=== block 1 ===
Block 1, metal 1:
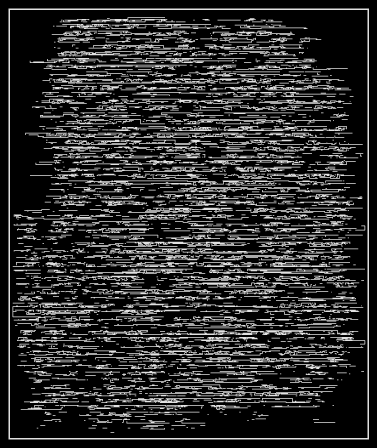

$ cat src/rtl/pipe_field.sv
// Scrolling obstacle field for the flappy-bird game: column shift register with
// LFSR-placed pipe gaps, one-cycle-delayed collision/score check, and a renderer read port.
module pipe_field #(
  parameter int unsigned NCOL      = 40,
  parameter int unsigned HW        = 7,
  parameter int unsigned FIELD_H   = 80,
  parameter int unsigned GAP       = 20,
  parameter int unsigned SPACING   = 8,
  parameter int unsigned BIRD_COL  = 1,
  parameter int unsigned SCW       = 8,
  parameter logic [15:0] LFSR_SEED = 16'hACE1
) (
  input  logic                    clk,
  input  logic                    resetn,
  input  logic                    start,
  input  logic                    tick,
  input  logic [HW-1:0]           bird_y,
  input  logic [$clog2(NCOL)-1:0] rd_col,
  output logic                    rd_pipe,
  output logic [HW-1:0]           rd_gap_lo,
  output logic                    running,
  output logic                    collide,
  output logic [SCW-1:0]          score
);
  localparam int unsigned SW   = $clog2(SPACING);
  localparam int unsigned GMOD = FIELD_H - GAP - 1;

  typedef enum logic [1:0] {IDLE, RUN, DEAD} state_t;

  state_t                   state_q, state_d;
  logic [NCOL-1:0]          pipe_q, pipe_d;
  logic [NCOL-1:0][HW-1:0]  gap_q, gap_d;
  logic [SW-1:0]            spc_q, spc_d;
  logic [15:0]              lfsr_q, lfsr_d;
  logic                     check_q, check_d;
  logic [HW-1:0]            bird_q, bird_d;
  logic                     collide_q, collide_d;
  logic [SCW-1:0]           score_q, score_d;

  logic [15:0]              lfsr_next;
  logic [HW-1:0]            new_gap;
  logic                     hit;

  assign lfsr_next = {1'b0, lfsr_q[15:1]} ^ (lfsr_q[0] ? 16'hB400 : 16'h0000);
  assign new_gap   = HW'(32'(lfsr_q[HW-1:0]) % GMOD + 32'd1);

  // Evaluated on the already-shifted field, so BIRD_COL holds the column the bird just entered.
  always_comb begin
    hit = (bird_q == '0) || (32'(bird_q) >= FIELD_H - 1);
    if (pipe_q[BIRD_COL] &&
        ((32'(bird_q) < 32'(gap_q[BIRD_COL])) ||
         (32'(bird_q) > 32'(gap_q[BIRD_COL]) + GAP - 1)))
      hit = 1'b1;
  end

  always_comb begin
    state_d   = state_q;
    pipe_d    = pipe_q;
    gap_d     = gap_q;
    spc_d     = spc_q;
    lfsr_d    = lfsr_q;
    check_d   = 1'b0;
    bird_d    = bird_q;
    collide_d = collide_q;
    score_d   = score_q;

    case (state_q)
      IDLE:    if (start) state_d = RUN;
      RUN:     if (start) state_d = RUN;
               else if (collide_q) state_d = DEAD;
      DEAD:    if (start) state_d = RUN;
      default: state_d = IDLE;
    endcase

    if (check_q) begin
      if (hit)
        collide_d = 1'b1;
      else if (pipe_q[BIRD_COL] && (score_q != '1))
        score_d = score_q + SCW'(1);
    end

    // start overrides both a pending check result and a same-cycle tick.
    if (start) begin
      pipe_d    = '0;
      gap_d     = '0;
      spc_d     = '0;
      score_d   = '0;
      collide_d = 1'b0;
      check_d   = 1'b0;
    end else if (tick && (state_q == RUN)) begin
      pipe_d = {1'b0, pipe_q[NCOL-1:1]};
      gap_d  = {HW'(0), gap_q[NCOL-1:1]};
      if (spc_q == SW'(SPACING - 1)) begin
        pipe_d[NCOL-1] = 1'b1;
        gap_d[NCOL-1]  = new_gap;
        lfsr_d         = lfsr_next;
        spc_d          = '0;
      end else begin
        spc_d = spc_q + SW'(1);
      end
      bird_d  = bird_y;
      check_d = 1'b1;
    end
  end

  always_ff @(posedge clk) begin
    if (!resetn) begin
      state_q   <= IDLE;
      pipe_q    <= '0;
      gap_q     <= '0;
      spc_q     <= '0;
      lfsr_q    <= LFSR_SEED;
      check_q   <= 1'b0;
      bird_q    <= '0;
      collide_q <= 1'b0;
      score_q   <= '0;
    end else begin
      state_q   <= state_d;
      pipe_q    <= pipe_d;
      gap_q     <= gap_d;
      spc_q     <= spc_d;
      lfsr_q    <= lfsr_d;
      check_q   <= check_d;
      bird_q    <= bird_d;
      collide_q <= collide_d;
      score_q   <= score_d;
    end
  end

  always_comb begin
    rd_pipe   = 1'b0;
    rd_gap_lo = '0;
    if ((32'(rd_col) < NCOL) && pipe_q[rd_col]) begin
      rd_pipe   = 1'b1;
      rd_gap_lo = gap_q[rd_col];
    end
  end

  assign running = (state_q == RUN);
  assign collide = collide_q;
  assign score   = score_q;

endmodule

$ cat config.mk
export PLATFORM = sky130hd
export DESIGN_NAME = pipe_field
export DESIGN_NICKNAME = d
export VERILOG_FILES = /design/src/rtl/pipe_field.sv
export SDC_FILE = /design/constraint.sdc
export NUM_CORES = 1
export LEC_CHECK = 0
export ABC_AREA = 1
export CAP_MARGIN = 20
export CORE_ASPECT_RATIO = 1.2
export CORE_UTILIZATION = 67
export DETAILED_ROUTE_END_ITERATION = 8
export HOLD_SLACK_MARGIN = 0.03
export PLACE_DENSITY = 0.9
export SYNTH_ARGS = -nofsm -noshare
export SYNTH_HDL_FRONTEND = slang
export SYNTH_SLANG_ARGS = --single-unit
$ cat constraint.sdc
create_clock -name clk -period 6.33 [get_ports clk]
set_input_delay 1.266 -clock clk [delete_from_list [all_inputs] [get_ports clk]]
set_output_delay 1.266 -clock clk [all_outputs]
set_load 0.005 [all_outputs]
=== block 2 ===
$ cat src/rtl/conf_int_div_pkg.sv
// Shared definitions for the sequential restoring divider: FSM state encoding
// and default operand/datapath widths.
package conf_int_div_pkg;

   localparam int DEF_OP_BITWIDTH        = 16;
   localparam int DEF_DATA_PATH_BITWIDTH = 16;

   typedef enum logic [1:0] {
      ST_IDLE = 2'd0,
      ST_CALC = 2'd1,
      ST_DONE = 2'd2
   } div_state_e;

endpackage

$ cat src/rtl/conf_int_div_step.sv
// One restoring-division step: shift the partial remainder left bringing in the
// next dividend bit, trial-subtract the divisor, keep the difference or restore.
module conf_int_div_step #(
   parameter int W = 16
) (
   input  logic [W:0]   rem_i,
   input  logic         dvd_msb_i,
   input  logic [W-1:0] dvs_i,
   output logic [W:0]   rem_o,
   output logic         qbit_o
);

   logic [W:0] shifted;
   logic [W:0] diff;

   // rem_i[W] is the bit shifted out of the (W+1)-bit window; if ever set, the
   // true shifted value exceeds any divisor, and the modular difference is exact.
   always_comb begin
      shifted = {rem_i[W-1:0], dvd_msb_i};
      diff    = shifted - {1'b0, dvs_i};
      qbit_o  = rem_i[W] | (shifted >= {1'b0, dvs_i});
      rem_o   = qbit_o ? diff : shifted;
   end

endmodule

$ cat src/rtl/conf_int_div_seq.sv
// Sequential unsigned W-bit restoring divider with optional approximate mode
// (low operand bits zeroed) and valid/ready handshakes on both sides.
module conf_int_div_seq
   import conf_int_div_pkg::*;
#(
   parameter int OP_BITWIDTH        = DEF_OP_BITWIDTH,
   parameter int DATA_PATH_BITWIDTH = DEF_DATA_PATH_BITWIDTH
) (
   input  logic                          clk,
   input  logic                          racc,
   input  logic                          apx,
   input  logic                          in_valid,
   output logic                          in_ready,
   input  logic [DATA_PATH_BITWIDTH-1:0] a,
   input  logic [DATA_PATH_BITWIDTH-1:0] b,
   output logic                          out_valid,
   input  logic                          out_ready,
   output logic [DATA_PATH_BITWIDTH-1:0] q,
   output logic [DATA_PATH_BITWIDTH-1:0] r,
   output logic                          div_by_zero
);

   localparam int W        = DATA_PATH_BITWIDTH;
   localparam int CNT_W    = $clog2(W + 1);
   localparam int LSB_BITS = W - OP_BITWIDTH;

   localparam logic [W-1:0]     APX_MASK = {W{1'b1}} << LSB_BITS;
   localparam logic [CNT_W-1:0] LAST_IT  = CNT_W'(W - 1);

   div_state_e       state_q, state_d;
   logic [CNT_W-1:0] cnt_q, cnt_d;
   logic [W:0]       rem_q, rem_d;
   logic [W-1:0]     dq_q, dq_d;
   logic [W-1:0]     dvs_q, dvs_d;
   logic [W-1:0]     q_q, q_d;
   logic [W-1:0]     r_q, r_d;
   logic             dbz_q, dbz_d;

   logic [W-1:0]     a_eff;
   logic [W-1:0]     b_eff;
   logic [W:0]       step_rem;
   logic             step_qbit;
   logic [W-1:0]     dq_shift;

   assign a_eff = apx ? (a & APX_MASK) : a;
   assign b_eff = apx ? (b & APX_MASK) : b;

   conf_int_div_step #(
      .W (W)
   ) u_step (
      .rem_i     (rem_q),
      .dvd_msb_i (dq_q[W-1]),
      .dvs_i     (dvs_q),
      .rem_o     (step_rem),
      .qbit_o    (step_qbit)
   );

   // dq_q starts as the dividend; each step consumes its MSB and appends a
   // quotient bit at the LSB, so after W steps it holds the full quotient.
   assign dq_shift = (dq_q << 1) | W'(step_qbit);

   always_comb begin
      state_d = state_q;
      cnt_d   = cnt_q;
      rem_d   = rem_q;
      dq_d    = dq_q;
      dvs_d   = dvs_q;
      q_d     = q_q;
      r_d     = r_q;
      dbz_d   = dbz_q;

      unique case (state_q)
         ST_IDLE: begin
            if (in_valid) begin
               if (b_eff == '0) begin
                  state_d = ST_DONE;
                  q_d     = '1;
                  r_d     = a_eff;
                  dbz_d   = 1'b1;
               end else begin
                  state_d = ST_CALC;
                  rem_d   = '0;
                  dq_d    = a_eff;
                  dvs_d   = b_eff;
                  cnt_d   = '0;
                  dbz_d   = 1'b0;
               end
            end
         end

         ST_CALC: begin
            rem_d = step_rem;
            dq_d  = dq_shift;
            if (cnt_q == LAST_IT) begin
               state_d = ST_DONE;
               q_d     = dq_shift;
               r_d     = step_rem[W-1:0];
               dbz_d   = 1'b0;
            end else begin
               cnt_d = cnt_q + CNT_W'(1);
            end
         end

         ST_DONE: begin
            if (out_ready) begin
               state_d = ST_IDLE;
            end
         end

         default: begin
            state_d = ST_IDLE;
         end
      endcase
   end

   always_ff @(posedge clk or negedge racc) begin
      if (!racc) begin
         state_q <= ST_IDLE;
         cnt_q   <= '0;
         rem_q   <= '0;
         dq_q    <= '0;
         dvs_q   <= '0;
         q_q     <= '0;
         r_q     <= '0;
         dbz_q   <= 1'b0;
      end else begin
         state_q <= state_d;
         cnt_q   <= cnt_d;
         rem_q   <= rem_d;
         dq_q    <= dq_d;
         dvs_q   <= dvs_d;
         q_q     <= q_d;
         r_q     <= r_d;
         dbz_q   <= dbz_d;
      end
   end

   assign in_ready    = (state_q == ST_IDLE);
   assign out_valid   = (state_q == ST_DONE);
   assign q           = q_q;
   assign r           = r_q;
   assign div_by_zero = dbz_q;

endmodule

$ cat config.mk
export PLATFORM = sky130hd
export DESIGN_NAME = conf_int_div_seq
export DESIGN_NICKNAME = d
export VERILOG_FILES = /design/src/rtl/conf_int_div_pkg.sv /design/src/rtl/conf_int_div_step.sv /design/src/rtl/conf_int_div_seq.sv
export SDC_FILE = /design/constraint.sdc
export NUM_CORES = 1
export LEC_CHECK = 0
export ABC_AREA = 1
export CELL_PAD_IN_SITES_DETAIL_PLACEMENT = 1
export CELL_PAD_IN_SITES_GLOBAL_PLACEMENT = 1
export CORE_MARGIN = 1
export CORE_UTILIZATION = 35
export DETAILED_ROUTE_END_ITERATION = 6
export PLACE_DENSITY_LB_ADDON = 0.15
export SYNTH_ARGS = -nofsm -noshare
export SYNTH_HDL_FRONTEND = slang
export SYNTH_SLANG_ARGS = --single-unit
$ cat constraint.sdc
create_clock -name clk -period 2.21 [get_ports clk]
set_input_delay 0.221 -clock clk [delete_from_list [all_inputs] [get_ports clk]]
set_output_delay 0.221 -clock clk [all_outputs]
set_load 0.01 [all_outputs]
=== block 3 ===
**src/rtl/phase_accum_tdm.sv**
```systemverilog
// phase_accum_tdm: time-multiplexed per-channel phase accumulator.
// Scans NUM_CHAN channels round-robin in 2-cycle slots (SELECT, UPDATE),
// advances each channel's phase by the modulated tuning word and emits one
// phase sample per enabled channel per frame.
// Ports:
//   clk, rst_n       clock, asynchronous active-low reset
//   scan_en          run channel scan (sampled in IDLE and UPDATE only)
//   note_enable      per-channel gate; a rising edge schedules a phase clear
//   mod_tuning_word  tuning word for the channel selected by curr_note
//   curr_note        one-hot selected channel (zero when idle)
//   acc_en           one-hot 1-cycle strobe during UPDATE
//   phase_out        phase sample of channel phase_chan
//   phase_chan       channel index of phase_out
//   phase_valid      1-cycle pulse qualifying phase_out/phase_chan
//   frame_start      1-cycle pulse with SELECT of channel 0
module phase_accum_tdm #(
  parameter int unsigned NUM_BITS = 32,
  parameter int unsigned NUM_CHAN = 16,
  parameter int unsigned CH_W     = $clog2(NUM_CHAN)
) (
  input  logic                clk,
  input  logic                rst_n,
  input  logic                scan_en,
  input  logic [NUM_CHAN-1:0] note_enable,
  input  logic [NUM_BITS-1:0] mod_tuning_word,
  output logic [NUM_CHAN-1:0] curr_note,
  output logic [NUM_CHAN-1:0] acc_en,
  output logic [NUM_BITS-1:0] phase_out,
  output logic [CH_W-1:0]     phase_chan,
  output logic                phase_valid,
  output logic                frame_start
);

  typedef enum logic [1:0] {
    ST_IDLE   = 2'd0,
    ST_SELECT = 2'd1,
    ST_UPDATE = 2'd2
  } state_e;

  state_e              state_q, state_d;
  logic [CH_W-1:0]     chan_q, chan_d;
  logic [NUM_CHAN-1:0] sel_d;

  logic [NUM_BITS-1:0] phase_q [NUM_CHAN];
  logic [NUM_CHAN-1:0] note_prev_q;
  logic [NUM_CHAN-1:0] pending_clr_q, pending_clr_d;
  logic [NUM_CHAN-1:0] note_rise;
  logic [NUM_CHAN-1:0] upd_mask;

  logic                upd;
  logic                sel_en;
  logic                sel_clr;
  logic [NUM_BITS-1:0] new_phase;

  logic [NUM_CHAN-1:0] curr_note_q;
  logic [NUM_CHAN-1:0] acc_en_q;
  logic [NUM_BITS-1:0] phase_out_q;
  logic [CH_W-1:0]     phase_chan_q;
  logic                phase_valid_q;
  logic                frame_start_q;

  // Next-state: slot sequencing and channel advance.
  always_comb begin
    state_d = state_q;
    chan_d  = chan_q;
    case (state_q)
      ST_IDLE: begin
        if (scan_en) state_d = ST_SELECT;
      end
      ST_SELECT: begin
        state_d = ST_UPDATE;
      end
      ST_UPDATE: begin
        chan_d  = (chan_q == CH_W'(NUM_CHAN - 1)) ? '0 : chan_q + CH_W'(1);
        state_d = scan_en ? ST_SELECT : ST_IDLE;
      end
      default: begin
        state_d = ST_IDLE;
      end
    endcase
    sel_d = NUM_CHAN'(1) << chan_d;
  end

  // Phase datapath for the channel in its UPDATE cycle.
  always_comb begin
    upd       = (state_q == ST_UPDATE);
    upd_mask  = upd ? (NUM_CHAN'(1) << chan_q) : '0;
    sel_en    = note_enable[chan_q];
    sel_clr   = pending_clr_q[chan_q];
    note_rise = note_enable & ~note_prev_q;
    new_phase = phase_q[chan_q];
    if (sel_clr) begin
      new_phase = '0;
    end else if (sel_en) begin
      new_phase = phase_q[chan_q] + mod_tuning_word;
    end
    // A rise coinciding with the UPDATE wins, so that clear lands next frame.
    pending_clr_d = (pending_clr_q & ~upd_mask) | note_rise;
  end

  // State and channel counter.
  always_ff @(posedge clk or negedge rst_n) begin
    if (!rst_n) begin
      state_q <= ST_IDLE;
      chan_q  <= '0;
    end else begin
      state_q <= state_d;
      chan_q  <= chan_d;
    end
  end

  // Phase registers, note-on history and pending clears.
  always_ff @(posedge clk or negedge rst_n) begin
    if (!rst_n) begin
      for (int unsigned i = 0; i < NUM_CHAN; i++) phase_q[i] <= '0;
      note_prev_q   <= '0;
      pending_clr_q <= '0;
    end else begin
      if (upd) phase_q[chan_q] <= new_phase;
      note_prev_q   <= note_enable;
      pending_clr_q <= pending_clr_d;
    end
  end

  // Registered outputs, decoded from the next state.
  always_ff @(posedge clk or negedge rst_n) begin
    if (!rst_n) begin
      curr_note_q   <= '0;
      acc_en_q      <= '0;
      frame_start_q <= 1'b0;
      phase_valid_q <= 1'b0;
      phase_out_q   <= '0;
      phase_chan_q  <= '0;
    end else begin
      curr_note_q   <= (state_d != ST_IDLE) ? sel_d : '0;
      acc_en_q      <= (state_d == ST_UPDATE) ? sel_d : '0;
      frame_start_q <= (state_d == ST_SELECT) && (chan_d == '0);
      phase_valid_q <= upd && sel_en;
      if (upd && sel_en) begin
        phase_out_q  <= new_phase;
        phase_chan_q <= chan_q;
      end
    end
  end

  assign curr_note   = curr_note_q;
  assign acc_en      = acc_en_q;
  assign frame_start = frame_start_q;
  assign phase_valid = phase_valid_q;
  assign phase_out   = phase_out_q;
  assign phase_chan  = phase_chan_q;

endmodule
```
**config.mk**
```make
export PLATFORM = sky130hd
export DESIGN_NAME = phase_accum_tdm
export DESIGN_NICKNAME = d
export VERILOG_FILES = /design/src/rtl/phase_accum_tdm.sv
export SDC_FILE = /design/constraint.sdc
export NUM_CORES = 1
export LEC_CHECK = 0
export ABC_AREA = 1
export ABC_CLOCK_PERIOD_IN_PS = 3700
export CAP_MARGIN = 0
export CORE_MARGIN = 3
export CORE_UTILIZATION = 60
export DETAILED_ROUTE_END_ITERATION = 10
export PLACE_DENSITY = 0.78
export RECOVER_POWER = 100
export SYNTH_ARGS = -nofsm -noshare
export SYNTH_HDL_FRONTEND = slang
export SYNTH_SLANG_ARGS = --single-unit
```
**constraint.sdc**
```tcl
create_clock -name clk -period 3.7 [get_ports clk]
set_input_delay 0.74 -clock clk [delete_from_list [all_inputs] [get_ports clk]]
set_output_delay 0.74 -clock clk [all_outputs]
set_load 0.005 [all_outputs]
```
Block 2, met3 routing:
The bar under the picture is 20 µm long.
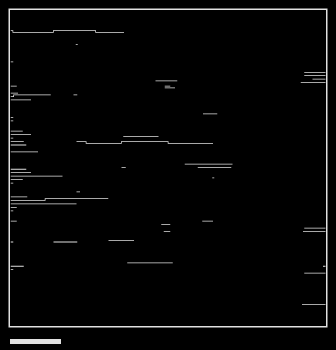
nets with wire on the layer = 47
main direction = horizontal
wire length on this layer = 464 µm

==> impl_metrics.toml, block 2 <==
# flow metrics
[status]
status = "finished, final reports clean"

[floorplan]
die-height_um = 124
fp.dieArea_um2 = 15400

[yosys]
syn_area_um2 = 5220
edf_count = 0
yosys.cell_count.top_type = "nand2_1"
synthFlopType = "dfrtp_1"
ys_cells = 685
ys_sh_xor_pct = 1.18

[final_layout]
area.combinational_um2 = 2580
final_core_util_pct = 46.3
seqAreaFraction_pct = 33.2

[clocking]
cts.sink_count = 89

[final_timing]
top_achievable_clock_speed_ghz = 0.479
layout_worst_path_cycle_share_pct = 94.5

[routing]
routed-via-count = 4854

[grt]
grt_usage_pct = 21.3

[placed_design]
globalplace.congestion = 0.816

[hold_path]
min_path_type = "in2async"
block 2: metal layers:
metal / up-vias / global-route usage, % / part of all wire (%)
met5: - / 0 / 0
met4: 0 / 6.03 / 1.0
met3: 12 / 3.21 / 3.0
met2: 67 / 34.3 / 46
met1: 2396 / 29.7 / 50
li1: 2379 / - / -
block 2: registers in the layout (all words and copies together), names as in the netlist:
register	count
dvs_q	16
state_q	2
r	16
cnt_q	5
rem_q	17
q	16
dq_q	16
div_by_zero	1
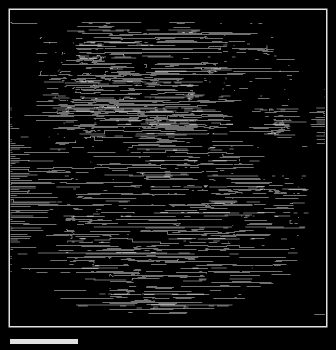
Block 3: met3 routing
The bar under the picture is 50 µm long.
longest straight run = 106 µm
nets with wire on the layer = 496
share of all routed wire = 13%
wire length on this layer = 13700 µm

==> impl_metrics.toml, block 3 <==
# flow metrics
[yosys]
synth.ff_latch_count = 620
edf_count = 0
yosys.cell_count.top_type = "nand2_1"
synth-warning-count = 0

[setup_path]
cp_max_fo = 73
slowest_cell_on_crit_path = "dfrtp_4"

[job]
max_cap_viol_count = 6

[final_layout]
dominant_cells = "flip-flops and latches"
num-nonclk-inverters = 194
n_clock_buffer = 94
nFlopsAndLatches = 620

[final_timing]
max_slew.worst_pin.slew_ns = 1.75
final.setup_skew_ns = 0.0300
number_of_pins_exceeding_their_max_slew_limit_in_the_final_report = 469

[placed_design]
placed_cell_area_um2 = 32900

[status]
status = "complete, but fails checks"
violated_checks = "capacitance limit, slew limit"

[floorplan]
fp-row-count = 81

[grt]
grt_max_degree = 113

[clocking]
clock_latency_ns = 0.62
cts_hold_buf = 0
clockBufferDepth = 3

[hold_path]
timing.hold.worst.start = "note_prev_q[11]"
block 3: cell families (layout without fill, tap and decap cells):
family,count (synthesis),in the layout,share of synthesized area [%]
DFF,620,620,51.0
and+or+nand+nor,1869,1871,24.8
other,0,1,0
buffers and inverters,455,605,7.09
adders and majority gates,38,38,1.59
xor gates and xnor gates,12,12,0.345
AOI/OAI and AO/OA,865,865,15.2
block 3: worst max-delay path: cells and delay by family (launching register included):
kind	cells	cell delay, ns
AND-OR/OR-AND	4	0.83
adder cells (fa/ha/maj)	1	0.29
AND/OR/NAND/NOR	10	1.36
flip-flops	1	0.49
buffers and inverters	3	0.45
Block 1, met3 routing:
The bar under the picture is 50 µm long.
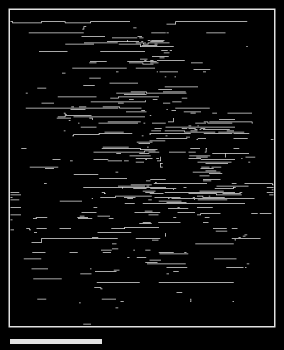
longest straight run = 55.2 µm
wire length on this layer = 2880 µm
main direction = horizontal
share of all routed wire = 7.1%
nets with wire on the layer = 157

## Picture notes: 'metal 1' of block 1
nets with wire on the layer = 2059
longest straight run = 35.9 µm

==> impl_metrics.toml, block 1 <==
# flow metrics
[status]
status = "finished, final reports clean"

[yosys]
synth.top_cells.by_area = "dfxtp_1 (45%), a21oi_1 (16%), o21ai_0 (14%)"
async_sr_flop_fraction_pct = 0
ys_area_um2 = 16000
top_cells_by_count = "a21oi_1 (514), o21ai_0 (433), dfxtp_1 (358), nand2_1 (240), inv_1 (200)"
edf_count = 0
netlist_logic_family_top = "AND-OR/OR-AND gates"
synthesis.instances = 2190
yosysTopAreaCell = "dfxtp_1"

[setup_path]
startpoint = "rd_col[4]"
crit-reg2reg-launch = "state_q[0]"
critical_path.reg2reg.endpoint = "gap_q[182]"
slowest_cell_on_crit_path = "clkdlybuf4s50_1"
worstSetupEndpointType = "output pin"
worst_ep_required_time_ns = 5.06
crit_type = "in2out"

[clocking]
post_cts.repair.setup_buffers = 0
clock_tree_from_tritoncts = "yes"
post_cts_clock_slew_at_the_launch_and_capture_registers_of_the_worst_setup_and_hold_paths_ns = 0.06
cts.sink_count = 358

[floorplan]
io_pins = 35
fp.dieArea_um2 = 24500
die-height_um = 171
initial_core_util_pct = 68.6
horiz_die_dim_um = 143

[final_layout]
final_core_util_pct = 75.0
largest_registers = "gap_q x280, pipe_q x40, lfsr_q x16"
largest_register_ff_count = 280
insertedDiodeCount = 0
largest_register_by_flop_count = "gap_q"
finalInstanceArea_um2 = 17500

[placed_design]
detailedPlacementHpwl_mm = 23.5
placed_cells_incl_taps = 2385

[final_timing]
finalSetupTns_ns = 0
fin_hold_ws_ns = 0.465
number_of_pins_exceeding_their_max_slew_limit_in_the_final_report = 0
worst_slack_ns = 0.775
final.setup_skew_ns = 0.00976
layout_worst_path_cycle_share_pct = 87.8

[grt]
grt_antenna_before_repair = 0
grt_usage_pct = 33.1

[job]
max_cap_viol_count = 0
warnings = 39

[routing]
routed-via-count = 15000
drt_pass1_iterations = 6
postRouteAntennaNets = 0

[hold_path]
timing.hold.worst.start = "gap_q[188]"
min_delay_worst_endpoint = "gap_q[188]"
block 1: routing by layer:
metal,track usage [%],vias up,part of all wire [%]
li1,-,7272,-
met1,40.2,7026,40
met2,57.1,599,49
met3,5.65,113,7.1
met4,14.8,0,3.3
met5,0,-,0
block 1: area by class of cell:
cell class	count	area share (%)
Inverter	208	4.51
Clock buffer	49	5.74
Timing Repair Buffer	55	3.24
Sequential cell	358	41.1
Multi-Input combinational cell	1449	42.2
Clock inverter	14	1.03
Tap cell	315	2.26

==> gallery <==
Routing congestion.
image #1
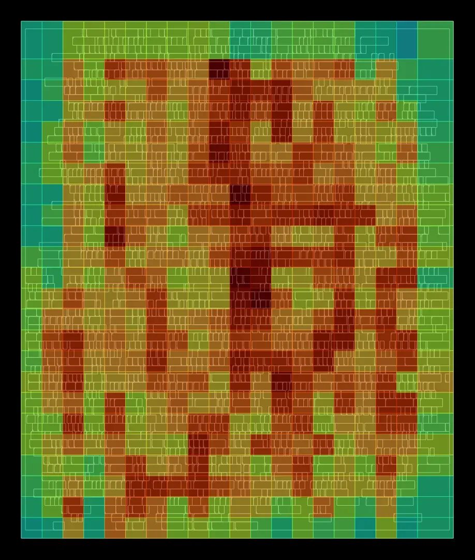
image #2
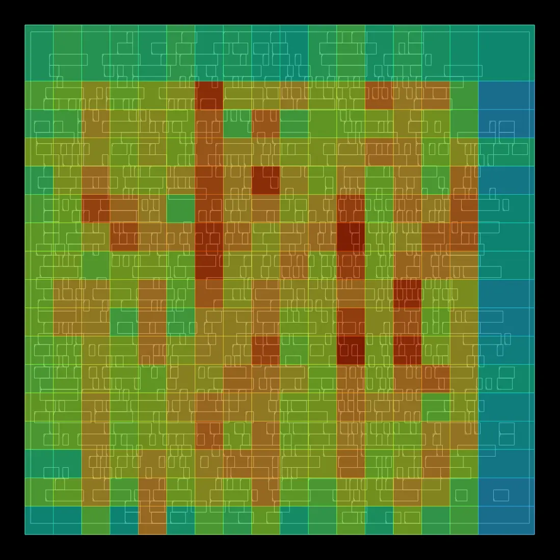
image #3
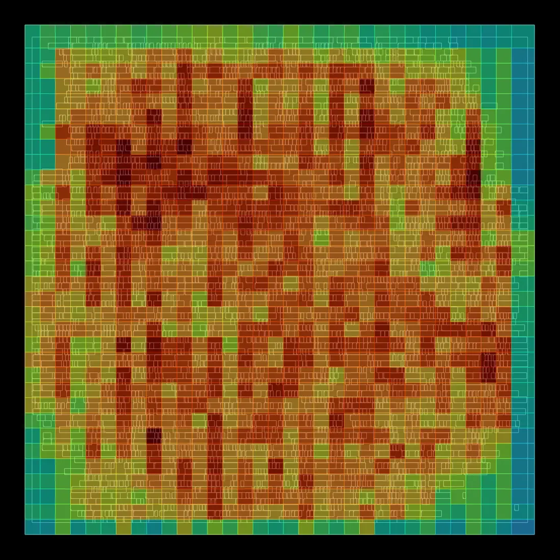
Block 2 is image #2.
Block 1 is image #1.
Block 3 is image #3.


=== block 4 ===
Block 4, signal wires on met4:
Cells faint in the background.
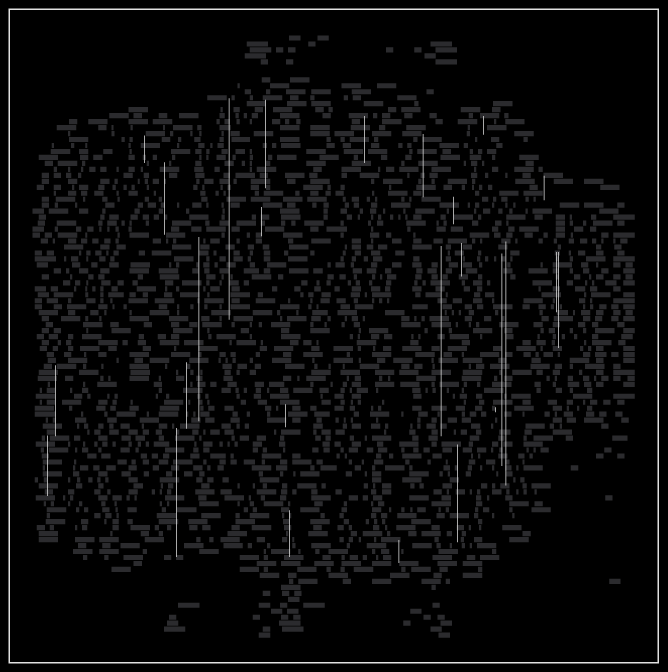

`config.mk`:
```
export PLATFORM = sky130hd
export DESIGN_NAME = sprite_layer_mapper
export DESIGN_NICKNAME = d
export VERILOG_FILES = /design/src/rtl/sprite_layer_mapper_pkg.sv /design/src/rtl/sprite_layer_mapper_if.sv /design/src/rtl/sprite_layer_mapper_channel.sv /design/src/rtl/sprite_layer_mapper.sv
export SDC_FILE = /design/constraint.sdc
export NUM_CORES = 1
export LEC_CHECK = 0
export CAP_MARGIN = 40
export CELL_PAD_IN_SITES_DETAIL_PLACEMENT = 2
export CELL_PAD_IN_SITES_GLOBAL_PLACEMENT = 2
export CORE_AREA = 10 10 285 287
export CTS_BUF_LIST = sky130_fd_sc_hd__clkbuf_16
export CTS_CLUSTER_SIZE = 8
export DETAILED_ROUTE_END_ITERATION = 10
export DIE_AREA = 0 0 295 297
export PLACE_DENSITY = 0.59
export SETUP_SLACK_MARGIN = 0.15
export SYNTH_ARGS = -nofsm -noshare
export SYNTH_HDL_FRONTEND = slang
export SYNTH_HIERARCHICAL = 1
export SYNTH_SLANG_ARGS = --single-unit
```
`constraint.sdc`:
```
create_clock -name Clk -period 7.1 [get_ports Clk]
set_clock_uncertainty 0.1 [all_clocks]
set_input_delay 1.42 -clock Clk [delete_from_list [all_inputs] [get_ports Clk]]
set_output_delay 1.42 -clock Clk [all_outputs]
set_load 0.1 [all_outputs]
```
`src/rtl/sprite_layer_mapper_pkg.sv`:
```
// Shared types, palette table and sizing constants for the sprite layer mapper.
package sprite_pkg;
    localparam int MAX_SPR     = 8;
    localparam int PAL_DEPTH   = 4;
    localparam int MAX_COORD_W = 16;

    typedef logic [11:0] rgb12_t;

    typedef struct packed {
        logic [MAX_COORD_W-1:0] x;
        logic [MAX_COORD_W-1:0] y;
        logic                   vis;
        logic                   flip;
    } spr_reg_t;

    // Entry 0 of every row is never shown: texel index 0 means transparent.
    localparam rgb12_t SPR_PALETTE [MAX_SPR][PAL_DEPTH] = '{
        '{12'h000, 12'hD31, 12'hA50, 12'hD80},
        '{12'h000, 12'h3C3, 12'h0A5, 12'h5F0},
        '{12'h000, 12'h33D, 12'h50A, 12'h08D},
        '{12'h000, 12'hFF0, 12'h0FF, 12'hF0F},
        '{12'h000, 12'h888, 12'hCCC, 12'hFFF},
        '{12'h000, 12'h840, 12'hC60, 12'hFA0},
        '{12'h000, 12'h048, 12'h06C, 12'h0AF},
        '{12'h000, 12'h804, 12'hC06, 12'hF0A}
    };

    function automatic rgb12_t pal_color(input int ch, input int idx);
        return SPR_PALETTE[ch % MAX_SPR][idx % PAL_DEPTH];
    endfunction
endpackage

```
`src/rtl/sprite_layer_mapper_if.sv`:
```
// Sprite register write bus plus the frame_start strobe that commits shadow to active.
interface sprite_layer_mapper_if #(
    parameter int COORD_W = 10,
    parameter int IDX_W   = 2
);
    logic               spr_wr_en;
    logic [IDX_W-1:0]   spr_wr_idx;
    logic [COORD_W-1:0] spr_wr_x;
    logic [COORD_W-1:0] spr_wr_y;
    logic               spr_wr_vis;
    logic               spr_wr_flip;
    logic               frame_start;

    modport master (output spr_wr_en, spr_wr_idx, spr_wr_x, spr_wr_y, spr_wr_vis, spr_wr_flip, frame_start);
    modport slave  (input  spr_wr_en, spr_wr_idx, spr_wr_x, spr_wr_y, spr_wr_vis, spr_wr_flip, frame_start);
endinterface

```
`src/rtl/sprite_layer_mapper_channel.sv`:
```
// One sprite channel: shadow/active registers, bounding-box hit test, texel address.
module sprite_channel
    import sprite_pkg::*;
#(
    parameter int CH         = 0,
    parameter int SPR_DIM    = 16,
    parameter int SCALE_LOG2 = 1,
    parameter int COORD_W    = 10,
    parameter int IDX_W      = 2,
    localparam int AW        = $clog2(SPR_DIM)
) (
    input  logic                 Clk,
    input  logic                 Reset_n,
    sprite_layer_mapper_if.slave wr_if,
    input  logic [COORD_W-1:0]   draw_x_i,
    input  logic [COORD_W-1:0]   draw_y_i,
    output logic                 hit_o,
    output logic [2*AW-1:0]      addr_o
);
    localparam int CW = MAX_COORD_W + 1;
    localparam logic [CW-1:0] SPAN_M1 = CW'((SPR_DIM << SCALE_LOG2) - 1);

    spr_reg_t shadow_q, shadow_d, active_q, active_d;
    logic     wr_sel;
    logic [CW-1:0] px, py, x0, y0;
    logic          hit_x, hit_y;
    logic [AW-1:0] col, row;

    assign wr_sel = wr_if.spr_wr_en && (wr_if.spr_wr_idx == IDX_W'(CH));

    // A write in the frame_start cycle lands in the copy to active.
    always_comb begin
        shadow_d = shadow_q;
        if (wr_sel) begin
            shadow_d.x    = MAX_COORD_W'(wr_if.spr_wr_x);
            shadow_d.y    = MAX_COORD_W'(wr_if.spr_wr_y);
            shadow_d.vis  = wr_if.spr_wr_vis;
            shadow_d.flip = wr_if.spr_wr_flip;
        end
        active_d = wr_if.frame_start ? shadow_d : active_q;
    end

    always_ff @(posedge Clk or negedge Reset_n) begin
        if (!Reset_n) begin
            shadow_q <= '0;
            active_q <= '0;
        end else begin
            shadow_q <= shadow_d;
            active_q <= active_d;
        end
    end

    // One extra bit of headroom keeps x+span from wrapping back onto column 0.
    always_comb begin
        px    = CW'(draw_x_i);
        py    = CW'(draw_y_i);
        x0    = CW'(active_q.x);
        y0    = CW'(active_q.y);
        hit_x = (px >= x0) && (px <= x0 + SPAN_M1);
        hit_y = (py >= y0) && (py <= y0 + SPAN_M1);
        col   = AW'((px - x0) >> SCALE_LOG2);
        row   = AW'((py - y0) >> SCALE_LOG2);
        if (active_q.flip) col = ~col;
        hit_o  = active_q.vis && hit_x && hit_y;
        addr_o = hit_o ? {row, col} : '0;
    end
endmodule

```
`src/rtl/sprite_layer_mapper.sv`:
```
// Sprite layer: per-channel hit/address, then ROM texel priority mux over background.
module sprite_layer_mapper
    import sprite_pkg::*;
#(
    parameter int NUM_SPR    = 4,
    parameter int SPR_DIM    = 16,
    parameter int SCALE_LOG2 = 1,
    parameter int PAL_W      = 2,
    parameter int COORD_W    = 10,
    localparam int IDX_W     = (NUM_SPR > 1) ? $clog2(NUM_SPR) : 1,
    localparam int AW        = $clog2(SPR_DIM)
) (
    input  logic                        Clk,
    input  logic                        Reset_n,
    input  logic                        pix_valid,
    input  logic [COORD_W-1:0]          DrawX,
    input  logic [COORD_W-1:0]          DrawY,
    input  logic                        frame_start,
    input  logic                        spr_wr_en,
    input  logic [IDX_W-1:0]            spr_wr_idx,
    input  logic [COORD_W-1:0]          spr_wr_x,
    input  logic [COORD_W-1:0]          spr_wr_y,
    input  logic                        spr_wr_vis,
    input  logic                        spr_wr_flip,
    output logic [NUM_SPR*2*AW-1:0]     rom_addr,
    input  logic [NUM_SPR*PAL_W-1:0]    rom_pal,
    input  logic [11:0]                 bg_rgb,
    output logic [3:0]                  Red,
    output logic [3:0]                  Green,
    output logic [3:0]                  Blue,
    output logic                        rgb_valid,
    output logic                        collision,
    output logic [NUM_SPR-1:0]          coll_mask
);
    localparam int STAGES = 3;

    sprite_layer_mapper_if #(.COORD_W(COORD_W), .IDX_W(IDX_W)) wr_bus ();
    assign wr_bus.spr_wr_en   = spr_wr_en;
    assign wr_bus.spr_wr_idx  = spr_wr_idx;
    assign wr_bus.spr_wr_x    = spr_wr_x;
    assign wr_bus.spr_wr_y    = spr_wr_y;
    assign wr_bus.spr_wr_vis  = spr_wr_vis;
    assign wr_bus.spr_wr_flip = spr_wr_flip;
    assign wr_bus.frame_start = frame_start;

    logic [NUM_SPR-1:0][2*AW-1:0]  addr_c, rom_addr_q;
    logic [NUM_SPR-1:0]            hit_c, hit1_q, hit2_q;
    logic [STAGES:1]               vld_pipe_q;
    logic [NUM_SPR-1:0][PAL_W-1:0] pal;
    logic [NUM_SPR-1:0]            opaque;
    rgb12_t                        pix_rgb, rgb_q, rgb_d;
    logic                          coll_q, coll_d;
    logic [NUM_SPR-1:0]            mask_q, mask_d;

    for (genvar i = 0; i < NUM_SPR; i++) begin : g_ch
        sprite_channel #(
            .CH(i), .SPR_DIM(SPR_DIM), .SCALE_LOG2(SCALE_LOG2),
            .COORD_W(COORD_W), .IDX_W(IDX_W)
        ) u_ch (
            .Clk      (Clk),
            .Reset_n  (Reset_n),
            .wr_if    (wr_bus.slave),
            .draw_x_i (DrawX),
            .draw_y_i (DrawY),
            .hit_o    (hit_c[i]),
            .addr_o   (addr_c[i])
        );
    end

    assign pal = rom_pal;

    // Walk from the top index down so the lowest opaque channel wins.
    always_comb begin
        opaque  = '0;
        pix_rgb = bg_rgb;
        for (int i = NUM_SPR - 1; i >= 0; i--) begin
            opaque[i] = hit2_q[i] && (pal[i] != '0);
            if (opaque[i]) pix_rgb = pal_color(i, int'(pal[i]));
        end
    end

    // A collision in the frame_start cycle survives the clear.
    always_comb begin
        coll_d = coll_q;
        mask_d = mask_q;
        if (frame_start) begin
            coll_d = 1'b0;
            mask_d = '0;
        end
        if (vld_pipe_q[2] && ($countones(opaque) >= 2)) begin
            coll_d = 1'b1;
            mask_d = mask_d | opaque;
        end
        rgb_d = vld_pipe_q[2] ? pix_rgb : rgb_q;
    end

    always_ff @(posedge Clk or negedge Reset_n) begin
        if (!Reset_n) begin
            rom_addr_q <= '0;
            hit1_q     <= '0;
            hit2_q     <= '0;
            vld_pipe_q <= '0;
            rgb_q      <= '0;
            coll_q     <= 1'b0;
            mask_q     <= '0;
        end else begin
            rom_addr_q <= addr_c;
            hit1_q     <= hit_c;
            hit2_q     <= hit1_q;
            vld_pipe_q <= {vld_pipe_q[STAGES-1:1], pix_valid};
            rgb_q      <= rgb_d;
            coll_q     <= coll_d;
            mask_q     <= mask_d;
        end
    end

    assign rom_addr           = rom_addr_q;
    assign {Red, Green, Blue} = rgb_q;
    assign rgb_valid          = vld_pipe_q[STAGES];
    assign collision          = coll_q;
    assign coll_mask          = mask_q;
endmodule

```
=== block 5 ===
[config.mk]
export PLATFORM = sky130hd
export DESIGN_NAME = fifo_sync_flags_flat
export DESIGN_NICKNAME = d
export VERILOG_FILES = /design/src/rtl/fifo_sync_flags_if.sv /design/src/rtl/fifo_sync_flags.sv /design/src/flat_wrapper.sv
export SDC_FILE = /design/constraint.sdc
export NUM_CORES = 1
export LEC_CHECK = 0
export ABC_AREA = 1
export CELL_PAD_IN_SITES_DETAIL_PLACEMENT = 1
export CELL_PAD_IN_SITES_GLOBAL_PLACEMENT = 1
export CORE_ASPECT_RATIO = 1.25
export CORE_MARGIN = 5
export CORE_UTILIZATION = 30
export CTS_CLUSTER_SIZE = 12
export DETAILED_ROUTE_END_ITERATION = 10
export GPL_TIMING_DRIVEN = 0
export PLACE_DENSITY = 0.55
export SETUP_SLACK_MARGIN = 0.5
export SLEW_MARGIN = 40
export SYNTH_ARGS = -nofsm -noshare
export SYNTH_HDL_FRONTEND = slang
export SYNTH_SLANG_ARGS = --single-unit
[constraint.sdc]
create_clock -name clk -period 2.77 [get_ports clk]
set_input_delay 0.277 -clock clk [delete_from_list [all_inputs] [get_ports clk]]
set_output_delay 0.277 -clock clk [all_outputs]
set_load 0.01 [all_outputs]
[src/rtl/fifo_sync_flags_if.sv]
// Producer/consumer handshake bundle for fifo_sync_flags.
// The master side drives requests and write data; the slave (the FIFO) returns data and status.
interface fifo_sync_flags_if #(
    parameter int DATA_WIDTH = 8,
    parameter int ADDR_WIDTH = 3
);
    logic                  wr;
    logic [DATA_WIDTH-1:0] wr_data;
    logic                  rd;
    logic [DATA_WIDTH-1:0] rd_data;
    logic                  full;
    logic                  empty;
    logic                  almost_full;
    logic                  almost_empty;
    logic [ADDR_WIDTH:0]   count;
    logic                  overflow;
    logic                  underflow;

    modport master (
        output wr, wr_data, rd,
        input  rd_data, full, empty, almost_full, almost_empty, count, overflow, underflow
    );

    modport slave (
        input  wr, wr_data, rd,
        output rd_data, full, empty, almost_full, almost_empty, count, overflow, underflow
    );
endinterface

[src/rtl/fifo_sync_flags.sv]
// Single-clock FIFO with owned storage, occupancy counter, programmable almost flags
// and one-cycle overflow/underflow pulses. Registered (non-FWFT) read data.
module fifo_sync_flags #(
    parameter int DATA_WIDTH = 8,
    parameter int ADDR_WIDTH = 3,
    parameter int AF_THRESH  = (1 << ADDR_WIDTH) - 1,
    parameter int AE_THRESH  = 1
) (
    input logic              clk,
    input logic              reset_n,
    fifo_sync_flags_if.slave bus
);
    localparam int                  DEPTH   = 1 << ADDR_WIDTH;
    localparam int                  CW      = ADDR_WIDTH + 1;
    localparam logic [ADDR_WIDTH:0] DEPTH_C = CW'(DEPTH);
    localparam logic [ADDR_WIDTH:0] AF_C    = CW'(AF_THRESH);
    localparam logic [ADDR_WIDTH:0] AE_C    = CW'(AE_THRESH);
    localparam logic                AF_RST  = (AF_THRESH == 0);

    logic [DATA_WIDTH-1:0] mem [DEPTH];
    logic [ADDR_WIDTH-1:0] wr_ptr;
    logic [ADDR_WIDTH-1:0] rd_ptr;
    logic [ADDR_WIDTH:0]   count_q;
    logic [ADDR_WIDTH:0]   count_nxt;
    logic [DATA_WIDTH-1:0] rd_data_q;
    logic                  full_q;
    logic                  empty_q;
    logic                  af_q;
    logic                  ae_q;
    logic                  ovf_q;
    logic                  unf_q;
    logic                  rd_acc;
    logic                  wr_acc;

    // A read frees a slot in the same edge, so a full FIFO still takes a paired write.
    assign rd_acc = bus.rd & ~empty_q;
    assign wr_acc = bus.wr & (~full_q | rd_acc);

    // NOTE: every combinational output gets a default first so no latch is inferred.
    always_comb begin
        count_nxt = count_q;
        case ({wr_acc, rd_acc})
            2'b10:   count_nxt = count_q + CW'(1);
            2'b01:   count_nxt = count_q - CW'(1);
            default: count_nxt = count_q;
        endcase
    end

    // NOTE: the storage array has no reset; only pointers and count define its contents.
    always_ff @(posedge clk) begin
        if (wr_acc) begin
            mem[wr_ptr] <= bus.wr_data;
        end
    end

    // NOTE: all state updates use non-blocking assignments so every register sees pre-edge values.
    always_ff @(posedge clk or negedge reset_n) begin
        if (!reset_n) begin
            wr_ptr    <= '0;
            rd_ptr    <= '0;
            count_q   <= '0;
            rd_data_q <= '0;
            full_q    <= 1'b0;
            empty_q   <= 1'b1;
            af_q      <= AF_RST;
            ae_q      <= 1'b1;
            ovf_q     <= 1'b0;
            unf_q     <= 1'b0;
        end else begin
            if (wr_acc) begin
                wr_ptr <= wr_ptr + ADDR_WIDTH'(1);
            end
            if (rd_acc) begin
                rd_ptr    <= rd_ptr + ADDR_WIDTH'(1);
                rd_data_q <= mem[rd_ptr];
            end
            count_q <= count_nxt;
            // Flags come from the next count so they move on the same edge as count.
            full_q  <= (count_nxt == DEPTH_C);
            empty_q <= (count_nxt == '0);
            af_q    <= (count_nxt >= AF_C);
            ae_q    <= (count_nxt <= AE_C);
            ovf_q   <= bus.wr & ~wr_acc;
            unf_q   <= bus.rd & ~rd_acc;
        end
    end

    assign bus.rd_data      = rd_data_q;
    assign bus.count        = count_q;
    assign bus.full         = full_q;
    assign bus.empty        = empty_q;
    assign bus.almost_full  = af_q;
    assign bus.almost_empty = ae_q;
    assign bus.overflow     = ovf_q;
    assign bus.underflow    = unf_q;
endmodule

[src/flat_wrapper.sv]
// flat-port wrapper written by rule: the top's interface ports become plain ports
module fifo_sync_flags_flat 
#(
    parameter int DATA_WIDTH = 8,
    parameter int ADDR_WIDTH = 3,
    parameter int AF_THRESH  = (1 << ADDR_WIDTH) - 1,
    parameter int AE_THRESH  = 1
)
  (clk, reset_n, bus_wr, bus_wr_data, bus_rd, bus_rd_data, bus_full, bus_empty, bus_almost_full, bus_almost_empty, bus_count, bus_overflow, bus_underflow);
  fifo_sync_flags_if #(.DATA_WIDTH(DATA_WIDTH), .ADDR_WIDTH(ADDR_WIDTH)) bus_i ();
  input logic clk;
  input logic reset_n;
  input wire logic [$bits(bus_i.wr)-1:0] bus_wr;
  input wire logic [$bits(bus_i.wr_data)-1:0] bus_wr_data;
  input wire logic [$bits(bus_i.rd)-1:0] bus_rd;
  output wire logic [$bits(bus_i.rd_data)-1:0] bus_rd_data;
  output wire logic [$bits(bus_i.full)-1:0] bus_full;
  output wire logic [$bits(bus_i.empty)-1:0] bus_empty;
  output wire logic [$bits(bus_i.almost_full)-1:0] bus_almost_full;
  output wire logic [$bits(bus_i.almost_empty)-1:0] bus_almost_empty;
  output wire logic [$bits(bus_i.count)-1:0] bus_count;
  output wire logic [$bits(bus_i.overflow)-1:0] bus_overflow;
  output wire logic [$bits(bus_i.underflow)-1:0] bus_underflow;
  assign bus_i.wr = bus_wr;
  assign bus_i.wr_data = bus_wr_data;
  assign bus_i.rd = bus_rd;
  assign bus_rd_data = bus_i.rd_data;
  assign bus_full = bus_i.full;
  assign bus_empty = bus_i.empty;
  assign bus_almost_full = bus_i.almost_full;
  assign bus_almost_empty = bus_i.almost_empty;
  assign bus_count = bus_i.count;
  assign bus_overflow = bus_i.overflow;
  assign bus_underflow = bus_i.underflow;
  fifo_sync_flags #(.DATA_WIDTH(DATA_WIDTH), .ADDR_WIDTH(ADDR_WIDTH), .AF_THRESH(AF_THRESH), .AE_THRESH(AE_THRESH)) u_core (.clk(clk), .reset_n(reset_n), .bus(bus_i));
endmodule
Block 5, signal wires on met4:
Cells faint in the background.
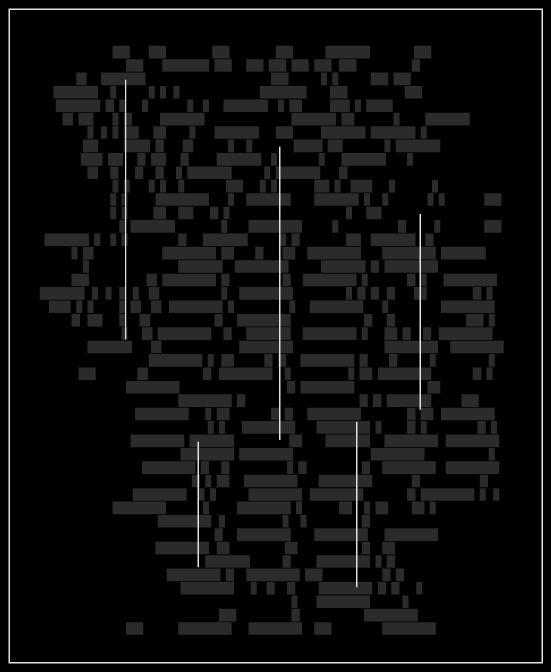
nets with wire on the layer = 4
wire length on this layer = 209 µm
main direction = vertical

Block 5, the metal 2 layer:
The bar under the picture is 20 µm long. Cells faint in the background.
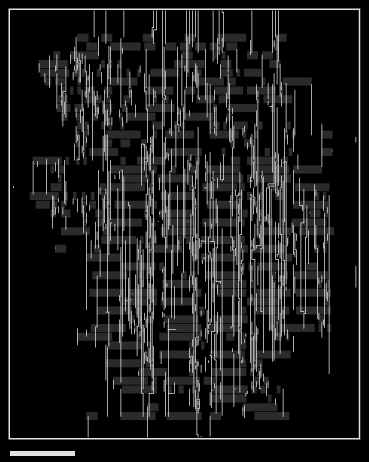
longest straight run = 57.8 µm
wire length on this layer = 5040 µm
main direction = vertical
share of all routed wire = 54%

==> impl_metrics.toml, block 5 <==
# flow metrics
[yosys]
synthFlopType = "edfxtp_1"
ys_area_um2 = 3590

[setup_path]
crit_type = "in2reg"
worst_ep_required_time_ns = 3.04
worstPathCellList = "clkdlybuf4s50_1, inv_1, nor2_4, o21ai_4, buf_4, ha_2, inv_2, or2_1, o21ai_2, inv_2, nor2_2, nand3_1, nor2_1"
rrSetupSlack_ns = 0.65

[final_layout]
area_share_clock_buf_inv_pct = 6.66
layout.area.seq_um2 = 2520
final_net_count = 367
finalInstanceArea_um2 = 4470

[routing]
routed-wl-met2_mm = 5.04
viasPerCell = 4.72
drt_pass1_iterations = 4

[clocking]
clock_latency_ns = 0.34

[final_timing]
fin_hold_ws_ns = 0.480
min_period_ns = 2.15
final.setup_skew_ns = 0.00957

[grt]
grt_usage_pct = 14.0
grt.overflow.total = 0
grt.busiest_layer = "met2"

[placed_design]
numPortBuffers = 29
globalplace.congestion = 0.731

[power]
maxPowerGroup = "registers"
switchingPower_mw = 1.78
combinationalPower_mw = 1.75
sw_frac_of_total_pct = 36.6

[floorplan]
fp-row-count = 44

[status]
status = "finished, final reports clean"
-- block 5: registers in the layout, indices dropped and copies added, names as in the netlist, 3 cells and up --
| register | count |
|---|---|
| u_core.bus.rd_data | 8 |
| u_core.mem | 64 |
| u_core.bus.count | 4 |
| u_core.rd_ptr | 3 |
| u_core.wr_ptr | 3 |
-- block 5: what timing repair did --
item,in CTS,in global routing
hold endpoints to repair,22,0
gates cloned,0,0
pin swaps,0,3
gates resized,5,5
setup endpoints to repair,15,5
hold buffers,1,0
buffers inserted,0,3
Block 4, routing congestion:
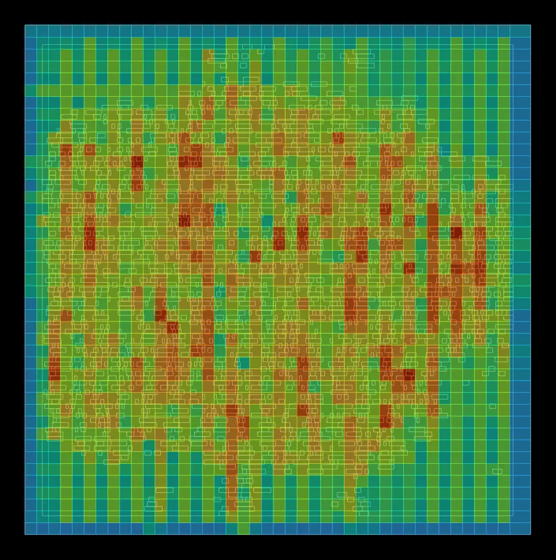
GRT Max-Usage Layer: met2
post-detailed-route wirelength per cell: 21.8 µm
final core area utilization: 31.0%

## Picture notes: 'signal wires on met4' of block 4
longest straight run = 111 µm
wire length on this layer = 978 µm
nets with wire on the layer = 11
main direction = vertical
share of all routed wire = 1.5%

==> impl_metrics.toml, block 4 <==
# flow metrics
[status]
status = "finished, final reports clean"

[yosys]
syn_area_um2 = 18800
yosys.cell_count.top_type = "dfrtp_1"
edf_count = 0
synthesis.instances = 1743
ys_sh_adder_pct = 13.1
yosys-mux-area-fraction_pct = 9.01
synth_simple_gate_area_share_pct = 13.9
synthFlopType = "dfrtp_1"
yosysTopAreaCell = "dfrtp_1"

[setup_path]
cp_max_fo = 9
rrSetupSlack_ns = 2.91
worst_ep_required_time_ns = 7.39
startpoint = "DrawY[9]"
worstSetupEndpointType = "flip-flop"
slowest_cell_on_crit_path = "clkdlybuf4s50_1"
crit-reg2reg-launch = "g_ch[2].u_ch/active_q[3]"
crit_type = "in2reg"
critical_path_buf_inv_count = 1
critical_path.reg2reg.endpoint = "rom_addr[23]"

[grt]
grtUsageMet3_pct = 2.28
first_global_vias = 16300
grt_usage_pct = 14.5
grt.met1_usage_pct = 19.1
grt_antenna_before_repair = 3

[hold_path]
min_path_type = "reg2reg"
whs_path_depth = 0

[routing]
routed-wl-met2_mm = 30.7
drt_pass1_iterations = 4
finalWirelength_mm = 63.4
drc = 0

[final_timing]
fin_hold_ws_ns = 0.251
relSlewSlack_pct = 42.5
final_setup_viols = 0
min_period_ns = 4.35

[floorplan]
initial_core_util_pct = 24.9
fp.dieArea_um2 = 87600

[clocking]
clock_tree_from_tritoncts = "yes"
cts-buffers-inserted = 48
post_cts.repair.setup_buffers = 0

[power]
power_density_nw_per_um2 = 268
switchingPower_mw = 2.15
p_comb_share_pct = 31.7
combinationalPower_mw = 1.99

[job]
max_cap_viol_count = 0

[final_layout]
layout_top_cells_excl_fill_tap = "dfrtp_1 (332), ha_1 (184), nand2_1 (142), mux2_2 (142), inv_1 (128)"
area_growth_syn_to_layout_pct = 24.7

[placed_design]
placed_cell_area_um2 = 22100
block 4: flip-flops by register name, summed over array words and instances (netlist names):
signal              cells
rgb_q                  12
collision               1
g_ch.u_ch/active_q    136
g_ch.u_ch/shadow_q    136
vld_pipe_q              3
hit1_q                  4
rom_addr               32
coll_mask               4
hit2_q                  4
block 4: final cells by class:
class	instances	area [µm²]
timing repair buffer	183	2330
multi-input combinational	1239	9800
sequential	332	8310
fill	7993	52000
antenna	2	5.00
inverter	125	469
tap	978	1220
clock inverter	9	53.8
clock buffer	48	1200

==> layout pictures side by side <==
Metal 1.
(a)
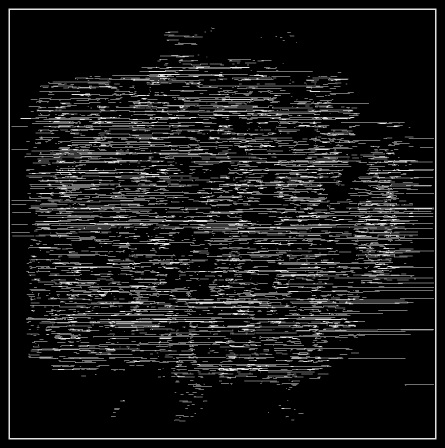
(b)
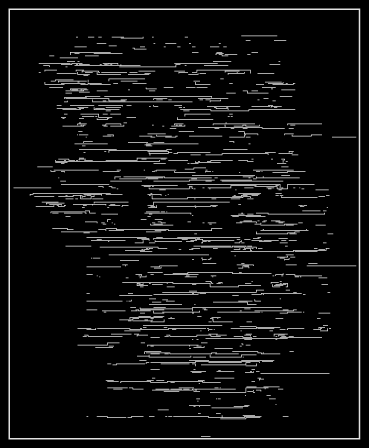
| from | picture |
|---|---|
| block 5 | (b) |
| block 4 | (a) |

Key to (b):
main direction = horizontal
share of all routed wire = 40%


=== block 6 ===
Block 6, met3 routing:
The bar under the picture is 50 µm long.
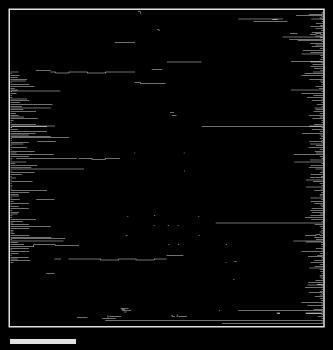

$ cat src/rtl/alu_pkg.sv
// alu_pkg: shared ALU operation encoding used by the ALU, the arbiter and
// anything that talks to either of them.
//   alu_op_t : ALU_NOP (read accumulator), ALU_ADD (b+a), ALU_SUB (b-a)
package alu_pkg;

    typedef enum logic [1:0] {
        ALU_NOP = 2'd0,
        ALU_ADD = 2'd1,
        ALU_SUB = 2'd2
    } alu_op_t;

endpackage

$ cat src/rtl/alu_arbiter_if.sv
// alu_arbiter_if: requester-side bundle of the ALU arbiter. One slot per
// requester, indexed 0..N_REQ-1.
//   req_valid/req_ready  request handshake
//   req_op/req_a/req_b   operation and 64-bit operands
//   req_lock             keep an exclusive grant after this op
//   rsp_valid/rsp_ready  response handshake (one-deep register per requester)
//   rsp_res/rsp_flags    64-bit result and {zf, cf, of, sf}
//
// Handshake rules: a request transfers in a cycle where req_valid and
// req_ready are both 1; req_ready may depend combinationally on req_valid
// and rsp_ready. A response transfers in a cycle where rsp_valid and
// rsp_ready are both 1; rsp_ready while rsp_valid is 0 has no effect.
// Modports: master = requesting unit, slave = arbiter.
interface alu_arbiter_if #(
    parameter int N_REQ = 2
);

    logic [N_REQ-1:0]  req_valid;
    logic [N_REQ-1:0]  req_ready;
    logic [N_REQ-1:0]  req_lock;
    alu_pkg::alu_op_t  req_op    [N_REQ];
    logic [63:0]       req_a     [N_REQ];
    logic [63:0]       req_b     [N_REQ];
    logic [N_REQ-1:0]  rsp_valid;
    logic [N_REQ-1:0]  rsp_ready;
    logic [63:0]       rsp_res   [N_REQ];
    logic [3:0]        rsp_flags [N_REQ];

    modport master (
        output req_valid, req_op, req_a, req_b, req_lock, rsp_ready,
        input  req_ready, rsp_valid, rsp_res, rsp_flags
    );

    modport slave (
        input  req_valid, req_op, req_a, req_b, req_lock, rsp_ready,
        output req_ready, rsp_valid, rsp_res, rsp_flags
    );

endinterface

$ cat src/rtl/alu_arbiter.sv
// alu_arbiter: shares one 64-bit ALU between N_REQ requesters.
// Round-robin grant in IDLE; a requester issuing with req_lock moves the FSM
// to LOCKED, where only that owner is served until it issues an unlocked op
// or stays idle for LOCK_TIMEOUT consecutive cycles (0 = never time out).
// Ports:
//   clk, rst        clock, asynchronous active-high reset
//   bus             requester bundle (alu_arbiter_if.slave)
//   alu_op/a/b      operation driven to the ALU (NOP and zero when no grant)
//   alu_res, alu_*f combinational ALU result and flags, captured at the
//                   edge ending the issue cycle
//   lock_owner      owner of the lock, meaningful while locked = 1
//   locked          FSM state (1 = LOCKED)
module alu_arbiter
    import alu_pkg::*;
#(
    parameter int N_REQ        = 2,
    parameter int LOCK_TIMEOUT = 16
) (
    input  logic                     clk,
    input  logic                     rst,
    alu_arbiter_if.slave             bus,
    output alu_op_t                  alu_op,
    output logic [63:0]              alu_a,
    output logic [63:0]              alu_b,
    input  logic [63:0]              alu_res,
    input  logic                     alu_zf,
    input  logic                     alu_cf,
    input  logic                     alu_of,
    input  logic                     alu_sf,
    output logic [$clog2(N_REQ)-1:0] lock_owner,
    output logic                     locked
);

    localparam int IW = $clog2(N_REQ);
    localparam int CW = (LOCK_TIMEOUT > 0) ? $clog2(LOCK_TIMEOUT + 1) : 1;

    typedef enum logic {
        ST_IDLE   = 1'b0,
        ST_LOCKED = 1'b1
    } state_t;

    state_t           state_q, state_d;
    logic [IW-1:0]    rr_ptr_q, rr_ptr_d;
    logic [IW-1:0]    owner_q, owner_d;
    logic [CW-1:0]    idle_cnt_q, idle_cnt_d;
    logic [N_REQ-1:0] rsp_valid_q, rsp_valid_d;
    logic [63:0]      rsp_res_q   [N_REQ];
    logic [63:0]      rsp_res_d   [N_REQ];
    logic [3:0]       rsp_flags_q [N_REQ];
    logic [3:0]       rsp_flags_d [N_REQ];

    logic [N_REQ-1:0] eligible;
    logic [N_REQ-1:0] req_ready;
    logic             gnt_valid;
    logic [IW-1:0]    gnt_idx;
    logic             timeout_hit;

    // A requester can be served only if its response slot is free or is
    // being drained in this same cycle.
    assign eligible = bus.req_valid & (~rsp_valid_q | bus.rsp_ready);

    assign timeout_hit = (LOCK_TIMEOUT != 0) &&
                         (idle_cnt_q == CW'(LOCK_TIMEOUT - 1));

    // Grant selection. Walking k from far to near lets the requester closest
    // after rr_ptr overwrite any earlier hit, so it wins.
    always_comb begin
        logic [IW-1:0] cand;
        cand      = '0;
        gnt_valid = 1'b0;
        gnt_idx   = '0;
        if (!rst) begin
            if (state_q == ST_LOCKED) begin
                gnt_valid = eligible[owner_q];
                gnt_idx   = owner_q;
            end else begin
                for (int k = N_REQ; k >= 1; k--) begin
                    cand = IW'((int'(rr_ptr_q) + k) % N_REQ);
                    if (eligible[cand]) begin
                        gnt_valid = 1'b1;
                        gnt_idx   = cand;
                    end
                end
            end
        end
    end

    always_comb begin
        alu_op    = ALU_NOP;
        alu_a     = '0;
        alu_b     = '0;
        req_ready = '0;
        if (gnt_valid) begin
            alu_op             = bus.req_op[gnt_idx];
            alu_a              = bus.req_a[gnt_idx];
            alu_b              = bus.req_b[gnt_idx];
            req_ready[gnt_idx] = 1'b1;
        end
    end

    // Lock FSM and idle counter.
    always_comb begin
        state_d    = state_q;
        owner_d    = owner_q;
        idle_cnt_d = idle_cnt_q;
        rr_ptr_d   = gnt_valid ? gnt_idx : rr_ptr_q;
        if (state_q == ST_IDLE) begin
            if (gnt_valid && bus.req_lock[gnt_idx]) begin
                state_d    = ST_LOCKED;
                owner_d    = gnt_idx;
                idle_cnt_d = '0;
            end
        end else begin
            if (gnt_valid) begin
                // An owner grant beats a timeout expiring in the same cycle.
                idle_cnt_d = '0;
                if (!bus.req_lock[gnt_idx]) begin
                    state_d = ST_IDLE;
                end
            end else if (timeout_hit) begin
                state_d    = ST_IDLE;
                idle_cnt_d = '0;
            end else if (LOCK_TIMEOUT != 0) begin
                idle_cnt_d = idle_cnt_q + 1'b1;
            end
        end
    end

    // Response registers: a fresh capture overrides a drain in the same cycle.
    always_comb begin
        rsp_valid_d = rsp_valid_q & ~bus.rsp_ready;
        rsp_res_d   = rsp_res_q;
        rsp_flags_d = rsp_flags_q;
        if (gnt_valid) begin
            rsp_valid_d[gnt_idx] = 1'b1;
            rsp_res_d[gnt_idx]   = alu_res;
            rsp_flags_d[gnt_idx] = {alu_zf, alu_cf, alu_of, alu_sf};
        end
    end

    always_ff @(posedge clk or posedge rst) begin
        if (rst) begin
            state_q     <= ST_IDLE;
            rr_ptr_q    <= IW'(N_REQ - 1);
            owner_q     <= '0;
            idle_cnt_q  <= '0;
            rsp_valid_q <= '0;
            for (int i = 0; i < N_REQ; i++) begin
                rsp_res_q[i]   <= '0;
                rsp_flags_q[i] <= '0;
            end
        end else begin
            state_q     <= state_d;
            rr_ptr_q    <= rr_ptr_d;
            owner_q     <= owner_d;
            idle_cnt_q  <= idle_cnt_d;
            rsp_valid_q <= rsp_valid_d;
            rsp_res_q   <= rsp_res_d;
            rsp_flags_q <= rsp_flags_d;
        end
    end

    assign bus.req_ready = req_ready;
    assign bus.rsp_valid = rsp_valid_q;
    for (genvar gi = 0; gi < N_REQ; gi++) begin : g_rsp
        assign bus.rsp_res[gi]   = rsp_res_q[gi];
        assign bus.rsp_flags[gi] = rsp_flags_q[gi];
    end

    assign lock_owner = owner_q;
    assign locked     = (state_q == ST_LOCKED);

endmodule
$ cat src/flat_wrapper.sv
// flat-port wrapper written by rule: the top's interface ports become plain ports
module alu_arbiter_flat import alu_pkg::*;
#(
    parameter int N_REQ        = 2,
    parameter int LOCK_TIMEOUT = 16
)
  (clk, rst, alu_op, alu_a, alu_b, alu_res, alu_zf, alu_cf, alu_of, alu_sf, lock_owner, locked, bus_req_valid, bus_req_op, bus_req_a, bus_req_b, bus_req_lock, bus_rsp_ready, bus_req_ready, bus_rsp_valid, bus_rsp_res, bus_rsp_flags);
  alu_arbiter_if #(.N_REQ(N_REQ)) bus_i ();
  input  logic clk;
  input  logic rst;
  output alu_op_t alu_op;
  output logic [63:0] alu_a;
  output logic [63:0] alu_b;
  input  logic [63:0] alu_res;
  input  logic alu_zf;
  input  logic alu_cf;
  input  logic alu_of;
  input  logic alu_sf;
  output logic [$clog2(N_REQ)-1:0] lock_owner;
  output logic locked;
  input wire logic [$bits(bus_i.req_valid)-1:0] bus_req_valid;
  input wire logic [$bits(bus_i.req_op)-1:0] bus_req_op;
  input wire logic [$bits(bus_i.req_a)-1:0] bus_req_a;
  input wire logic [$bits(bus_i.req_b)-1:0] bus_req_b;
  input wire logic [$bits(bus_i.req_lock)-1:0] bus_req_lock;
  input wire logic [$bits(bus_i.rsp_ready)-1:0] bus_rsp_ready;
  output wire logic [$bits(bus_i.req_ready)-1:0] bus_req_ready;
  output wire logic [$bits(bus_i.rsp_valid)-1:0] bus_rsp_valid;
  output wire logic [$bits(bus_i.rsp_res)-1:0] bus_rsp_res;
  output wire logic [$bits(bus_i.rsp_flags)-1:0] bus_rsp_flags;
  assign bus_i.req_valid = bus_req_valid;
  assign bus_i.req_op = {>>{bus_req_op}};
  assign bus_i.req_a = {>>{bus_req_a}};
  assign bus_i.req_b = {>>{bus_req_b}};
  assign bus_i.req_lock = bus_req_lock;
  assign bus_i.rsp_ready = bus_rsp_ready;
  assign bus_req_ready = bus_i.req_ready;
  assign bus_rsp_valid = bus_i.rsp_valid;
  assign bus_rsp_res = {>>{bus_i.rsp_res}};
  assign bus_rsp_flags = {>>{bus_i.rsp_flags}};
  alu_arbiter #(.N_REQ(N_REQ), .LOCK_TIMEOUT(LOCK_TIMEOUT)) u_core (.clk(clk), .rst(rst), .bus(bus_i), .alu_op(alu_op), .alu_a(alu_a), .alu_b(alu_b), .alu_res(alu_res), .alu_zf(alu_zf), .alu_cf(alu_cf), .alu_of(alu_of), .alu_sf(alu_sf), .lock_owner(lock_owner), .locked(locked));
endmodule
$ cat config.mk
export PLATFORM = sky130hd
export DESIGN_NAME = alu_arbiter_flat
export DESIGN_NICKNAME = d
export VERILOG_FILES = /design/src/rtl/alu_pkg.sv /design/src/rtl/alu_arbiter_if.sv /design/src/rtl/alu_arbiter.sv /design/src/flat_wrapper.sv
export SDC_FILE = /design/constraint.sdc
export NUM_CORES = 1
export LEC_CHECK = 0
export CORE_AREA = 2 2 235 237
export CTS_CLUSTER_DIAMETER = 60
export DETAILED_ROUTE_END_ITERATION = 10
export DIE_AREA = 0 0 237 239
export PLACE_DENSITY_LB_ADDON = 0.25
export SYNTH_ARGS = -nofsm -noshare
export SYNTH_HDL_FRONTEND = slang
export SYNTH_SLANG_ARGS = --single-unit
$ cat constraint.sdc
create_clock -name clk -period 9.3 [get_ports clk]
set_input_delay 1.86 -clock clk [delete_from_list [all_inputs] [get_ports clk]]
set_output_delay 1.86 -clock clk [all_outputs]
set_load 0.05 [all_outputs]
=== block 7 ===
==> src/rtl/alu_sec_banco.sv <==
// -----------------------------------------------------------------------------
// alu_sec_banco
//
// Moore sequencer for a 2-entry operand register bank feeding an ALU.
// A command (opcode + two operands) is accepted over a valid/ready handshake.
// The controller then:
//   - writes operand A to bank entry 0 and operand B to bank entry 1,
//     or skips both writes when cmd_reuse is set;
//   - issues one bank read so the bank presents both entries to the ALU;
//   - waits ALU_LAT cycles and captures the ALU result and carry.
// The captured result is returned over a second valid/ready handshake.
// This block is the only driver of the bank control pins.
//
// Optional feature (macro WRITEBACK_EN):
//   When defined, the accepted result is written back into bank entry 0 in
//   an extra WB state. A following reuse command then computes result-op-B,
//   which gives accumulator behaviour. When undefined, results never touch
//   the bank.
//
// Parameters:
//   W        operand/result width (must match the bank word width)
//   OPW      ALU opcode width
//   ALU_LAT  cycles from the bank read completing to a valid ALU result.
//            Legal range is 1..15. The wait counter is 4 bits and wraps, so
//            other values do not give the intended latency.
//
// Ports:
//   clk, rst                 rising-edge clock, asynchronous active-high reset
//   cmd_valid/cmd_ready      command handshake
//   cmd_op, cmd_a, cmd_b     command opcode and operands
//   cmd_reuse                1 = skip bank writes, reuse the stored operands
//   res_valid/res_ready      result handshake
//   res_data, res_carry      captured ALU result and carry/flag
//   busy                     controller is not idle
//   w_r_reg, regadd, wd_reg, bank write(1)/read(0) select, entry address,
//   enable_reg               write data and enable
//   alu_op                   opcode presented to the ALU
//   alu_res, alu_carry       ALU result and carry/flag
// -----------------------------------------------------------------------------
module alu_sec_banco #(
    parameter int unsigned W       = 4,
    parameter int unsigned OPW     = 3,
    parameter int unsigned ALU_LAT = 1
) (
    input  logic           clk,
    input  logic           rst,

    input  logic           cmd_valid,
    output logic           cmd_ready,
    input  logic [OPW-1:0] cmd_op,
    input  logic [W-1:0]   cmd_a,
    input  logic [W-1:0]   cmd_b,
    input  logic           cmd_reuse,

    output logic           res_valid,
    input  logic           res_ready,
    output logic [W-1:0]   res_data,
    output logic           res_carry,

    output logic           busy,

    output logic           w_r_reg,
    output logic           regadd,
    output logic [W-1:0]   wd_reg,
    output logic           enable_reg,

    output logic [OPW-1:0] alu_op,
    input  logic [W-1:0]   alu_res,
    input  logic           alu_carry
);

    // Value of the wait counter on the edge that captures the ALU result.
    // Truncated to the 4-bit counter width on purpose: out-of-range latencies wrap.
    localparam logic [3:0] LastCnt = 4'(ALU_LAT - 1);

    typedef enum logic [2:0] {
        StIdle = 3'd0,
        StWrA  = 3'd1,
        StWrB  = 3'd2,
        StRd   = 3'd3,
        StExec = 3'd4,
        StDone = 3'd5
`ifdef WRITEBACK_EN
        ,
        StWb   = 3'd6
`endif
    } state_e;

    state_e         state_q, state_d;
    logic [OPW-1:0] op_q, op_d;
    logic [W-1:0]   a_q, a_d;
    logic [W-1:0]   b_q, b_d;
    logic [W-1:0]   res_data_q, res_data_d;
    logic           res_carry_q, res_carry_d;
    logic [3:0]     cnt_q, cnt_d;

    // -------------------------------------------------------------------------
    // State and datapath registers
    // -------------------------------------------------------------------------
    always_ff @(posedge clk or posedge rst) begin
        if (rst) begin
            state_q     <= StIdle;
            op_q        <= '0;
            a_q         <= '0;
            b_q         <= '0;
            res_data_q  <= '0;
            res_carry_q <= 1'b0;
            cnt_q       <= '0;
        end else begin
            state_q     <= state_d;
            op_q        <= op_d;
            a_q         <= a_d;
            b_q         <= b_d;
            res_data_q  <= res_data_d;
            res_carry_q <= res_carry_d;
            cnt_q       <= cnt_d;
        end
    end

    // -------------------------------------------------------------------------
    // Next-state logic
    // -------------------------------------------------------------------------
    always_comb begin
        state_d     = state_q;
        op_d        = op_q;
        a_d         = a_q;
        b_d         = b_q;
        res_data_d  = res_data_q;
        res_carry_d = res_carry_q;
        cnt_d       = cnt_q;

        unique case (state_q)
            StIdle: begin
                // cmd_ready is 1 throughout IDLE, so cmd_valid alone is the handshake.
                if (cmd_valid) begin
                    op_d    = cmd_op;
                    a_d     = cmd_a;
                    b_d     = cmd_b;
                    state_d = cmd_reuse ? StRd : StWrA;
                end
            end

            StWrA: begin
                state_d = StWrB;
            end

            StWrB: begin
                state_d = StRd;
            end

            StRd: begin
                // The bank registers both entries on this edge; the ALU latency
                // is counted from here.
                cnt_d   = '0;
                state_d = StExec;
            end

            StExec: begin
                cnt_d = cnt_q + 4'd1;
                if (cnt_q == LastCnt) begin
                    res_data_d  = alu_res;
                    res_carry_d = alu_carry;
                    state_d     = StDone;
                end
            end

            StDone: begin
                if (res_ready) begin
`ifdef WRITEBACK_EN
                    state_d = StWb;
`else
                    state_d = StIdle;
`endif
                end
            end

`ifdef WRITEBACK_EN
            StWb: begin
                state_d = StIdle;
            end
`endif

            default: begin
                state_d = StIdle;
            end
        endcase
    end

    // -------------------------------------------------------------------------
    // Moore outputs: a function of the current state and registered values only
    // -------------------------------------------------------------------------
    always_comb begin
        cmd_ready  = 1'b0;
        res_valid  = 1'b0;
        busy       = 1'b1;
        enable_reg = 1'b0;
        w_r_reg    = 1'b0;
        regadd     = 1'b0;
        wd_reg     = '0;
        alu_op     = op_q;

        unique case (state_q)
            StIdle: begin
                cmd_ready = 1'b1;
                busy      = 1'b0;
                alu_op    = '0;
            end

            StWrA: begin
                enable_reg = 1'b1;
                w_r_reg    = 1'b1;
                regadd     = 1'b0;
                wd_reg     = a_q;
            end

            StWrB: begin
                enable_reg = 1'b1;
                w_r_reg    = 1'b1;
                regadd     = 1'b1;
                wd_reg     = b_q;
            end

            StRd: begin
                enable_reg = 1'b1;
                w_r_reg    = 1'b0;
            end

            StExec: begin
            end

            StDone: begin
                res_valid = 1'b1;
            end

`ifdef WRITEBACK_EN
            StWb: begin
                // Entry 0 takes the last result so a reuse command accumulates.
                enable_reg = 1'b1;
                w_r_reg    = 1'b1;
                regadd     = 1'b0;
                wd_reg     = res_data_q;
            end
`endif

            default: begin
            end
        endcase
    end

    assign res_data  = res_data_q;
    assign res_carry = res_carry_q;

endmodule

==> config.mk <==
export PLATFORM = sky130hd
export DESIGN_NAME = alu_sec_banco
export DESIGN_NICKNAME = d
export VERILOG_FILES = /design/src/rtl/alu_sec_banco.sv
export SDC_FILE = /design/constraint.sdc
export NUM_CORES = 1
export LEC_CHECK = 0
export CAP_MARGIN = 10
export CORE_MARGIN = 3
export CORE_UTILIZATION = 40
export CTS_CLUSTER_DIAMETER = 150
export CTS_CLUSTER_SIZE = 24
export DETAILED_ROUTE_END_ITERATION = 10
export PLACE_DENSITY = 0.74
export SLEW_MARGIN = 25
export SYNTH_ARGS = -nofsm -noshare
export SYNTH_HDL_FRONTEND = slang
export SYNTH_SLANG_ARGS = --single-unit
==> constraint.sdc <==
create_clock -name clk -period 2 [get_ports clk]
set_input_delay 0.4 -clock clk [delete_from_list [all_inputs] [get_ports clk]]
set_output_delay 0.4 -clock clk [all_outputs]
set_load 0.02 [all_outputs]
=== block 8 ===
<file path="src/rtl/decode_buffer_stage_if.sv">
// Port bundle for the decode buffer stage: upstream fetch handshake, downstream
// handshake, register-file read port and decoded head fields.
interface decode_buffer_stage_if #(
  parameter int ADDR_WIDTH        = 32,
  parameter int INSTRUCTION_WIDTH = 32,
  parameter int DATA_WIDTH        = 32,
  parameter int NUM_REGISTERS     = 32,
  parameter int DEPTH             = 4
);
  localparam int RW = $clog2(NUM_REGISTERS);
  localparam int OW = $clog2(DEPTH + 1);

  logic                         prev_done;
  logic                         stall_prev;
  logic [ADDR_WIDTH-1:0]        program_count;
  logic [INSTRUCTION_WIDTH-1:0] instruction_data;
  logic                         instruction_data_valid;
  logic                         flush;
  logic                         done_next;
  logic                         next_stall;
  logic [RW-1:0]                register_read_1;
  logic [RW-1:0]                register_read_2;
  logic [DATA_WIDTH-1:0]        register_read_1_data;
  logic [DATA_WIDTH-1:0]        register_read_2_data;
  logic                         register_read_1_contended;
  logic                         register_read_2_contended;
  logic [ADDR_WIDTH-1:0]        program_count_out;
  logic [INSTRUCTION_WIDTH-1:0] instruction_out;
  logic                         instruction_valid_out;
  logic [DATA_WIDTH-1:0]        register_1_data;
  logic [DATA_WIDTH-1:0]        register_2_data;
  logic                         register_1_data_valid;
  logic                         register_2_data_valid;
  logic [RW-1:0]                write_register;
  logic                         write_register_valid;
  logic                         opcode_valid;
  logic [OW-1:0]                occupancy;

  modport slave (
    input  prev_done, program_count, instruction_data, instruction_data_valid, flush,
           next_stall, register_read_1_data, register_read_2_data,
           register_read_1_contended, register_read_2_contended,
    output stall_prev, done_next, register_read_1, register_read_2,
           program_count_out, instruction_out, instruction_valid_out,
           register_1_data, register_2_data, register_1_data_valid, register_2_data_valid,
           write_register, write_register_valid, opcode_valid, occupancy
  );

  modport master (
    output prev_done, program_count, instruction_data, instruction_data_valid, flush,
           next_stall, register_read_1_data, register_read_2_data,
           register_read_1_contended, register_read_2_contended,
    input  stall_prev, done_next, register_read_1, register_read_2,
           program_count_out, instruction_out, instruction_valid_out,
           register_1_data, register_2_data, register_1_data_valid, register_2_data_valid,
           write_register, write_register_valid, opcode_valid, occupancy
  );
endinterface

</file>
<file path="src/rtl/decode_buffer_stage.sv">
// Instruction buffer between fetch and decode: circular FIFO whose head entry is
// decoded for register usage and held back while any source operand is contended.
module decode_buffer_stage #(
  parameter int DEPTH             = 4,
  parameter int ADDR_WIDTH        = 32,
  parameter int INSTRUCTION_WIDTH = 32,
  parameter int DATA_WIDTH        = 32,
  parameter int NUM_REGISTERS     = 32
) (
  input logic                  clk,
  input logic                  rst,
  decode_buffer_stage_if.slave bus
);
  localparam int RW = $clog2(NUM_REGISTERS);
  localparam int PW = $clog2(DEPTH);
  localparam int OW = $clog2(DEPTH + 1);

  typedef struct packed {
    logic [ADDR_WIDTH-1:0]        pc;
    logic [INSTRUCTION_WIDTH-1:0] instr;
    logic                         valid;
  } entry_t;

  entry_t        mem [DEPTH];
  logic [PW-1:0] rd_ptr, wr_ptr;
  logic [OW-1:0] occ;
  entry_t        head;
  logic          empty, full, head_ok, hazard;
  logic          transfer_in, transfer_out;
  logic          use1, use2, use_rd, op_known;

  assign head  = mem[rd_ptr];
  assign empty = (occ == '0);
  assign full  = (occ == OW'(DEPTH));

  // A full buffer still accepts when the head leaves this same cycle.
  assign bus.stall_prev = full && !transfer_out && !bus.flush;
  assign bus.done_next  = !empty && !hazard && !bus.flush;
  assign transfer_in    = bus.prev_done && !bus.stall_prev;
  assign transfer_out   = bus.done_next && !bus.next_stall;

  assign head_ok = !empty && head.valid;

  always_comb begin
    use1     = 1'b0;
    use2     = 1'b0;
    use_rd   = 1'b0;
    op_known = 1'b0;
    if (head_ok) begin
      op_known = 1'b1;
      case (head.instr[6:0])
        7'b0110011: begin use1 = 1'b1; use2 = 1'b1; use_rd = 1'b1; end
        7'b0010011,
        7'b0000011,
        7'b1100111: begin use1 = 1'b1; use_rd = 1'b1; end
        7'b0100011,
        7'b1100011: begin use1 = 1'b1; use2 = 1'b1; end
        7'b1101111,
        7'b0110111,
        7'b0010111: use_rd = 1'b1;
        7'b1110011: ;
        default:    op_known = 1'b0;
      endcase
    end
  end

  assign hazard = (use1 && bus.register_read_1_contended) ||
                  (use2 && bus.register_read_2_contended);

  assign bus.register_read_1       = use1 ? RW'(head.instr[19:15]) : '0;
  assign bus.register_read_2       = use2 ? RW'(head.instr[24:20]) : '0;
  assign bus.register_1_data       = DATA_WIDTH'(bus.register_read_1_data);
  assign bus.register_2_data       = DATA_WIDTH'(bus.register_read_2_data);
  assign bus.register_1_data_valid = use1 && !bus.register_read_1_contended;
  assign bus.register_2_data_valid = use2 && !bus.register_read_2_contended;
  assign bus.write_register        = RW'(head.instr[11:7]);
  assign bus.write_register_valid  = use_rd;
  assign bus.opcode_valid          = op_known;
  assign bus.program_count_out     = head.pc;
  assign bus.instruction_out       = head.instr;
  assign bus.instruction_valid_out = head_ok;
  assign bus.occupancy             = occ;

  always_ff @(posedge clk) begin
    if (rst || bus.flush) begin
      rd_ptr <= '0;
      wr_ptr <= '0;
      occ    <= '0;
    end else begin
      if (transfer_in)  wr_ptr <= wr_ptr + 1'b1;
      if (transfer_out) rd_ptr <= rd_ptr + 1'b1;
      case ({transfer_in, transfer_out})
        2'b10:   occ <= occ + 1'b1;
        2'b01:   occ <= occ - 1'b1;
        default: ;
      endcase
    end
  end

  // Storage is not reset; occupancy alone decides which slots are live.
  always_ff @(posedge clk) begin
    if (transfer_in && !bus.flush && !rst)
      mem[wr_ptr] <= '{pc: bus.program_count, instr: bus.instruction_data,
                       valid: bus.instruction_data_valid};
  end
endmodule
</file>
<file path="src/flat_wrapper.sv">
// flat-port wrapper written by rule: the top's interface ports become plain ports
module decode_buffer_stage_flat 
#(
  parameter int DEPTH             = 4,
  parameter int ADDR_WIDTH        = 32,
  parameter int INSTRUCTION_WIDTH = 32,
  parameter int DATA_WIDTH        = 32,
  parameter int NUM_REGISTERS     = 32
)
  (clk, rst, bus_prev_done, bus_program_count, bus_instruction_data, bus_instruction_data_valid, bus_flush, bus_next_stall, bus_register_read_1_data, bus_register_read_2_data, bus_register_read_1_contended, bus_register_read_2_contended, bus_stall_prev, bus_done_next, bus_register_read_1, bus_register_read_2, bus_program_count_out, bus_instruction_out, bus_instruction_valid_out, bus_register_1_data, bus_register_2_data, bus_register_1_data_valid, bus_register_2_data_valid, bus_write_register, bus_write_register_valid, bus_opcode_valid, bus_occupancy);
  decode_buffer_stage_if #(.ADDR_WIDTH(ADDR_WIDTH), .INSTRUCTION_WIDTH(INSTRUCTION_WIDTH), .DATA_WIDTH(DATA_WIDTH), .NUM_REGISTERS(NUM_REGISTERS), .DEPTH(DEPTH)) bus_i ();
  input logic clk;
  input logic rst;
  input wire logic [$bits(bus_i.prev_done)-1:0] bus_prev_done;
  input wire logic [$bits(bus_i.program_count)-1:0] bus_program_count;
  input wire logic [$bits(bus_i.instruction_data)-1:0] bus_instruction_data;
  input wire logic [$bits(bus_i.instruction_data_valid)-1:0] bus_instruction_data_valid;
  input wire logic [$bits(bus_i.flush)-1:0] bus_flush;
  input wire logic [$bits(bus_i.next_stall)-1:0] bus_next_stall;
  input wire logic [$bits(bus_i.register_read_1_data)-1:0] bus_register_read_1_data;
  input wire logic [$bits(bus_i.register_read_2_data)-1:0] bus_register_read_2_data;
  input wire logic [$bits(bus_i.register_read_1_contended)-1:0] bus_register_read_1_contended;
  input wire logic [$bits(bus_i.register_read_2_contended)-1:0] bus_register_read_2_contended;
  output wire logic [$bits(bus_i.stall_prev)-1:0] bus_stall_prev;
  output wire logic [$bits(bus_i.done_next)-1:0] bus_done_next;
  output wire logic [$bits(bus_i.register_read_1)-1:0] bus_register_read_1;
  output wire logic [$bits(bus_i.register_read_2)-1:0] bus_register_read_2;
  output wire logic [$bits(bus_i.program_count_out)-1:0] bus_program_count_out;
  output wire logic [$bits(bus_i.instruction_out)-1:0] bus_instruction_out;
  output wire logic [$bits(bus_i.instruction_valid_out)-1:0] bus_instruction_valid_out;
  output wire logic [$bits(bus_i.register_1_data)-1:0] bus_register_1_data;
  output wire logic [$bits(bus_i.register_2_data)-1:0] bus_register_2_data;
  output wire logic [$bits(bus_i.register_1_data_valid)-1:0] bus_register_1_data_valid;
  output wire logic [$bits(bus_i.register_2_data_valid)-1:0] bus_register_2_data_valid;
  output wire logic [$bits(bus_i.write_register)-1:0] bus_write_register;
  output wire logic [$bits(bus_i.write_register_valid)-1:0] bus_write_register_valid;
  output wire logic [$bits(bus_i.opcode_valid)-1:0] bus_opcode_valid;
  output wire logic [$bits(bus_i.occupancy)-1:0] bus_occupancy;
  assign bus_i.prev_done = bus_prev_done;
  assign bus_i.program_count = bus_program_count;
  assign bus_i.instruction_data = bus_instruction_data;
  assign bus_i.instruction_data_valid = bus_instruction_data_valid;
  assign bus_i.flush = bus_flush;
  assign bus_i.next_stall = bus_next_stall;
  assign bus_i.register_read_1_data = bus_register_read_1_data;
  assign bus_i.register_read_2_data = bus_register_read_2_data;
  assign bus_i.register_read_1_contended = bus_register_read_1_contended;
  assign bus_i.register_read_2_contended = bus_register_read_2_contended;
  assign bus_stall_prev = bus_i.stall_prev;
  assign bus_done_next = bus_i.done_next;
  assign bus_register_read_1 = bus_i.register_read_1;
  assign bus_register_read_2 = bus_i.register_read_2;
  assign bus_program_count_out = bus_i.program_count_out;
  assign bus_instruction_out = bus_i.instruction_out;
  assign bus_instruction_valid_out = bus_i.instruction_valid_out;
  assign bus_register_1_data = bus_i.register_1_data;
  assign bus_register_2_data = bus_i.register_2_data;
  assign bus_register_1_data_valid = bus_i.register_1_data_valid;
  assign bus_register_2_data_valid = bus_i.register_2_data_valid;
  assign bus_write_register = bus_i.write_register;
  assign bus_write_register_valid = bus_i.write_register_valid;
  assign bus_opcode_valid = bus_i.opcode_valid;
  assign bus_occupancy = bus_i.occupancy;
  decode_buffer_stage #(.DEPTH(DEPTH), .ADDR_WIDTH(ADDR_WIDTH), .INSTRUCTION_WIDTH(INSTRUCTION_WIDTH), .DATA_WIDTH(DATA_WIDTH), .NUM_REGISTERS(NUM_REGISTERS)) u_core (.clk(clk), .rst(rst), .bus(bus_i));
endmodule
</file>
<file path="config.mk">
export PLATFORM = sky130hd
export DESIGN_NAME = decode_buffer_stage_flat
export DESIGN_NICKNAME = d
export VERILOG_FILES = /design/src/rtl/decode_buffer_stage_if.sv /design/src/rtl/decode_buffer_stage.sv /design/src/flat_wrapper.sv
export SDC_FILE = /design/constraint.sdc
export NUM_CORES = 1
export LEC_CHECK = 0
export ABC_AREA = 0
export ABC_CLOCK_PERIOD_IN_PS = 4260
export CAP_MARGIN = 5
export CORE_AREA = 2 2 130 196
export DETAILED_ROUTE_END_ITERATION = 7
export DIE_AREA = 0 0 132 198
export GPL_TIMING_DRIVEN = 1
export PLACE_DENSITY = 0.86
export SLEW_MARGIN = 5
export SYNTH_ARGS = -nofsm -noshare
export SYNTH_HDL_FRONTEND = slang
export SYNTH_SLANG_ARGS = --single-unit
</file>
<file path="constraint.sdc">
create_clock -name clk -period 4.26 [get_ports clk]
set_input_delay 0.852 -clock clk [delete_from_list [all_inputs] [get_ports clk]]
set_output_delay 0.852 -clock clk [all_outputs]
set_load 0.05 [all_outputs]
</file>

==> layout pictures side by side <==
Metal 1.
picture 1
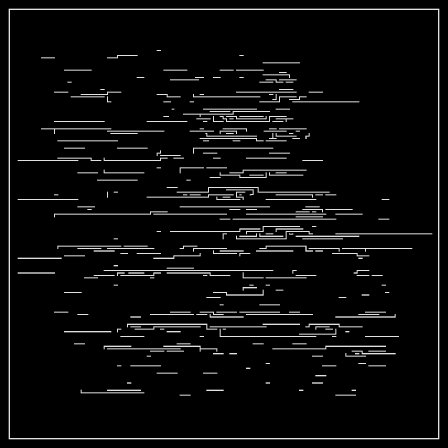
picture 2
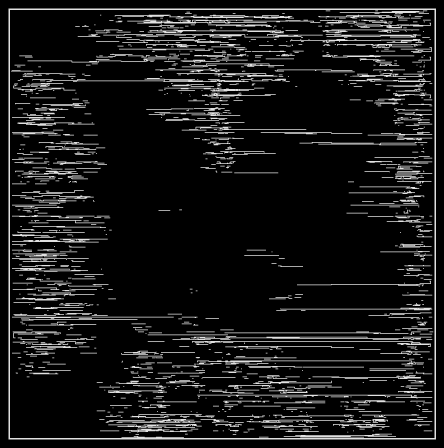
picture 3
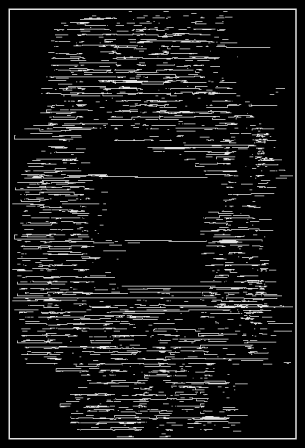
picture 1 -> block 7
picture 2 -> block 6
picture 3 -> block 8

Key to picture 3:
nets with wire on the layer = 618
wire length on this layer = 7820 µm

Block 7, routing congestion:
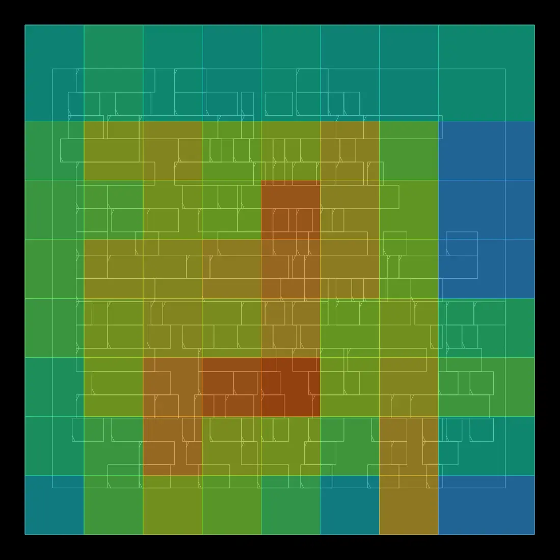
post-detailed-route wirelength per cell: 14.5 µm
met2 Use GR: 25.9%
final core area utilization: 61.1%

==> impl_metrics.toml, block 7 <==
# flow metrics
[yosys]
async_sr_flop_fraction_pct = 100
synth.ff_latch_count = 23
ys_area_um2 = 1150
syn_area_um2 = 1150
synthFlopType = "dfrtp_1"
yosys.cell_count.top_type = "dfrtp_1"
postSynthAreaPerCell_um2 = 11.8
synth.top_cells.by_area = "dfrtp_1 (50%), mux2_2 (15%), nor2b_1 (3.8%)"
synth_largest_type_area_fraction_pct = 50.2
yosysSeqAreaShare_pct = 50.2

[final_layout]
nFlopsAndLatches = 23
finalInstanceArea_um2 = 1580
post_layout_nonfiller_instances = 174
num-nonclk-inverters = 5
n_all_buffers = 48
area.combinational_um2 = 507
final_net_count = 168

[power]
power.sequential.fraction_pct = 32.9
clkPwrFrac_pct = 8.8
combinationalPower_mw = 1.46
maxPowerGroup = "combinational cells"
power_density_nw_per_um2 = 1580
sum_of_internal_switching_and_leakage_power_mw = 2.50
total_internal_power_mw = 1.46
power.clock.total_uw = 220

[routing]
viasPerCell = 5.19
wl_met3_um = 109
total_routed_wire_length_on_the_met1_layer_mm = 1.04
drt_pass1_iterations = 4
postRouteAntennaNets = 0
drt_iter0_markers = 22
routed-wl-met2_mm = 1.30
maxUsedRoutingLayer = "met4"

[floorplan]
coreArea_um2 = 2590
fp.dieArea_um2 = 3540
number_of_tap_cells_added_at_floorplan = 30
io_pins = 39
fp-row-count = 18

[setup_path]
rrSetupSlack_ns = 0.42
critical_path.reg2reg.endpoint = "op_q[2]"
startpoint = "state_q[1]"
worstSetupEndpoint = "w_r_reg"
crit_type = "reg2out"
ff2ff_path_depth = 4
critical_path_arrival_ns = 1.52
worstSetupEndpointType = "output pin"
crit-reg2reg-launch = "state_q[1]"

[placed_design]
numPortBuffers = 38
post-place-ws_ns = 0.118
detailedPlacementHpwl_mm = 1.91
placed_cell_area_um2 = 1580
placed_cells_incl_taps = 168

[grt]
grtUsageMet3_pct = 4.36
grt_antenna_before_repair = 0
grt.overflow.total = 0
grt_max_degree = 24
grt_first_pass_wirelength_mm = 4.12

[final_timing]
fin_hold_ws_ns = 0.402
relSlewSlack_pct = 79.0
finalSetupTns_ns = 0

[clocking]
cts.sink_count = 23
cts_max_level = 1
clock_tree_from_tritoncts = "yes"

[status]
status = "finished, final reports clean"
block 7: cell families after synthesis:
kind of cell    share of synthesized area (%)
flops                                    50.2
mux                                      15.7
buf+inv                                  5.57
fa+ha+maj                                2.18
compound gates                           11.6
simple gates                             14.7
block 7: timing repair:
item                                   CTS  global route
endpoints found under the hold margin    0             0
gates cloned                             0             0
resized                                 14            21
setup buffers                            0             2
pin swaps                                1             1
setup endpoints to repair               13            11
block 7: critical path, stage by stage, from the launching register on:
cell and delay, ns:
dfrtp_1 0.43, nor2b_1 0.14, buf_4 0.15, o21ba_2 0.21, clkdlybuf4s15_1 0.28
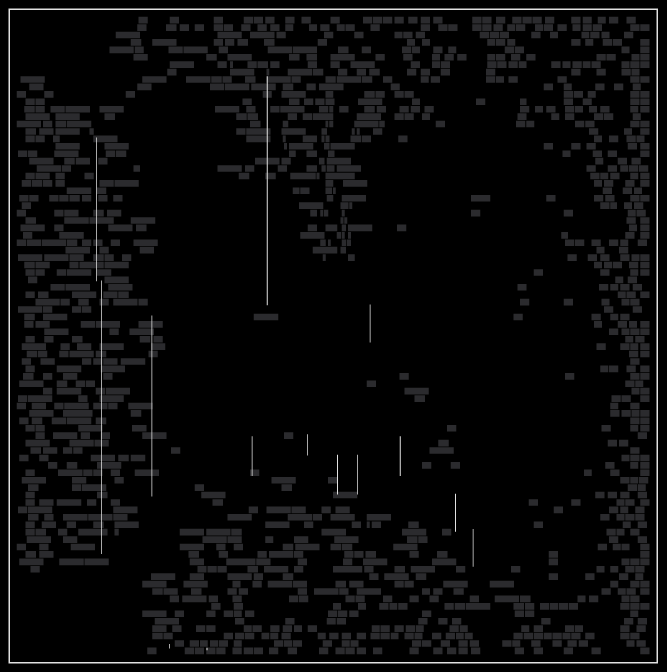
Block 6: signal wires on met4
Cells faint in the background.
main direction = vertical
share of all routed wire = 1.1%
nets with wire on the layer = 11

Notes on 'met3 routing' of block 6 above:
wire length on this layer = 3360 µm
share of all routed wire = 8.9%
longest straight run = 164 µm

==> impl_metrics.toml, block 6 <==
# flow metrics
[yosys]
ys_cells = 502
yosys.cell_count.top_type = "dfrtp_1"
synth-warning-count = 0
syn_area_um2 = 7060
postSynthAreaPerCell_um2 = 14.1
synth_cell_types = 30
async_sr_flop_fraction_pct = 100
ys_sh_xor_pct = 0
edf_count = 0

[final_timing]
worst_slack_ns = 2.16
top_achievable_clock_speed_ghz = 0.140
rsz0062_at_grt = "no"
fin_hold_ws_ns = 0.488

[power]
power.ir.vdd_worst_mv = 0.256
maxPowerGroup = "combinational cells"
p_comb_share_pct = 63.8
power.clock.total_uw = 749
sw_frac_of_total_pct = 48.9

[grt]
grt_max_degree = 66
grt_usage_pct = 12.8
grt_first_pass_wirelength_mm = 51.7

[hold_path]
min_path_type = "reg2reg"
whs_path_depth = 1
timing.hold.worst.start = "u_core.bus.rsp_res[0]"

[placed_design]
placed_cell_area_um2 = 13800
detailedPlacementHpwl_mm = 30.8

[setup_path]
cp_max_fo = 62
rrSetupSlack_ns = 6.39
crit-reg2reg-launch = "u_core.bus.rsp_valid[1]"
worst_ep_required_time_ns = 7.44

[status]
status = "finished, final reports clean"

[final_layout]
post_layout_nonfiller_instances = 1812
final_net_count = 1430
layout.cells.most_common = "clkdlybuf4s50_1"

[job]
warnings = 26
max_cap_viol_count = 0

[floorplan]
die-height_um = 239
initial_core_util_pct = 13.0
fp-row-count = 86

[clocking]
cts_max_level = 4
clock_latency_ns = 0.45
postCtsResizedCells = 0

[routing]
wl_met3_mm = 3.36
maxUsedRoutingLayer = "met5"
==> block 6: cell type report <==
| type | instances | area, µm² | share of cell area, % |
|---|---|---|---|
| inverters | 8 | 35.0 | 0.242 |
| well taps | 704 | 881 | 6.09 |
| clock inverters | 10 | 184 | 1.27 |
| repair buffers | 616 | 6160 | 42.5 |
| diodes | 4 | 10.0 | 0.0692 |
| clock buffers | 20 | 437 | 3.02 |
| flip-flops and latches | 146 | 3650 | 25.3 |
| multi-input cells | 304 | 3120 | 21.5 |
Block 8, routing congestion:
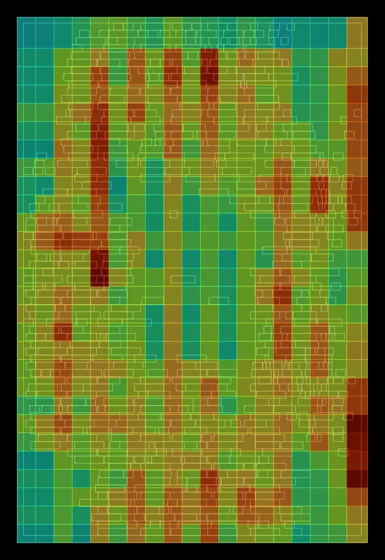
met1 GRT Util: 19.5%
GRT Max-Usage Layer: met2

==> impl_metrics.toml, block 8 <==
# flow metrics
[clocking]
cts.sink_count = 269
post_cts.repair.setup_buffers = 0

[floorplan]
initial_core_util_pct = 43.0

[final_layout]
insertedDiodeCount = 2

[placed_design]
placed_cell_area_um2 = 12200
post-place-ws_ns = 0.594
globalplace.congestion = 0.735

[yosys]
synth_simple_gate_area_share_pct = 2.69
synthesis.instances = 503
edf_count = 260
syn_area_um2 = 10600
synth.top_cells.by_area = "edfxtp_1 (74%), mux4_2 (14%), buf_4 (4.9%)"

[setup_path]
worstPathCellList = "mux4_2, and3b_1, nor2_1, nor4_1, clkdlybuf4s50_1"

[grt]
grt_antenna_before_repair = 1

[status]
status = "finished, final reports clean"
[block 8: kinds of logic (layout without fill, tap and decap cells)]
family                   count (synthesis)  count (layout)
XOR/XNOR                                 2               2
adder cells (fa/ha/maj)                  6               6
multiplexers                            67              67
flip-flops                             269             269
buffers and inverters                   93             223
other                                    0               2
AND/OR/NAND/NOR                         51              51
AND-OR/OR-AND                           15              15
[block 8: sequential cells by signal, summed over array words and instances, names as in the netlist, named ones only]
name                  cells
u_core.mem              260
u_core.bus.occupancy      3
u_core.rd_ptr             2
u_core.wr_ptr             2

=== block 9 ===
Block 9, close-up of the layout:
The bar under the picture is 5 µm long. Window x 11 to 31, y 52 to 72 µm. Cells in gray, sequential cells in the stronger gray; small squares are vias.
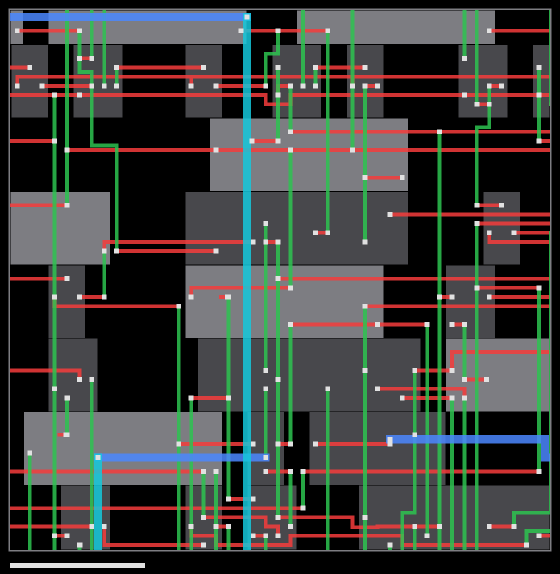

**src/rtl/cla_multicycle_adder.sv**
```systemverilog
// Sequential adder: one SLICE-bit carry-lookahead stage per clock, carry registered between slices.
// Optional signed overflow output is enabled by defining CLA_SIGNED_OVF_EN.
//
// Handshake: a transfer happens on a rising edge where valid and ready are both high;
// in_ready is high only in IDLE, out_valid only in DONE, and neither side may retract early.
module cla_multicycle_adder #(
  parameter int WIDTH = 16,
  parameter int SLICE = 4
) (
  input  logic             clk,
  input  logic             rst_n,
  input  logic             in_valid,
  output logic             in_ready,
  input  logic [WIDTH-1:0] a,
  input  logic [WIDTH-1:0] b,
  input  logic             cin,
  output logic             out_valid,
  input  logic             out_ready,
  output logic [WIDTH-1:0] sum,
  output logic             cout
`ifdef CLA_SIGNED_OVF_EN
  ,
  output logic             ovf
`endif
);

  localparam int NSLICE = WIDTH / SLICE;
  localparam int IDXW   = (NSLICE > 1) ? $clog2(NSLICE) : 1;

  typedef enum logic [1:0] {IDLE, RUN, DONE} state_t;

  state_t           state;
  logic [WIDTH-1:0] a_r;
  logic [WIDTH-1:0] b_r;
  logic             carry;
  logic [IDXW-1:0]  idx;

  int               base;
  logic [SLICE-1:0] sa;
  logic [SLICE-1:0] sb;
  logic [SLICE-1:0] g;
  logic [SLICE-1:0] p;
  logic [SLICE-1:0] ssum;
  logic [SLICE:0]   c;

  assign in_ready = (state == IDLE);

  // Each carry is expanded into its full generate/propagate sum-of-products from the slice carry-in.
  always_comb begin : lookahead
    logic cc;
    logic pp;
    base = int'(idx) * SLICE;
    sa   = a_r[base +: SLICE];
    sb   = b_r[base +: SLICE];
    g    = sa & sb;
    p    = sa ^ sb;
    c    = '0;
    c[0] = carry;
    for (int i = 0; i < SLICE; i++) begin
      cc = g[i];
      pp = p[i];
      for (int j = i - 1; j >= 0; j--) begin
        cc = cc | (pp & g[j]);
        pp = pp & p[j];
      end
      c[i+1] = cc | (pp & carry);
    end
    ssum = p ^ c[SLICE-1:0];
  end

  always_ff @(posedge clk) begin
    if (!rst_n) begin
      state     <= IDLE;
      a_r       <= '0;
      b_r       <= '0;
      carry     <= 1'b0;
      idx       <= '0;
      sum       <= '0;
      cout      <= 1'b0;
      out_valid <= 1'b0;
`ifdef CLA_SIGNED_OVF_EN
      ovf       <= 1'b0;
`endif
    end else begin
      case (state)
        IDLE: begin
          if (in_valid) begin
            a_r   <= a;
            b_r   <= b;
            carry <= cin;
            idx   <= '0;
            state <= RUN;
          end
        end
        RUN: begin
          sum[base +: SLICE] <= ssum;
          carry              <= c[SLICE];
          if (idx == IDXW'(NSLICE - 1)) begin
            cout      <= c[SLICE];
`ifdef CLA_SIGNED_OVF_EN
            ovf       <= c[SLICE] ^ c[SLICE-1];
`endif
            out_valid <= 1'b1;
            state     <= DONE;
          end else begin
            idx <= idx + IDXW'(1);
          end
        end
        DONE: begin
          if (out_ready) begin
            out_valid <= 1'b0;
            state     <= IDLE;
          end
        end
        default: state <= IDLE;
      endcase
    end
  end

endmodule

```
**config.mk**
```make
export PLATFORM = sky130hd
export DESIGN_NAME = cla_multicycle_adder
export DESIGN_NICKNAME = d
export VERILOG_FILES = /design/src/rtl/cla_multicycle_adder.sv
export SDC_FILE = /design/constraint.sdc
export NUM_CORES = 1
export LEC_CHECK = 0
export CELL_PAD_IN_SITES_DETAIL_PLACEMENT = 1
export CELL_PAD_IN_SITES_GLOBAL_PLACEMENT = 1
export CORE_MARGIN = 2
export CORE_UTILIZATION = 40
export CTS_CLUSTER_SIZE = 10
export DETAILED_ROUTE_END_ITERATION = 8
export GPL_TIMING_DRIVEN = 0
export PLACE_DENSITY_LB_ADDON = 0.1
export RECOVER_POWER = 25
export SYNTH_ARGS = -nofsm -noshare
export SYNTH_HDL_FRONTEND = slang
export SYNTH_SLANG_ARGS = --single-unit
```
**constraint.sdc**
```tcl
create_clock -name clk -period 6.6 [get_ports clk]
set_input_delay 1.32 -clock clk [delete_from_list [all_inputs] [get_ports clk]]
set_output_delay 1.32 -clock clk [all_outputs]
set_load 0.01 [all_outputs]
```
=== block 10 ===
===== src/rtl/util_sync_filter.sv =====
// Multi-channel async level conditioner: flop-chain synchroniser, per-channel
// stability filter, and registered rise/fall/changed pulses.
module util_sync_filter #(
    parameter int unsigned        C_WIDTH         = 4,
    parameter int unsigned        C_NUM_STAGES    = 2,
    parameter int unsigned        C_FILTER_CYCLES = 4,
    parameter logic [C_WIDTH-1:0] C_RESET_VALUE   = {C_WIDTH{1'b0}}
) (
    input  logic               clk,
    input  logic               rst_n,
    input  logic [C_WIDTH-1:0] data_in,
    output logic [C_WIDTH-1:0] data_out,
    output logic [C_WIDTH-1:0] rise,
    output logic [C_WIDTH-1:0] fall,
    output logic               changed
);

    localparam int unsigned      CNT_W    = $clog2(C_FILTER_CYCLES + 1);
    localparam logic [CNT_W-1:0] CNT_LAST = CNT_W'(C_FILTER_CYCLES - 1);
    localparam int unsigned      CHAIN_N  = C_NUM_STAGES - 1;

    (* ASYNC_REG = "TRUE" *)
    logic [C_WIDTH-1:0] meta_q;
    logic [C_WIDTH-1:0] meta_d;

    logic [CHAIN_N-1:0][C_WIDTH-1:0] chain_q;
    logic [CHAIN_N-1:0][C_WIDTH-1:0] chain_d;

    logic [C_WIDTH-1:0][CNT_W-1:0] cnt_q;
    logic [C_WIDTH-1:0][CNT_W-1:0] cnt_d;

    logic [C_WIDTH-1:0] data_q;
    logic [C_WIDTH-1:0] data_d;
    logic [C_WIDTH-1:0] rise_q;
    logic [C_WIDTH-1:0] rise_d;
    logic [C_WIDTH-1:0] fall_q;
    logic [C_WIDTH-1:0] fall_d;
    logic               changed_q;
    logic               changed_d;

    logic [C_WIDTH-1:0] sync;

    assign sync = chain_q[CHAIN_N-1];

    always_comb begin
        meta_d     = data_in;
        chain_d    = chain_q;
        chain_d[0] = meta_q;
        for (int k = 1; k < int'(CHAIN_N); k++) begin
            chain_d[k] = chain_q[k-1];
        end
    end

    // A channel only moves after CNT_LAST+1 consecutive mismatching samples.
    always_comb begin
        data_d = data_q;
        cnt_d  = cnt_q;
        rise_d = '0;
        fall_d = '0;
        for (int i = 0; i < int'(C_WIDTH); i++) begin
            if (sync[i] == data_q[i]) begin
                cnt_d[i] = '0;
            end else if (cnt_q[i] == CNT_LAST) begin
                data_d[i] = sync[i];
                cnt_d[i]  = '0;
                rise_d[i] = sync[i];
                fall_d[i] = ~sync[i];
            end else begin
                cnt_d[i] = cnt_q[i] + 1'b1;
            end
        end
        changed_d = |(rise_d | fall_d);
    end

    always_ff @(posedge clk) begin
        if (!rst_n) begin
            meta_q    <= C_RESET_VALUE;
            chain_q   <= {CHAIN_N{C_RESET_VALUE}};
            cnt_q     <= '0;
            data_q    <= C_RESET_VALUE;
            rise_q    <= '0;
            fall_q    <= '0;
            changed_q <= 1'b0;
        end else begin
            meta_q    <= meta_d;
            chain_q   <= chain_d;
            cnt_q     <= cnt_d;
            data_q    <= data_d;
            rise_q    <= rise_d;
            fall_q    <= fall_d;
            changed_q <= changed_d;
        end
    end

    assign data_out = data_q;
    assign rise     = rise_q;
    assign fall     = fall_q;
    assign changed  = changed_q;

endmodule


===== config.mk =====
export PLATFORM = sky130hd
export DESIGN_NAME = util_sync_filter
export DESIGN_NICKNAME = d
export VERILOG_FILES = /design/src/rtl/util_sync_filter.sv
export SDC_FILE = /design/constraint.sdc
export NUM_CORES = 1
export LEC_CHECK = 0
export CAP_MARGIN = 20
export CELL_PAD_IN_SITES_DETAIL_PLACEMENT = 0
export CELL_PAD_IN_SITES_GLOBAL_PLACEMENT = 1
export CORE_UTILIZATION = 39
export DETAILED_ROUTE_END_ITERATION = 8
export PLACE_DENSITY = 0.79
export SYNTH_ARGS = -nofsm -noshare
export SYNTH_HDL_FRONTEND = slang
export SYNTH_SLANG_ARGS = --single-unit

===== constraint.sdc =====
create_clock -name clk -period 1.6 [get_ports clk]
set_clock_uncertainty 0.15 [all_clocks]
set_input_delay 0.32 -clock clk [delete_from_list [all_inputs] [get_ports clk]]
set_output_delay 0.32 -clock clk [all_outputs]
set_load 0.05 [all_outputs]

=== block 11 ===
===== config.mk =====
export PLATFORM = sky130hd
export DESIGN_NAME = lane_striper_4l
export DESIGN_NICKNAME = d
export VERILOG_FILES = /design/src/rtl/lane_striper_4l.sv
export SDC_FILE = /design/constraint.sdc
export NUM_CORES = 1
export LEC_CHECK = 0
export CORE_ASPECT_RATIO = 0.5
export CORE_MARGIN = 2
export CORE_UTILIZATION = 55
export DETAILED_ROUTE_END_ITERATION = 7
export GPL_ROUTABILITY_DRIVEN = 0
export GPL_TIMING_DRIVEN = 0
export PLACE_DENSITY = 0.8
export SETUP_SLACK_MARGIN = 0.02
export SLEW_MARGIN = 20
export SYNTH_ARGS = -nofsm -noshare
export SYNTH_HDL_FRONTEND = slang
export SYNTH_SLANG_ARGS = --single-unit

===== constraint.sdc =====
create_clock -name clk_4f -period 4.8 [get_ports clk_4f]
set_input_delay 1.44 -clock clk_4f [delete_from_list [all_inputs] [get_ports clk_4f]]
set_output_delay 1.44 -clock clk_4f [all_outputs]
set_load 0.02 [all_outputs]

===== src/rtl/lane_striper_4l.sv =====
// -----------------------------------------------------------------------------
// lane_striper_4l
//   Byte-to-lane striper feeding the L2 lane stage. A serial byte stream is
//   distributed round-robin over lanes 0..3. Each complete 4-byte group is
//   published on Salida0..3 with per-lane valids. A partial group can be forced
//   out with flush, or by an optional idle timeout.
//
//   Optional feature macro: LANE_STRIPER_IDLE_FLUSH_EN
//     defined   -> a partial group is auto-emitted after IDLE_TIMEOUT idle
//                  cycles (validEntrada=0) while bytes are held.
//     undefined -> partial groups leave only on flush or further data.
//
// Ports
//   clk_4f          in   single rising-edge clock
//   reset           in   asynchronous, active-low
//   Entrada         in   input byte (WIDTH bits)
//   validEntrada    in   Entrada accepted this cycle (no backpressure)
//   flush           in   emit the partial group
//   Salida0..3      out  lane data of the last emitted group
//   validSalida0..3 out  lane N carries a valid byte of the last group
//   group_done      out  1-cycle pulse when the outputs update
//   lane_ptr        out  lane the next accepted byte goes to
//   grp_cnt         out  emitted-group counter, wraps 255->0
// -----------------------------------------------------------------------------
module lane_striper_4l #(
  parameter int WIDTH        = 8,
  parameter int IDLE_TIMEOUT = 4
) (
  input  logic             clk_4f,
  input  logic             reset,
  input  logic [WIDTH-1:0] Entrada,
  input  logic             validEntrada,
  input  logic             flush,
  output logic [WIDTH-1:0] Salida0,
  output logic [WIDTH-1:0] Salida1,
  output logic [WIDTH-1:0] Salida2,
  output logic [WIDTH-1:0] Salida3,
  output logic             validSalida0,
  output logic             validSalida1,
  output logic             validSalida2,
  output logic             validSalida3,
  output logic             group_done,
  output logic [1:0]       lane_ptr,
  output logic [7:0]       grp_cnt
);

  typedef enum logic {
    EMPTY = 1'b0,
    FILL  = 1'b1
  } state_t;

  state_t           state_q, state_d;
  logic [1:0]       ptr_q, ptr_d;
  logic [WIDTH-1:0] hold_q [3];
  logic [WIDTH-1:0] sal_q  [4];
  logic [WIDTH-1:0] sal_d  [4];
  logic [3:0]       vld_q, vld_d;
  logic             done_q, done_d;
  logic [7:0]       cnt_q, cnt_d;

  logic [WIDTH-1:0] merged [4];
  logic [3:0]       lane_on;
  logic [2:0]       fill_cnt;
  logic             emit_full;
  logic             emit_part;
  logic             idle_fire;

  // Bytes held plus the one being accepted this cycle: this is what an
  // emission in this cycle must publish.
  assign fill_cnt  = {1'b0, ptr_q} + {2'b00, validEntrada};
  assign emit_full = validEntrada && (ptr_q == 2'd3);
  // A partial emission needs at least one byte (held or arriving); a full
  // group takes priority so flush on the 4th byte does not emit twice.
  assign emit_part = !emit_full && (flush || idle_fire) && (fill_cnt != 3'd0);

  genvar gi;
  generate
    for (gi = 0; gi < 4; gi++) begin : g_lane
      if (gi < 3) begin : g_held
        // Bypass so a byte accepted in the emitting cycle is included.
        assign merged[gi] = (validEntrada && (ptr_q == 2'(gi))) ? Entrada : hold_q[gi];

        always_ff @(posedge clk_4f or negedge reset) begin
          if (!reset) begin
            hold_q[gi] <= '0;
          end else if (validEntrada && (ptr_q == 2'(gi))) begin
            hold_q[gi] <= Entrada;
          end
        end
      end else begin : g_direct
        // Lane 3 is only ever published by the accepting cycle itself, so the
        // byte goes straight to the output register with no holding stage.
        assign merged[gi] = Entrada;
      end
      assign lane_on[gi] = (3'(gi) < fill_cnt);
    end
  endgenerate

`ifdef LANE_STRIPER_IDLE_FLUSH_EN
  localparam int IW = $clog2(IDLE_TIMEOUT + 1);
  logic [IW-1:0] idle_q, idle_d;

  // Fires on the IDLE_TIMEOUT-th consecutive idle cycle in FILL.
  assign idle_fire = (state_q == FILL) && !validEntrada &&
                     (idle_q == IW'(IDLE_TIMEOUT - 1));

  always_comb begin
    idle_d = idle_q;
    if (validEntrada || (state_d == EMPTY)) begin
      idle_d = '0;
    end else if (state_q == FILL) begin
      idle_d = idle_q + 1'b1;
    end
  end

  always_ff @(posedge clk_4f or negedge reset) begin
    if (!reset) begin
      idle_q <= '0;
    end else begin
      idle_q <= idle_d;
    end
  end
`else
  logic unused_idle_timeout;
  assign unused_idle_timeout = (IDLE_TIMEOUT == 0);
  assign idle_fire           = 1'b0;
`endif

  always_comb begin
    state_d = state_q;
    ptr_d   = ptr_q;
    vld_d   = vld_q;
    done_d  = 1'b0;
    cnt_d   = cnt_q;
    for (int i = 0; i < 4; i++) begin
      sal_d[i] = sal_q[i];
    end

    if (validEntrada) begin
      ptr_d = ptr_q + 2'd1;
    end

    if (emit_full || emit_part) begin
      ptr_d   = 2'd0;
      state_d = EMPTY;
      done_d  = 1'b1;
      cnt_d   = cnt_q + 8'd1;
      vld_d   = lane_on;
      for (int i = 0; i < 4; i++) begin
        sal_d[i] = lane_on[i] ? merged[i] : '0;
      end
    end else if (validEntrada) begin
      state_d = FILL;
    end
  end

  always_ff @(posedge clk_4f or negedge reset) begin
    if (!reset) begin
      state_q <= EMPTY;
      ptr_q   <= 2'd0;
      vld_q   <= 4'd0;
      done_q  <= 1'b0;
      cnt_q   <= 8'd0;
      for (int i = 0; i < 4; i++) begin
        sal_q[i] <= '0;
      end
    end else begin
      state_q <= state_d;
      ptr_q   <= ptr_d;
      vld_q   <= vld_d;
      done_q  <= done_d;
      cnt_q   <= cnt_d;
      for (int i = 0; i < 4; i++) begin
        sal_q[i] <= sal_d[i];
      end
    end
  end

  assign Salida0      = sal_q[0];
  assign Salida1      = sal_q[1];
  assign Salida2      = sal_q[2];
  assign Salida3      = sal_q[3];
  assign validSalida0 = vld_q[0];
  assign validSalida1 = vld_q[1];
  assign validSalida2 = vld_q[2];
  assign validSalida3 = vld_q[3];
  assign group_done   = done_q;
  assign lane_ptr     = ptr_q;
  assign grp_cnt      = cnt_q;

endmodule

Block 11, routing congestion:
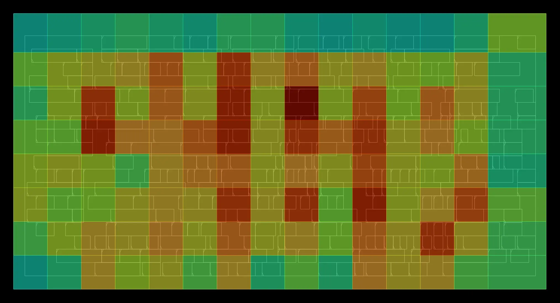
met2 Use GR: 36.3%
met1 GRT Util: 34.8%
final core area utilization: 76.2%

Block 11, met3 routing:
The bar under the picture is 20 µm long.
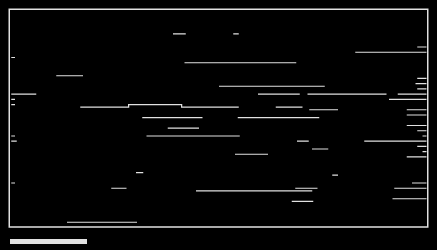
wire length on this layer = 416 µm
share of all routed wire = 6.1%
main direction = horizontal
longest straight run = 29.9 µm
nets with wire on the layer = 38

==> impl_metrics.toml, block 11 <==
# flow metrics
[setup_path]
crit-reg2reg-launch = "lane_ptr[0]"
critical_path.max_stage_delay_ns = 0.48
critical_path.reg2reg.endpoint = "Salida0[3]"
worstSetupEndpointType = "flip-flop"

[final_timing]
worst_slack_ns = 1.39
timing_hold_violations_final = 0

[floorplan]
number_of_tap_cells_added_at_floorplan = 70
fp.dieArea_um2 = 6090
horiz_die_dim_um = 108
initial_core_util_pct = 58.9
fp-row-count = 18

[clocking]
cts_root_buf = "clkbuf_8"
clock_tree_from_tritoncts = "yes"
cts_hold_buf = 0
cts.sink_count = 71
clockBufferDepth = 2
post_cts_clock_slew_at_the_launch_and_capture_registers_of_the_worst_setup_and_hold_paths_ns = 0.08
cts_max_level = 3

[final_layout]
num-fill-cells = 352
area_share_clock_buf_inv_pct = 5.06
layout.cells.most_common = "dfrtp_1"
area_growth_syn_to_layout_pct = 29.4
layout.comb_gates.multi_input = 141
area.combinational_um2 = 1110
dominant_cells = "flip-flops and latches"

[job]
warnings = 30

[hold_path]
timing.hold.worst.start = "grp_cnt[7]"
min_delay_worst_endpoint = "grp_cnt[7]"

[yosys]
syn-num-nets = 254
postSynthAreaPerCell_um2 = 12.8
ys_cells = 234
netlist_logic_family_top = "AND-OR/OR-AND gates"
async_sr_flop_fraction_pct = 100
ys_sh_adder_pct = 3.34
edf_count = 0
synth.cellmix.compoundShare_pct = 11.1

[status]
status = "finished, final reports clean"

[power]
power.sequential.total_uw = 940
power.clock.total_uw = 470
combinationalPower_mw = 1.04
power.sequential.fraction_pct = 38.3
power.ir.vdd_worst_mv = 0.351
total_internal_power_mw = 1.57

[routing]
viasPerCell = 5.61
drt_pass1_iterations = 5
routed-via-count = 2126
finalWirelength_mm = 6.87
routed-wl-met2_mm = 3.18

[grt]
grt_usage_pct = 24.9
grt_antenna_before_repair = 0
grt_max_degree = 45
grt_first_pass_wirelength_mm = 11.3
grt.busiest_layer = "met2"

[placed_design]
placed_cell_area_um2 = 3680
## block 11: worst max-delay path by stage
| stage | to | cells past startpoint |
|---|---|---|
| finish | Salida0[3] | 10 |
| global placement | Salida1[2] | 1 |
| detailed placement | Salida0[3] | 10 |
| floorplan | Salida0[1] | 9 |
| CTS | Salida0[3] | 10 |
| global route | Salida0[3] | 10 |
## block 11: state kept, by name, summed over array words and instances, names as in the netlist, 2 cells and up
register / count
hold_q: 24
Salida3: 8
grp_cnt: 8
lane_ptr: 2
vld_q: 4
Salida1: 8
Salida0: 8
Salida2: 8
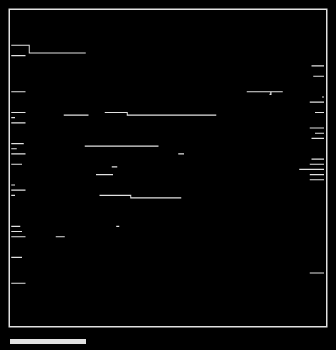
Block 9: met3 routing
The bar under the picture is 20 µm long.
longest straight run = 23.2 µm
wire length on this layer = 203 µm
main direction = horizontal
nets with wire on the layer = 37
share of all routed wire = 3.1%

Block 9, routing congestion:
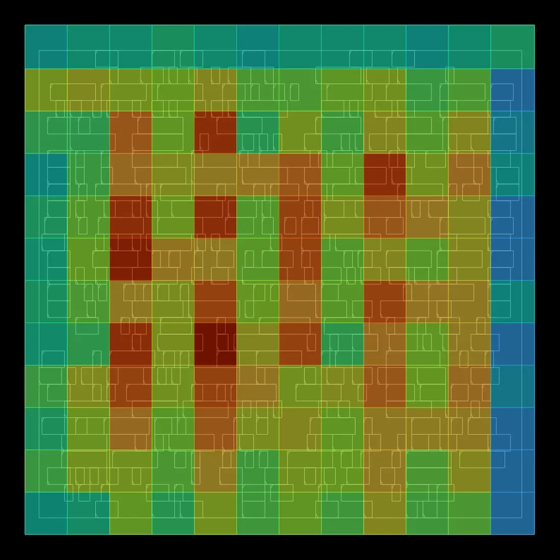
met2 Use GR: 35.8%
All-Layer GR Usage: 19.8%

## Picture notes: 'close-up of the layout' of block 9
cyan -> metal 4
green -> metal 2
blue -> metal 3
red -> metal 1
netlist names of flops here include = b_r (5)
sequential cells in the window = 5
most frequent = nand2_1 (7), a21oi_1 (7), dfxtp_1 (5)
cells with their middle in the window = 23

==> impl_metrics.toml, block 9 <==
# flow metrics
[status]
status = "finished, final reports clean"

[power]
power.clock.total_uw = 193
total_internal_power_uw = 485
total_leakage_power_nw = 1.25

[hold_path]
min_delay_worst_endpoint = "a_r[6]"
timing.hold.worst.start = "a_r[6]"

[yosys]
postSynthAreaPerCell_um2 = 9.02
syn-num-nets = 326
top_cells_by_count = "nand2_1 (73), dfxtp_1 (55), a21oi_1 (37), nor2_1 (22), ha_1 (11)"
synth_simple_gate_area_share_pct = 20.6
ys_cells = 277
synth.cellmix.compoundShare_pct = 15.9
synth_cell_types = 37
synth_largest_type_area_fraction_pct = 44.1
yosys-mux-area-fraction_pct = 8.06
async_sr_flop_fraction_pct = 0
netlist_logic_family_top = "simple AND/OR/NAND/NOR gates"

[final_layout]
final_net_count = 388
n_clock_buffer = 7
comb_area_share_pct = 39.9
num-nonclk-inverters = 5
post_layout_nonfiller_instances = 415
insertedDiodeCount = 0
layout.nonclk_buf_share_pct = 19.7
area_growth_syn_to_layout_pct = 29.4
largest_registers = "a_r x16, b_r x16, sum x16"

[grt]
grt_max_degree = 17
grt.met1_usage_pct = 24.1
grt.overflow.total = 0
first_global_vias = 2310
grt_first_pass_wirelength_mm = 11.1

[setup_path]
worstSetupEndpoint = "cout"
rrSetupSlack_ns = 3.51
critical_path.max_stage_delay_ns = 0.66
slowest_cell_on_crit_path = "mux4_2"
cell_type_group_with_the_largest_total_delay_on_the_critical_path = "AND-OR/OR-AND gates"
cp_max_fo = 10
startpoint = "idx[0]"
worstSetupEndpointType = "flip-flop"
cp_launch_type = "flip-flop"

[final_timing]
final_setup_viols = 0
rsz0062_at_grt = "no"
min_period_ns = 3.09

[routing]
viasPerCell = 5.24
drc = 0
drt_iter0_markers = 61
routed-via-count = 2173
total_routed_wire_length_on_the_met1_layer_mm = 2.89

[clocking]
post_cts.repair.setup_buffers = 0
clockBufferDepth = 2
postCtsResizedCells = 0
cts.sink_count = 55

[floorplan]
fp.dieArea_um2 = 6890
initial_core_util_pct = 41.7
horiz_die_dim_um = 83.0

[placed_design]
numPortBuffers = 55
placed_cells_incl_taps = 407
block 9: stage by stage:
| stage | hold slack [ns] | power, mW | util [%] | cell area (µm²) |
|---|---|---|---|---|
| 3_5_place_dp | 0.448 | 0.474 | 52.5 | 3140 |
| 5_1_grt | 0.489 | 0.693 | 54.0 | 3230 |
| 6_report | 0.462 | 0.658 | 54.0 | 3230 |
| 4_1_cts | 0.462 | 0.665 | 54.1 | 3240 |
| 3_3_place_gp | 0.438 | 0.471 | 52.5 | 3140 |
| 2_1_floorplan | 0.433 | 0.426 | - | 2500 |
Block 10, met3 routing:
The bar under the picture is 20 µm long.
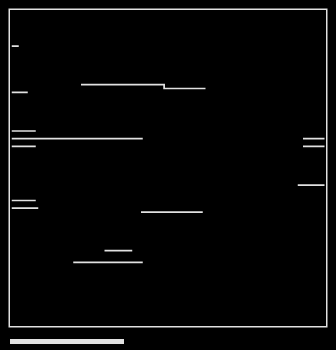
nets with wire on the layer = 11
share of all routed wire = 6.5%
wire length on this layer = 103 µm

==> impl_metrics.toml, block 10 <==
# flow metrics
[status]
status = "finished, final reports clean"

[grt]
grt_first_pass_wirelength_mm = 2.90
first_global_vias = 690

[final_timing]
layout_worst_path_cycle_share_pct = 90.5
finalSetupTns_ns = 0

[power]
combinationalPower_uw = 42.5
power.clock.total_uw = 426

[placed_design]
globalplace.congestion = 0.729

[final_layout]
layout_cells_sized_above_1_pct = 16.5
dominant_cells = "flip-flops and latches"
finalInstanceArea_um2 = 1530
num-fill-cells = 244
seqAreaFraction_pct = 43.1

[yosys]
synthFlopType = "dfxtp_1"
synth_largest_type_area_fraction_pct = 58.9
ys_area_um2 = 1120
edf_count = 0

[clocking]
cts_hold_buf = 0
cts-buffers-inserted = 5

[hold_path]
min_delay_worst_endpoint = "cnt_q[3]"

[routing]
drt_pass1_iterations = 4

[setup_path]
rrSetupSlack_ns = 0.29
crit-reg2reg-launch = "cnt_q[0]"
[block 10: logic make-up after synthesis]
family | count (synthesis) | share of synthesized area [%]
buffers and inverters | 10 | 3.46
adder cells (fa/ha/maj) | 8 | 8.92
XOR/XNOR | 4 | 3.12
flip-flops | 33 | 58.9
multiplexers | 4 | 3.57
AND-OR/OR-AND | 3 | 2.01
AND/OR/NAND/NOR | 40 | 20.1
[block 10: metal layers]
metal	track usage [%]	up-vias	part of all wire, %
met5	0	-	0
met4	8.57	0	1.1
met3	6.98	2	6.5
met2	19.8	18	49
met1	13.5	335	43
li1	-	375	-


==> notes/layouts.md <==
Pictures saved along the way, in no particular order.

Metal 1.
Plate I
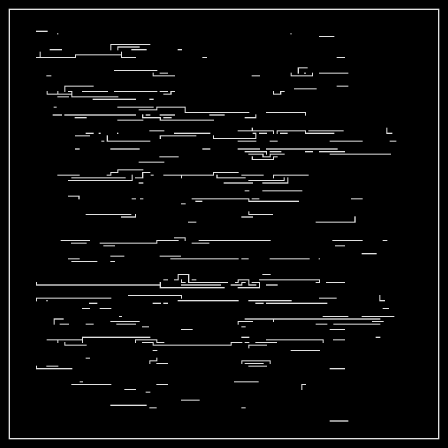
Plate II
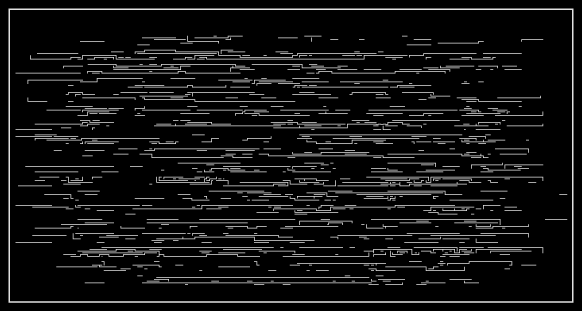
Plate III
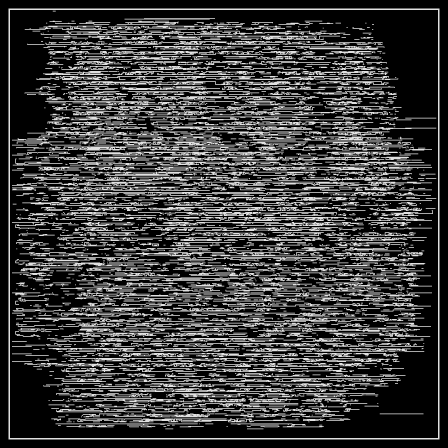
Plate IV
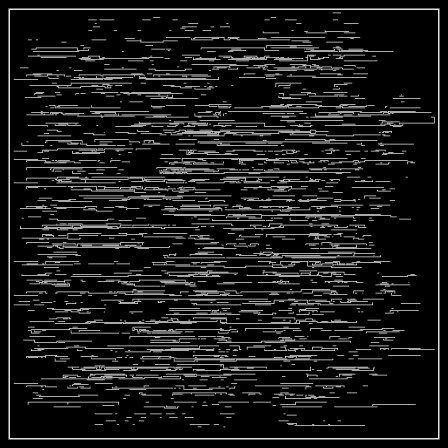
Plate V
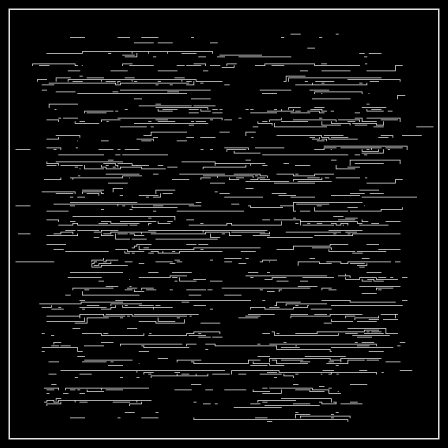
| picture | from |
|---|---|
| Plate III | block 3 |
| Plate II | block 11 |
| Plate IV | block 2 |
| Plate V | block 9 |
| Plate I | block 10 |

Key to Plate II:
wire length on this layer = 3150 µm
nets with wire on the layer = 289
main direction = horizontal
longest straight run = 44.2 µm


## Gallery

Routing congestion.
shot_01.png
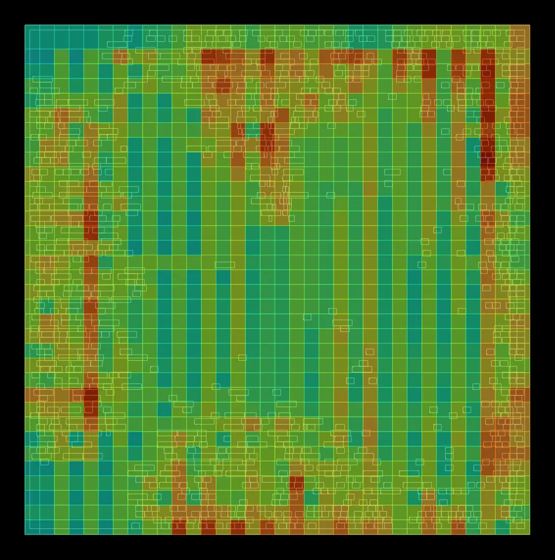
shot_02.png
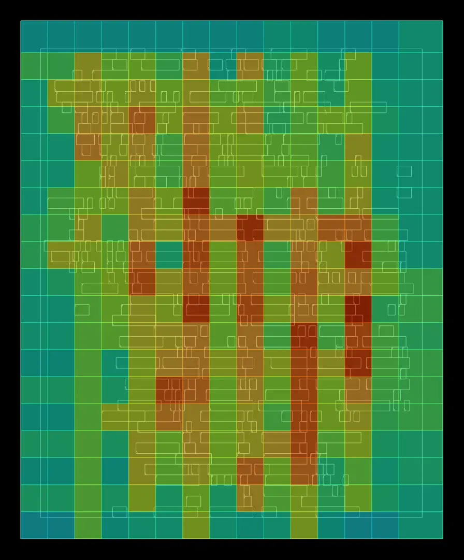
shot_03.png
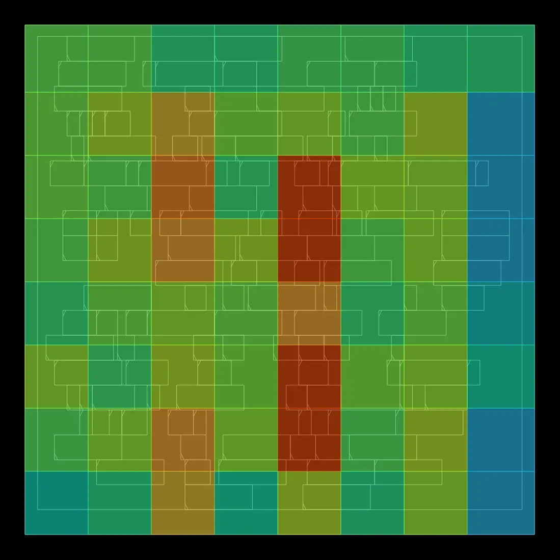
- shot_02.png = block 5
- shot_01.png = block 6
- shot_03.png = block 10

Power is estimated from default activity; no workload was simulated.
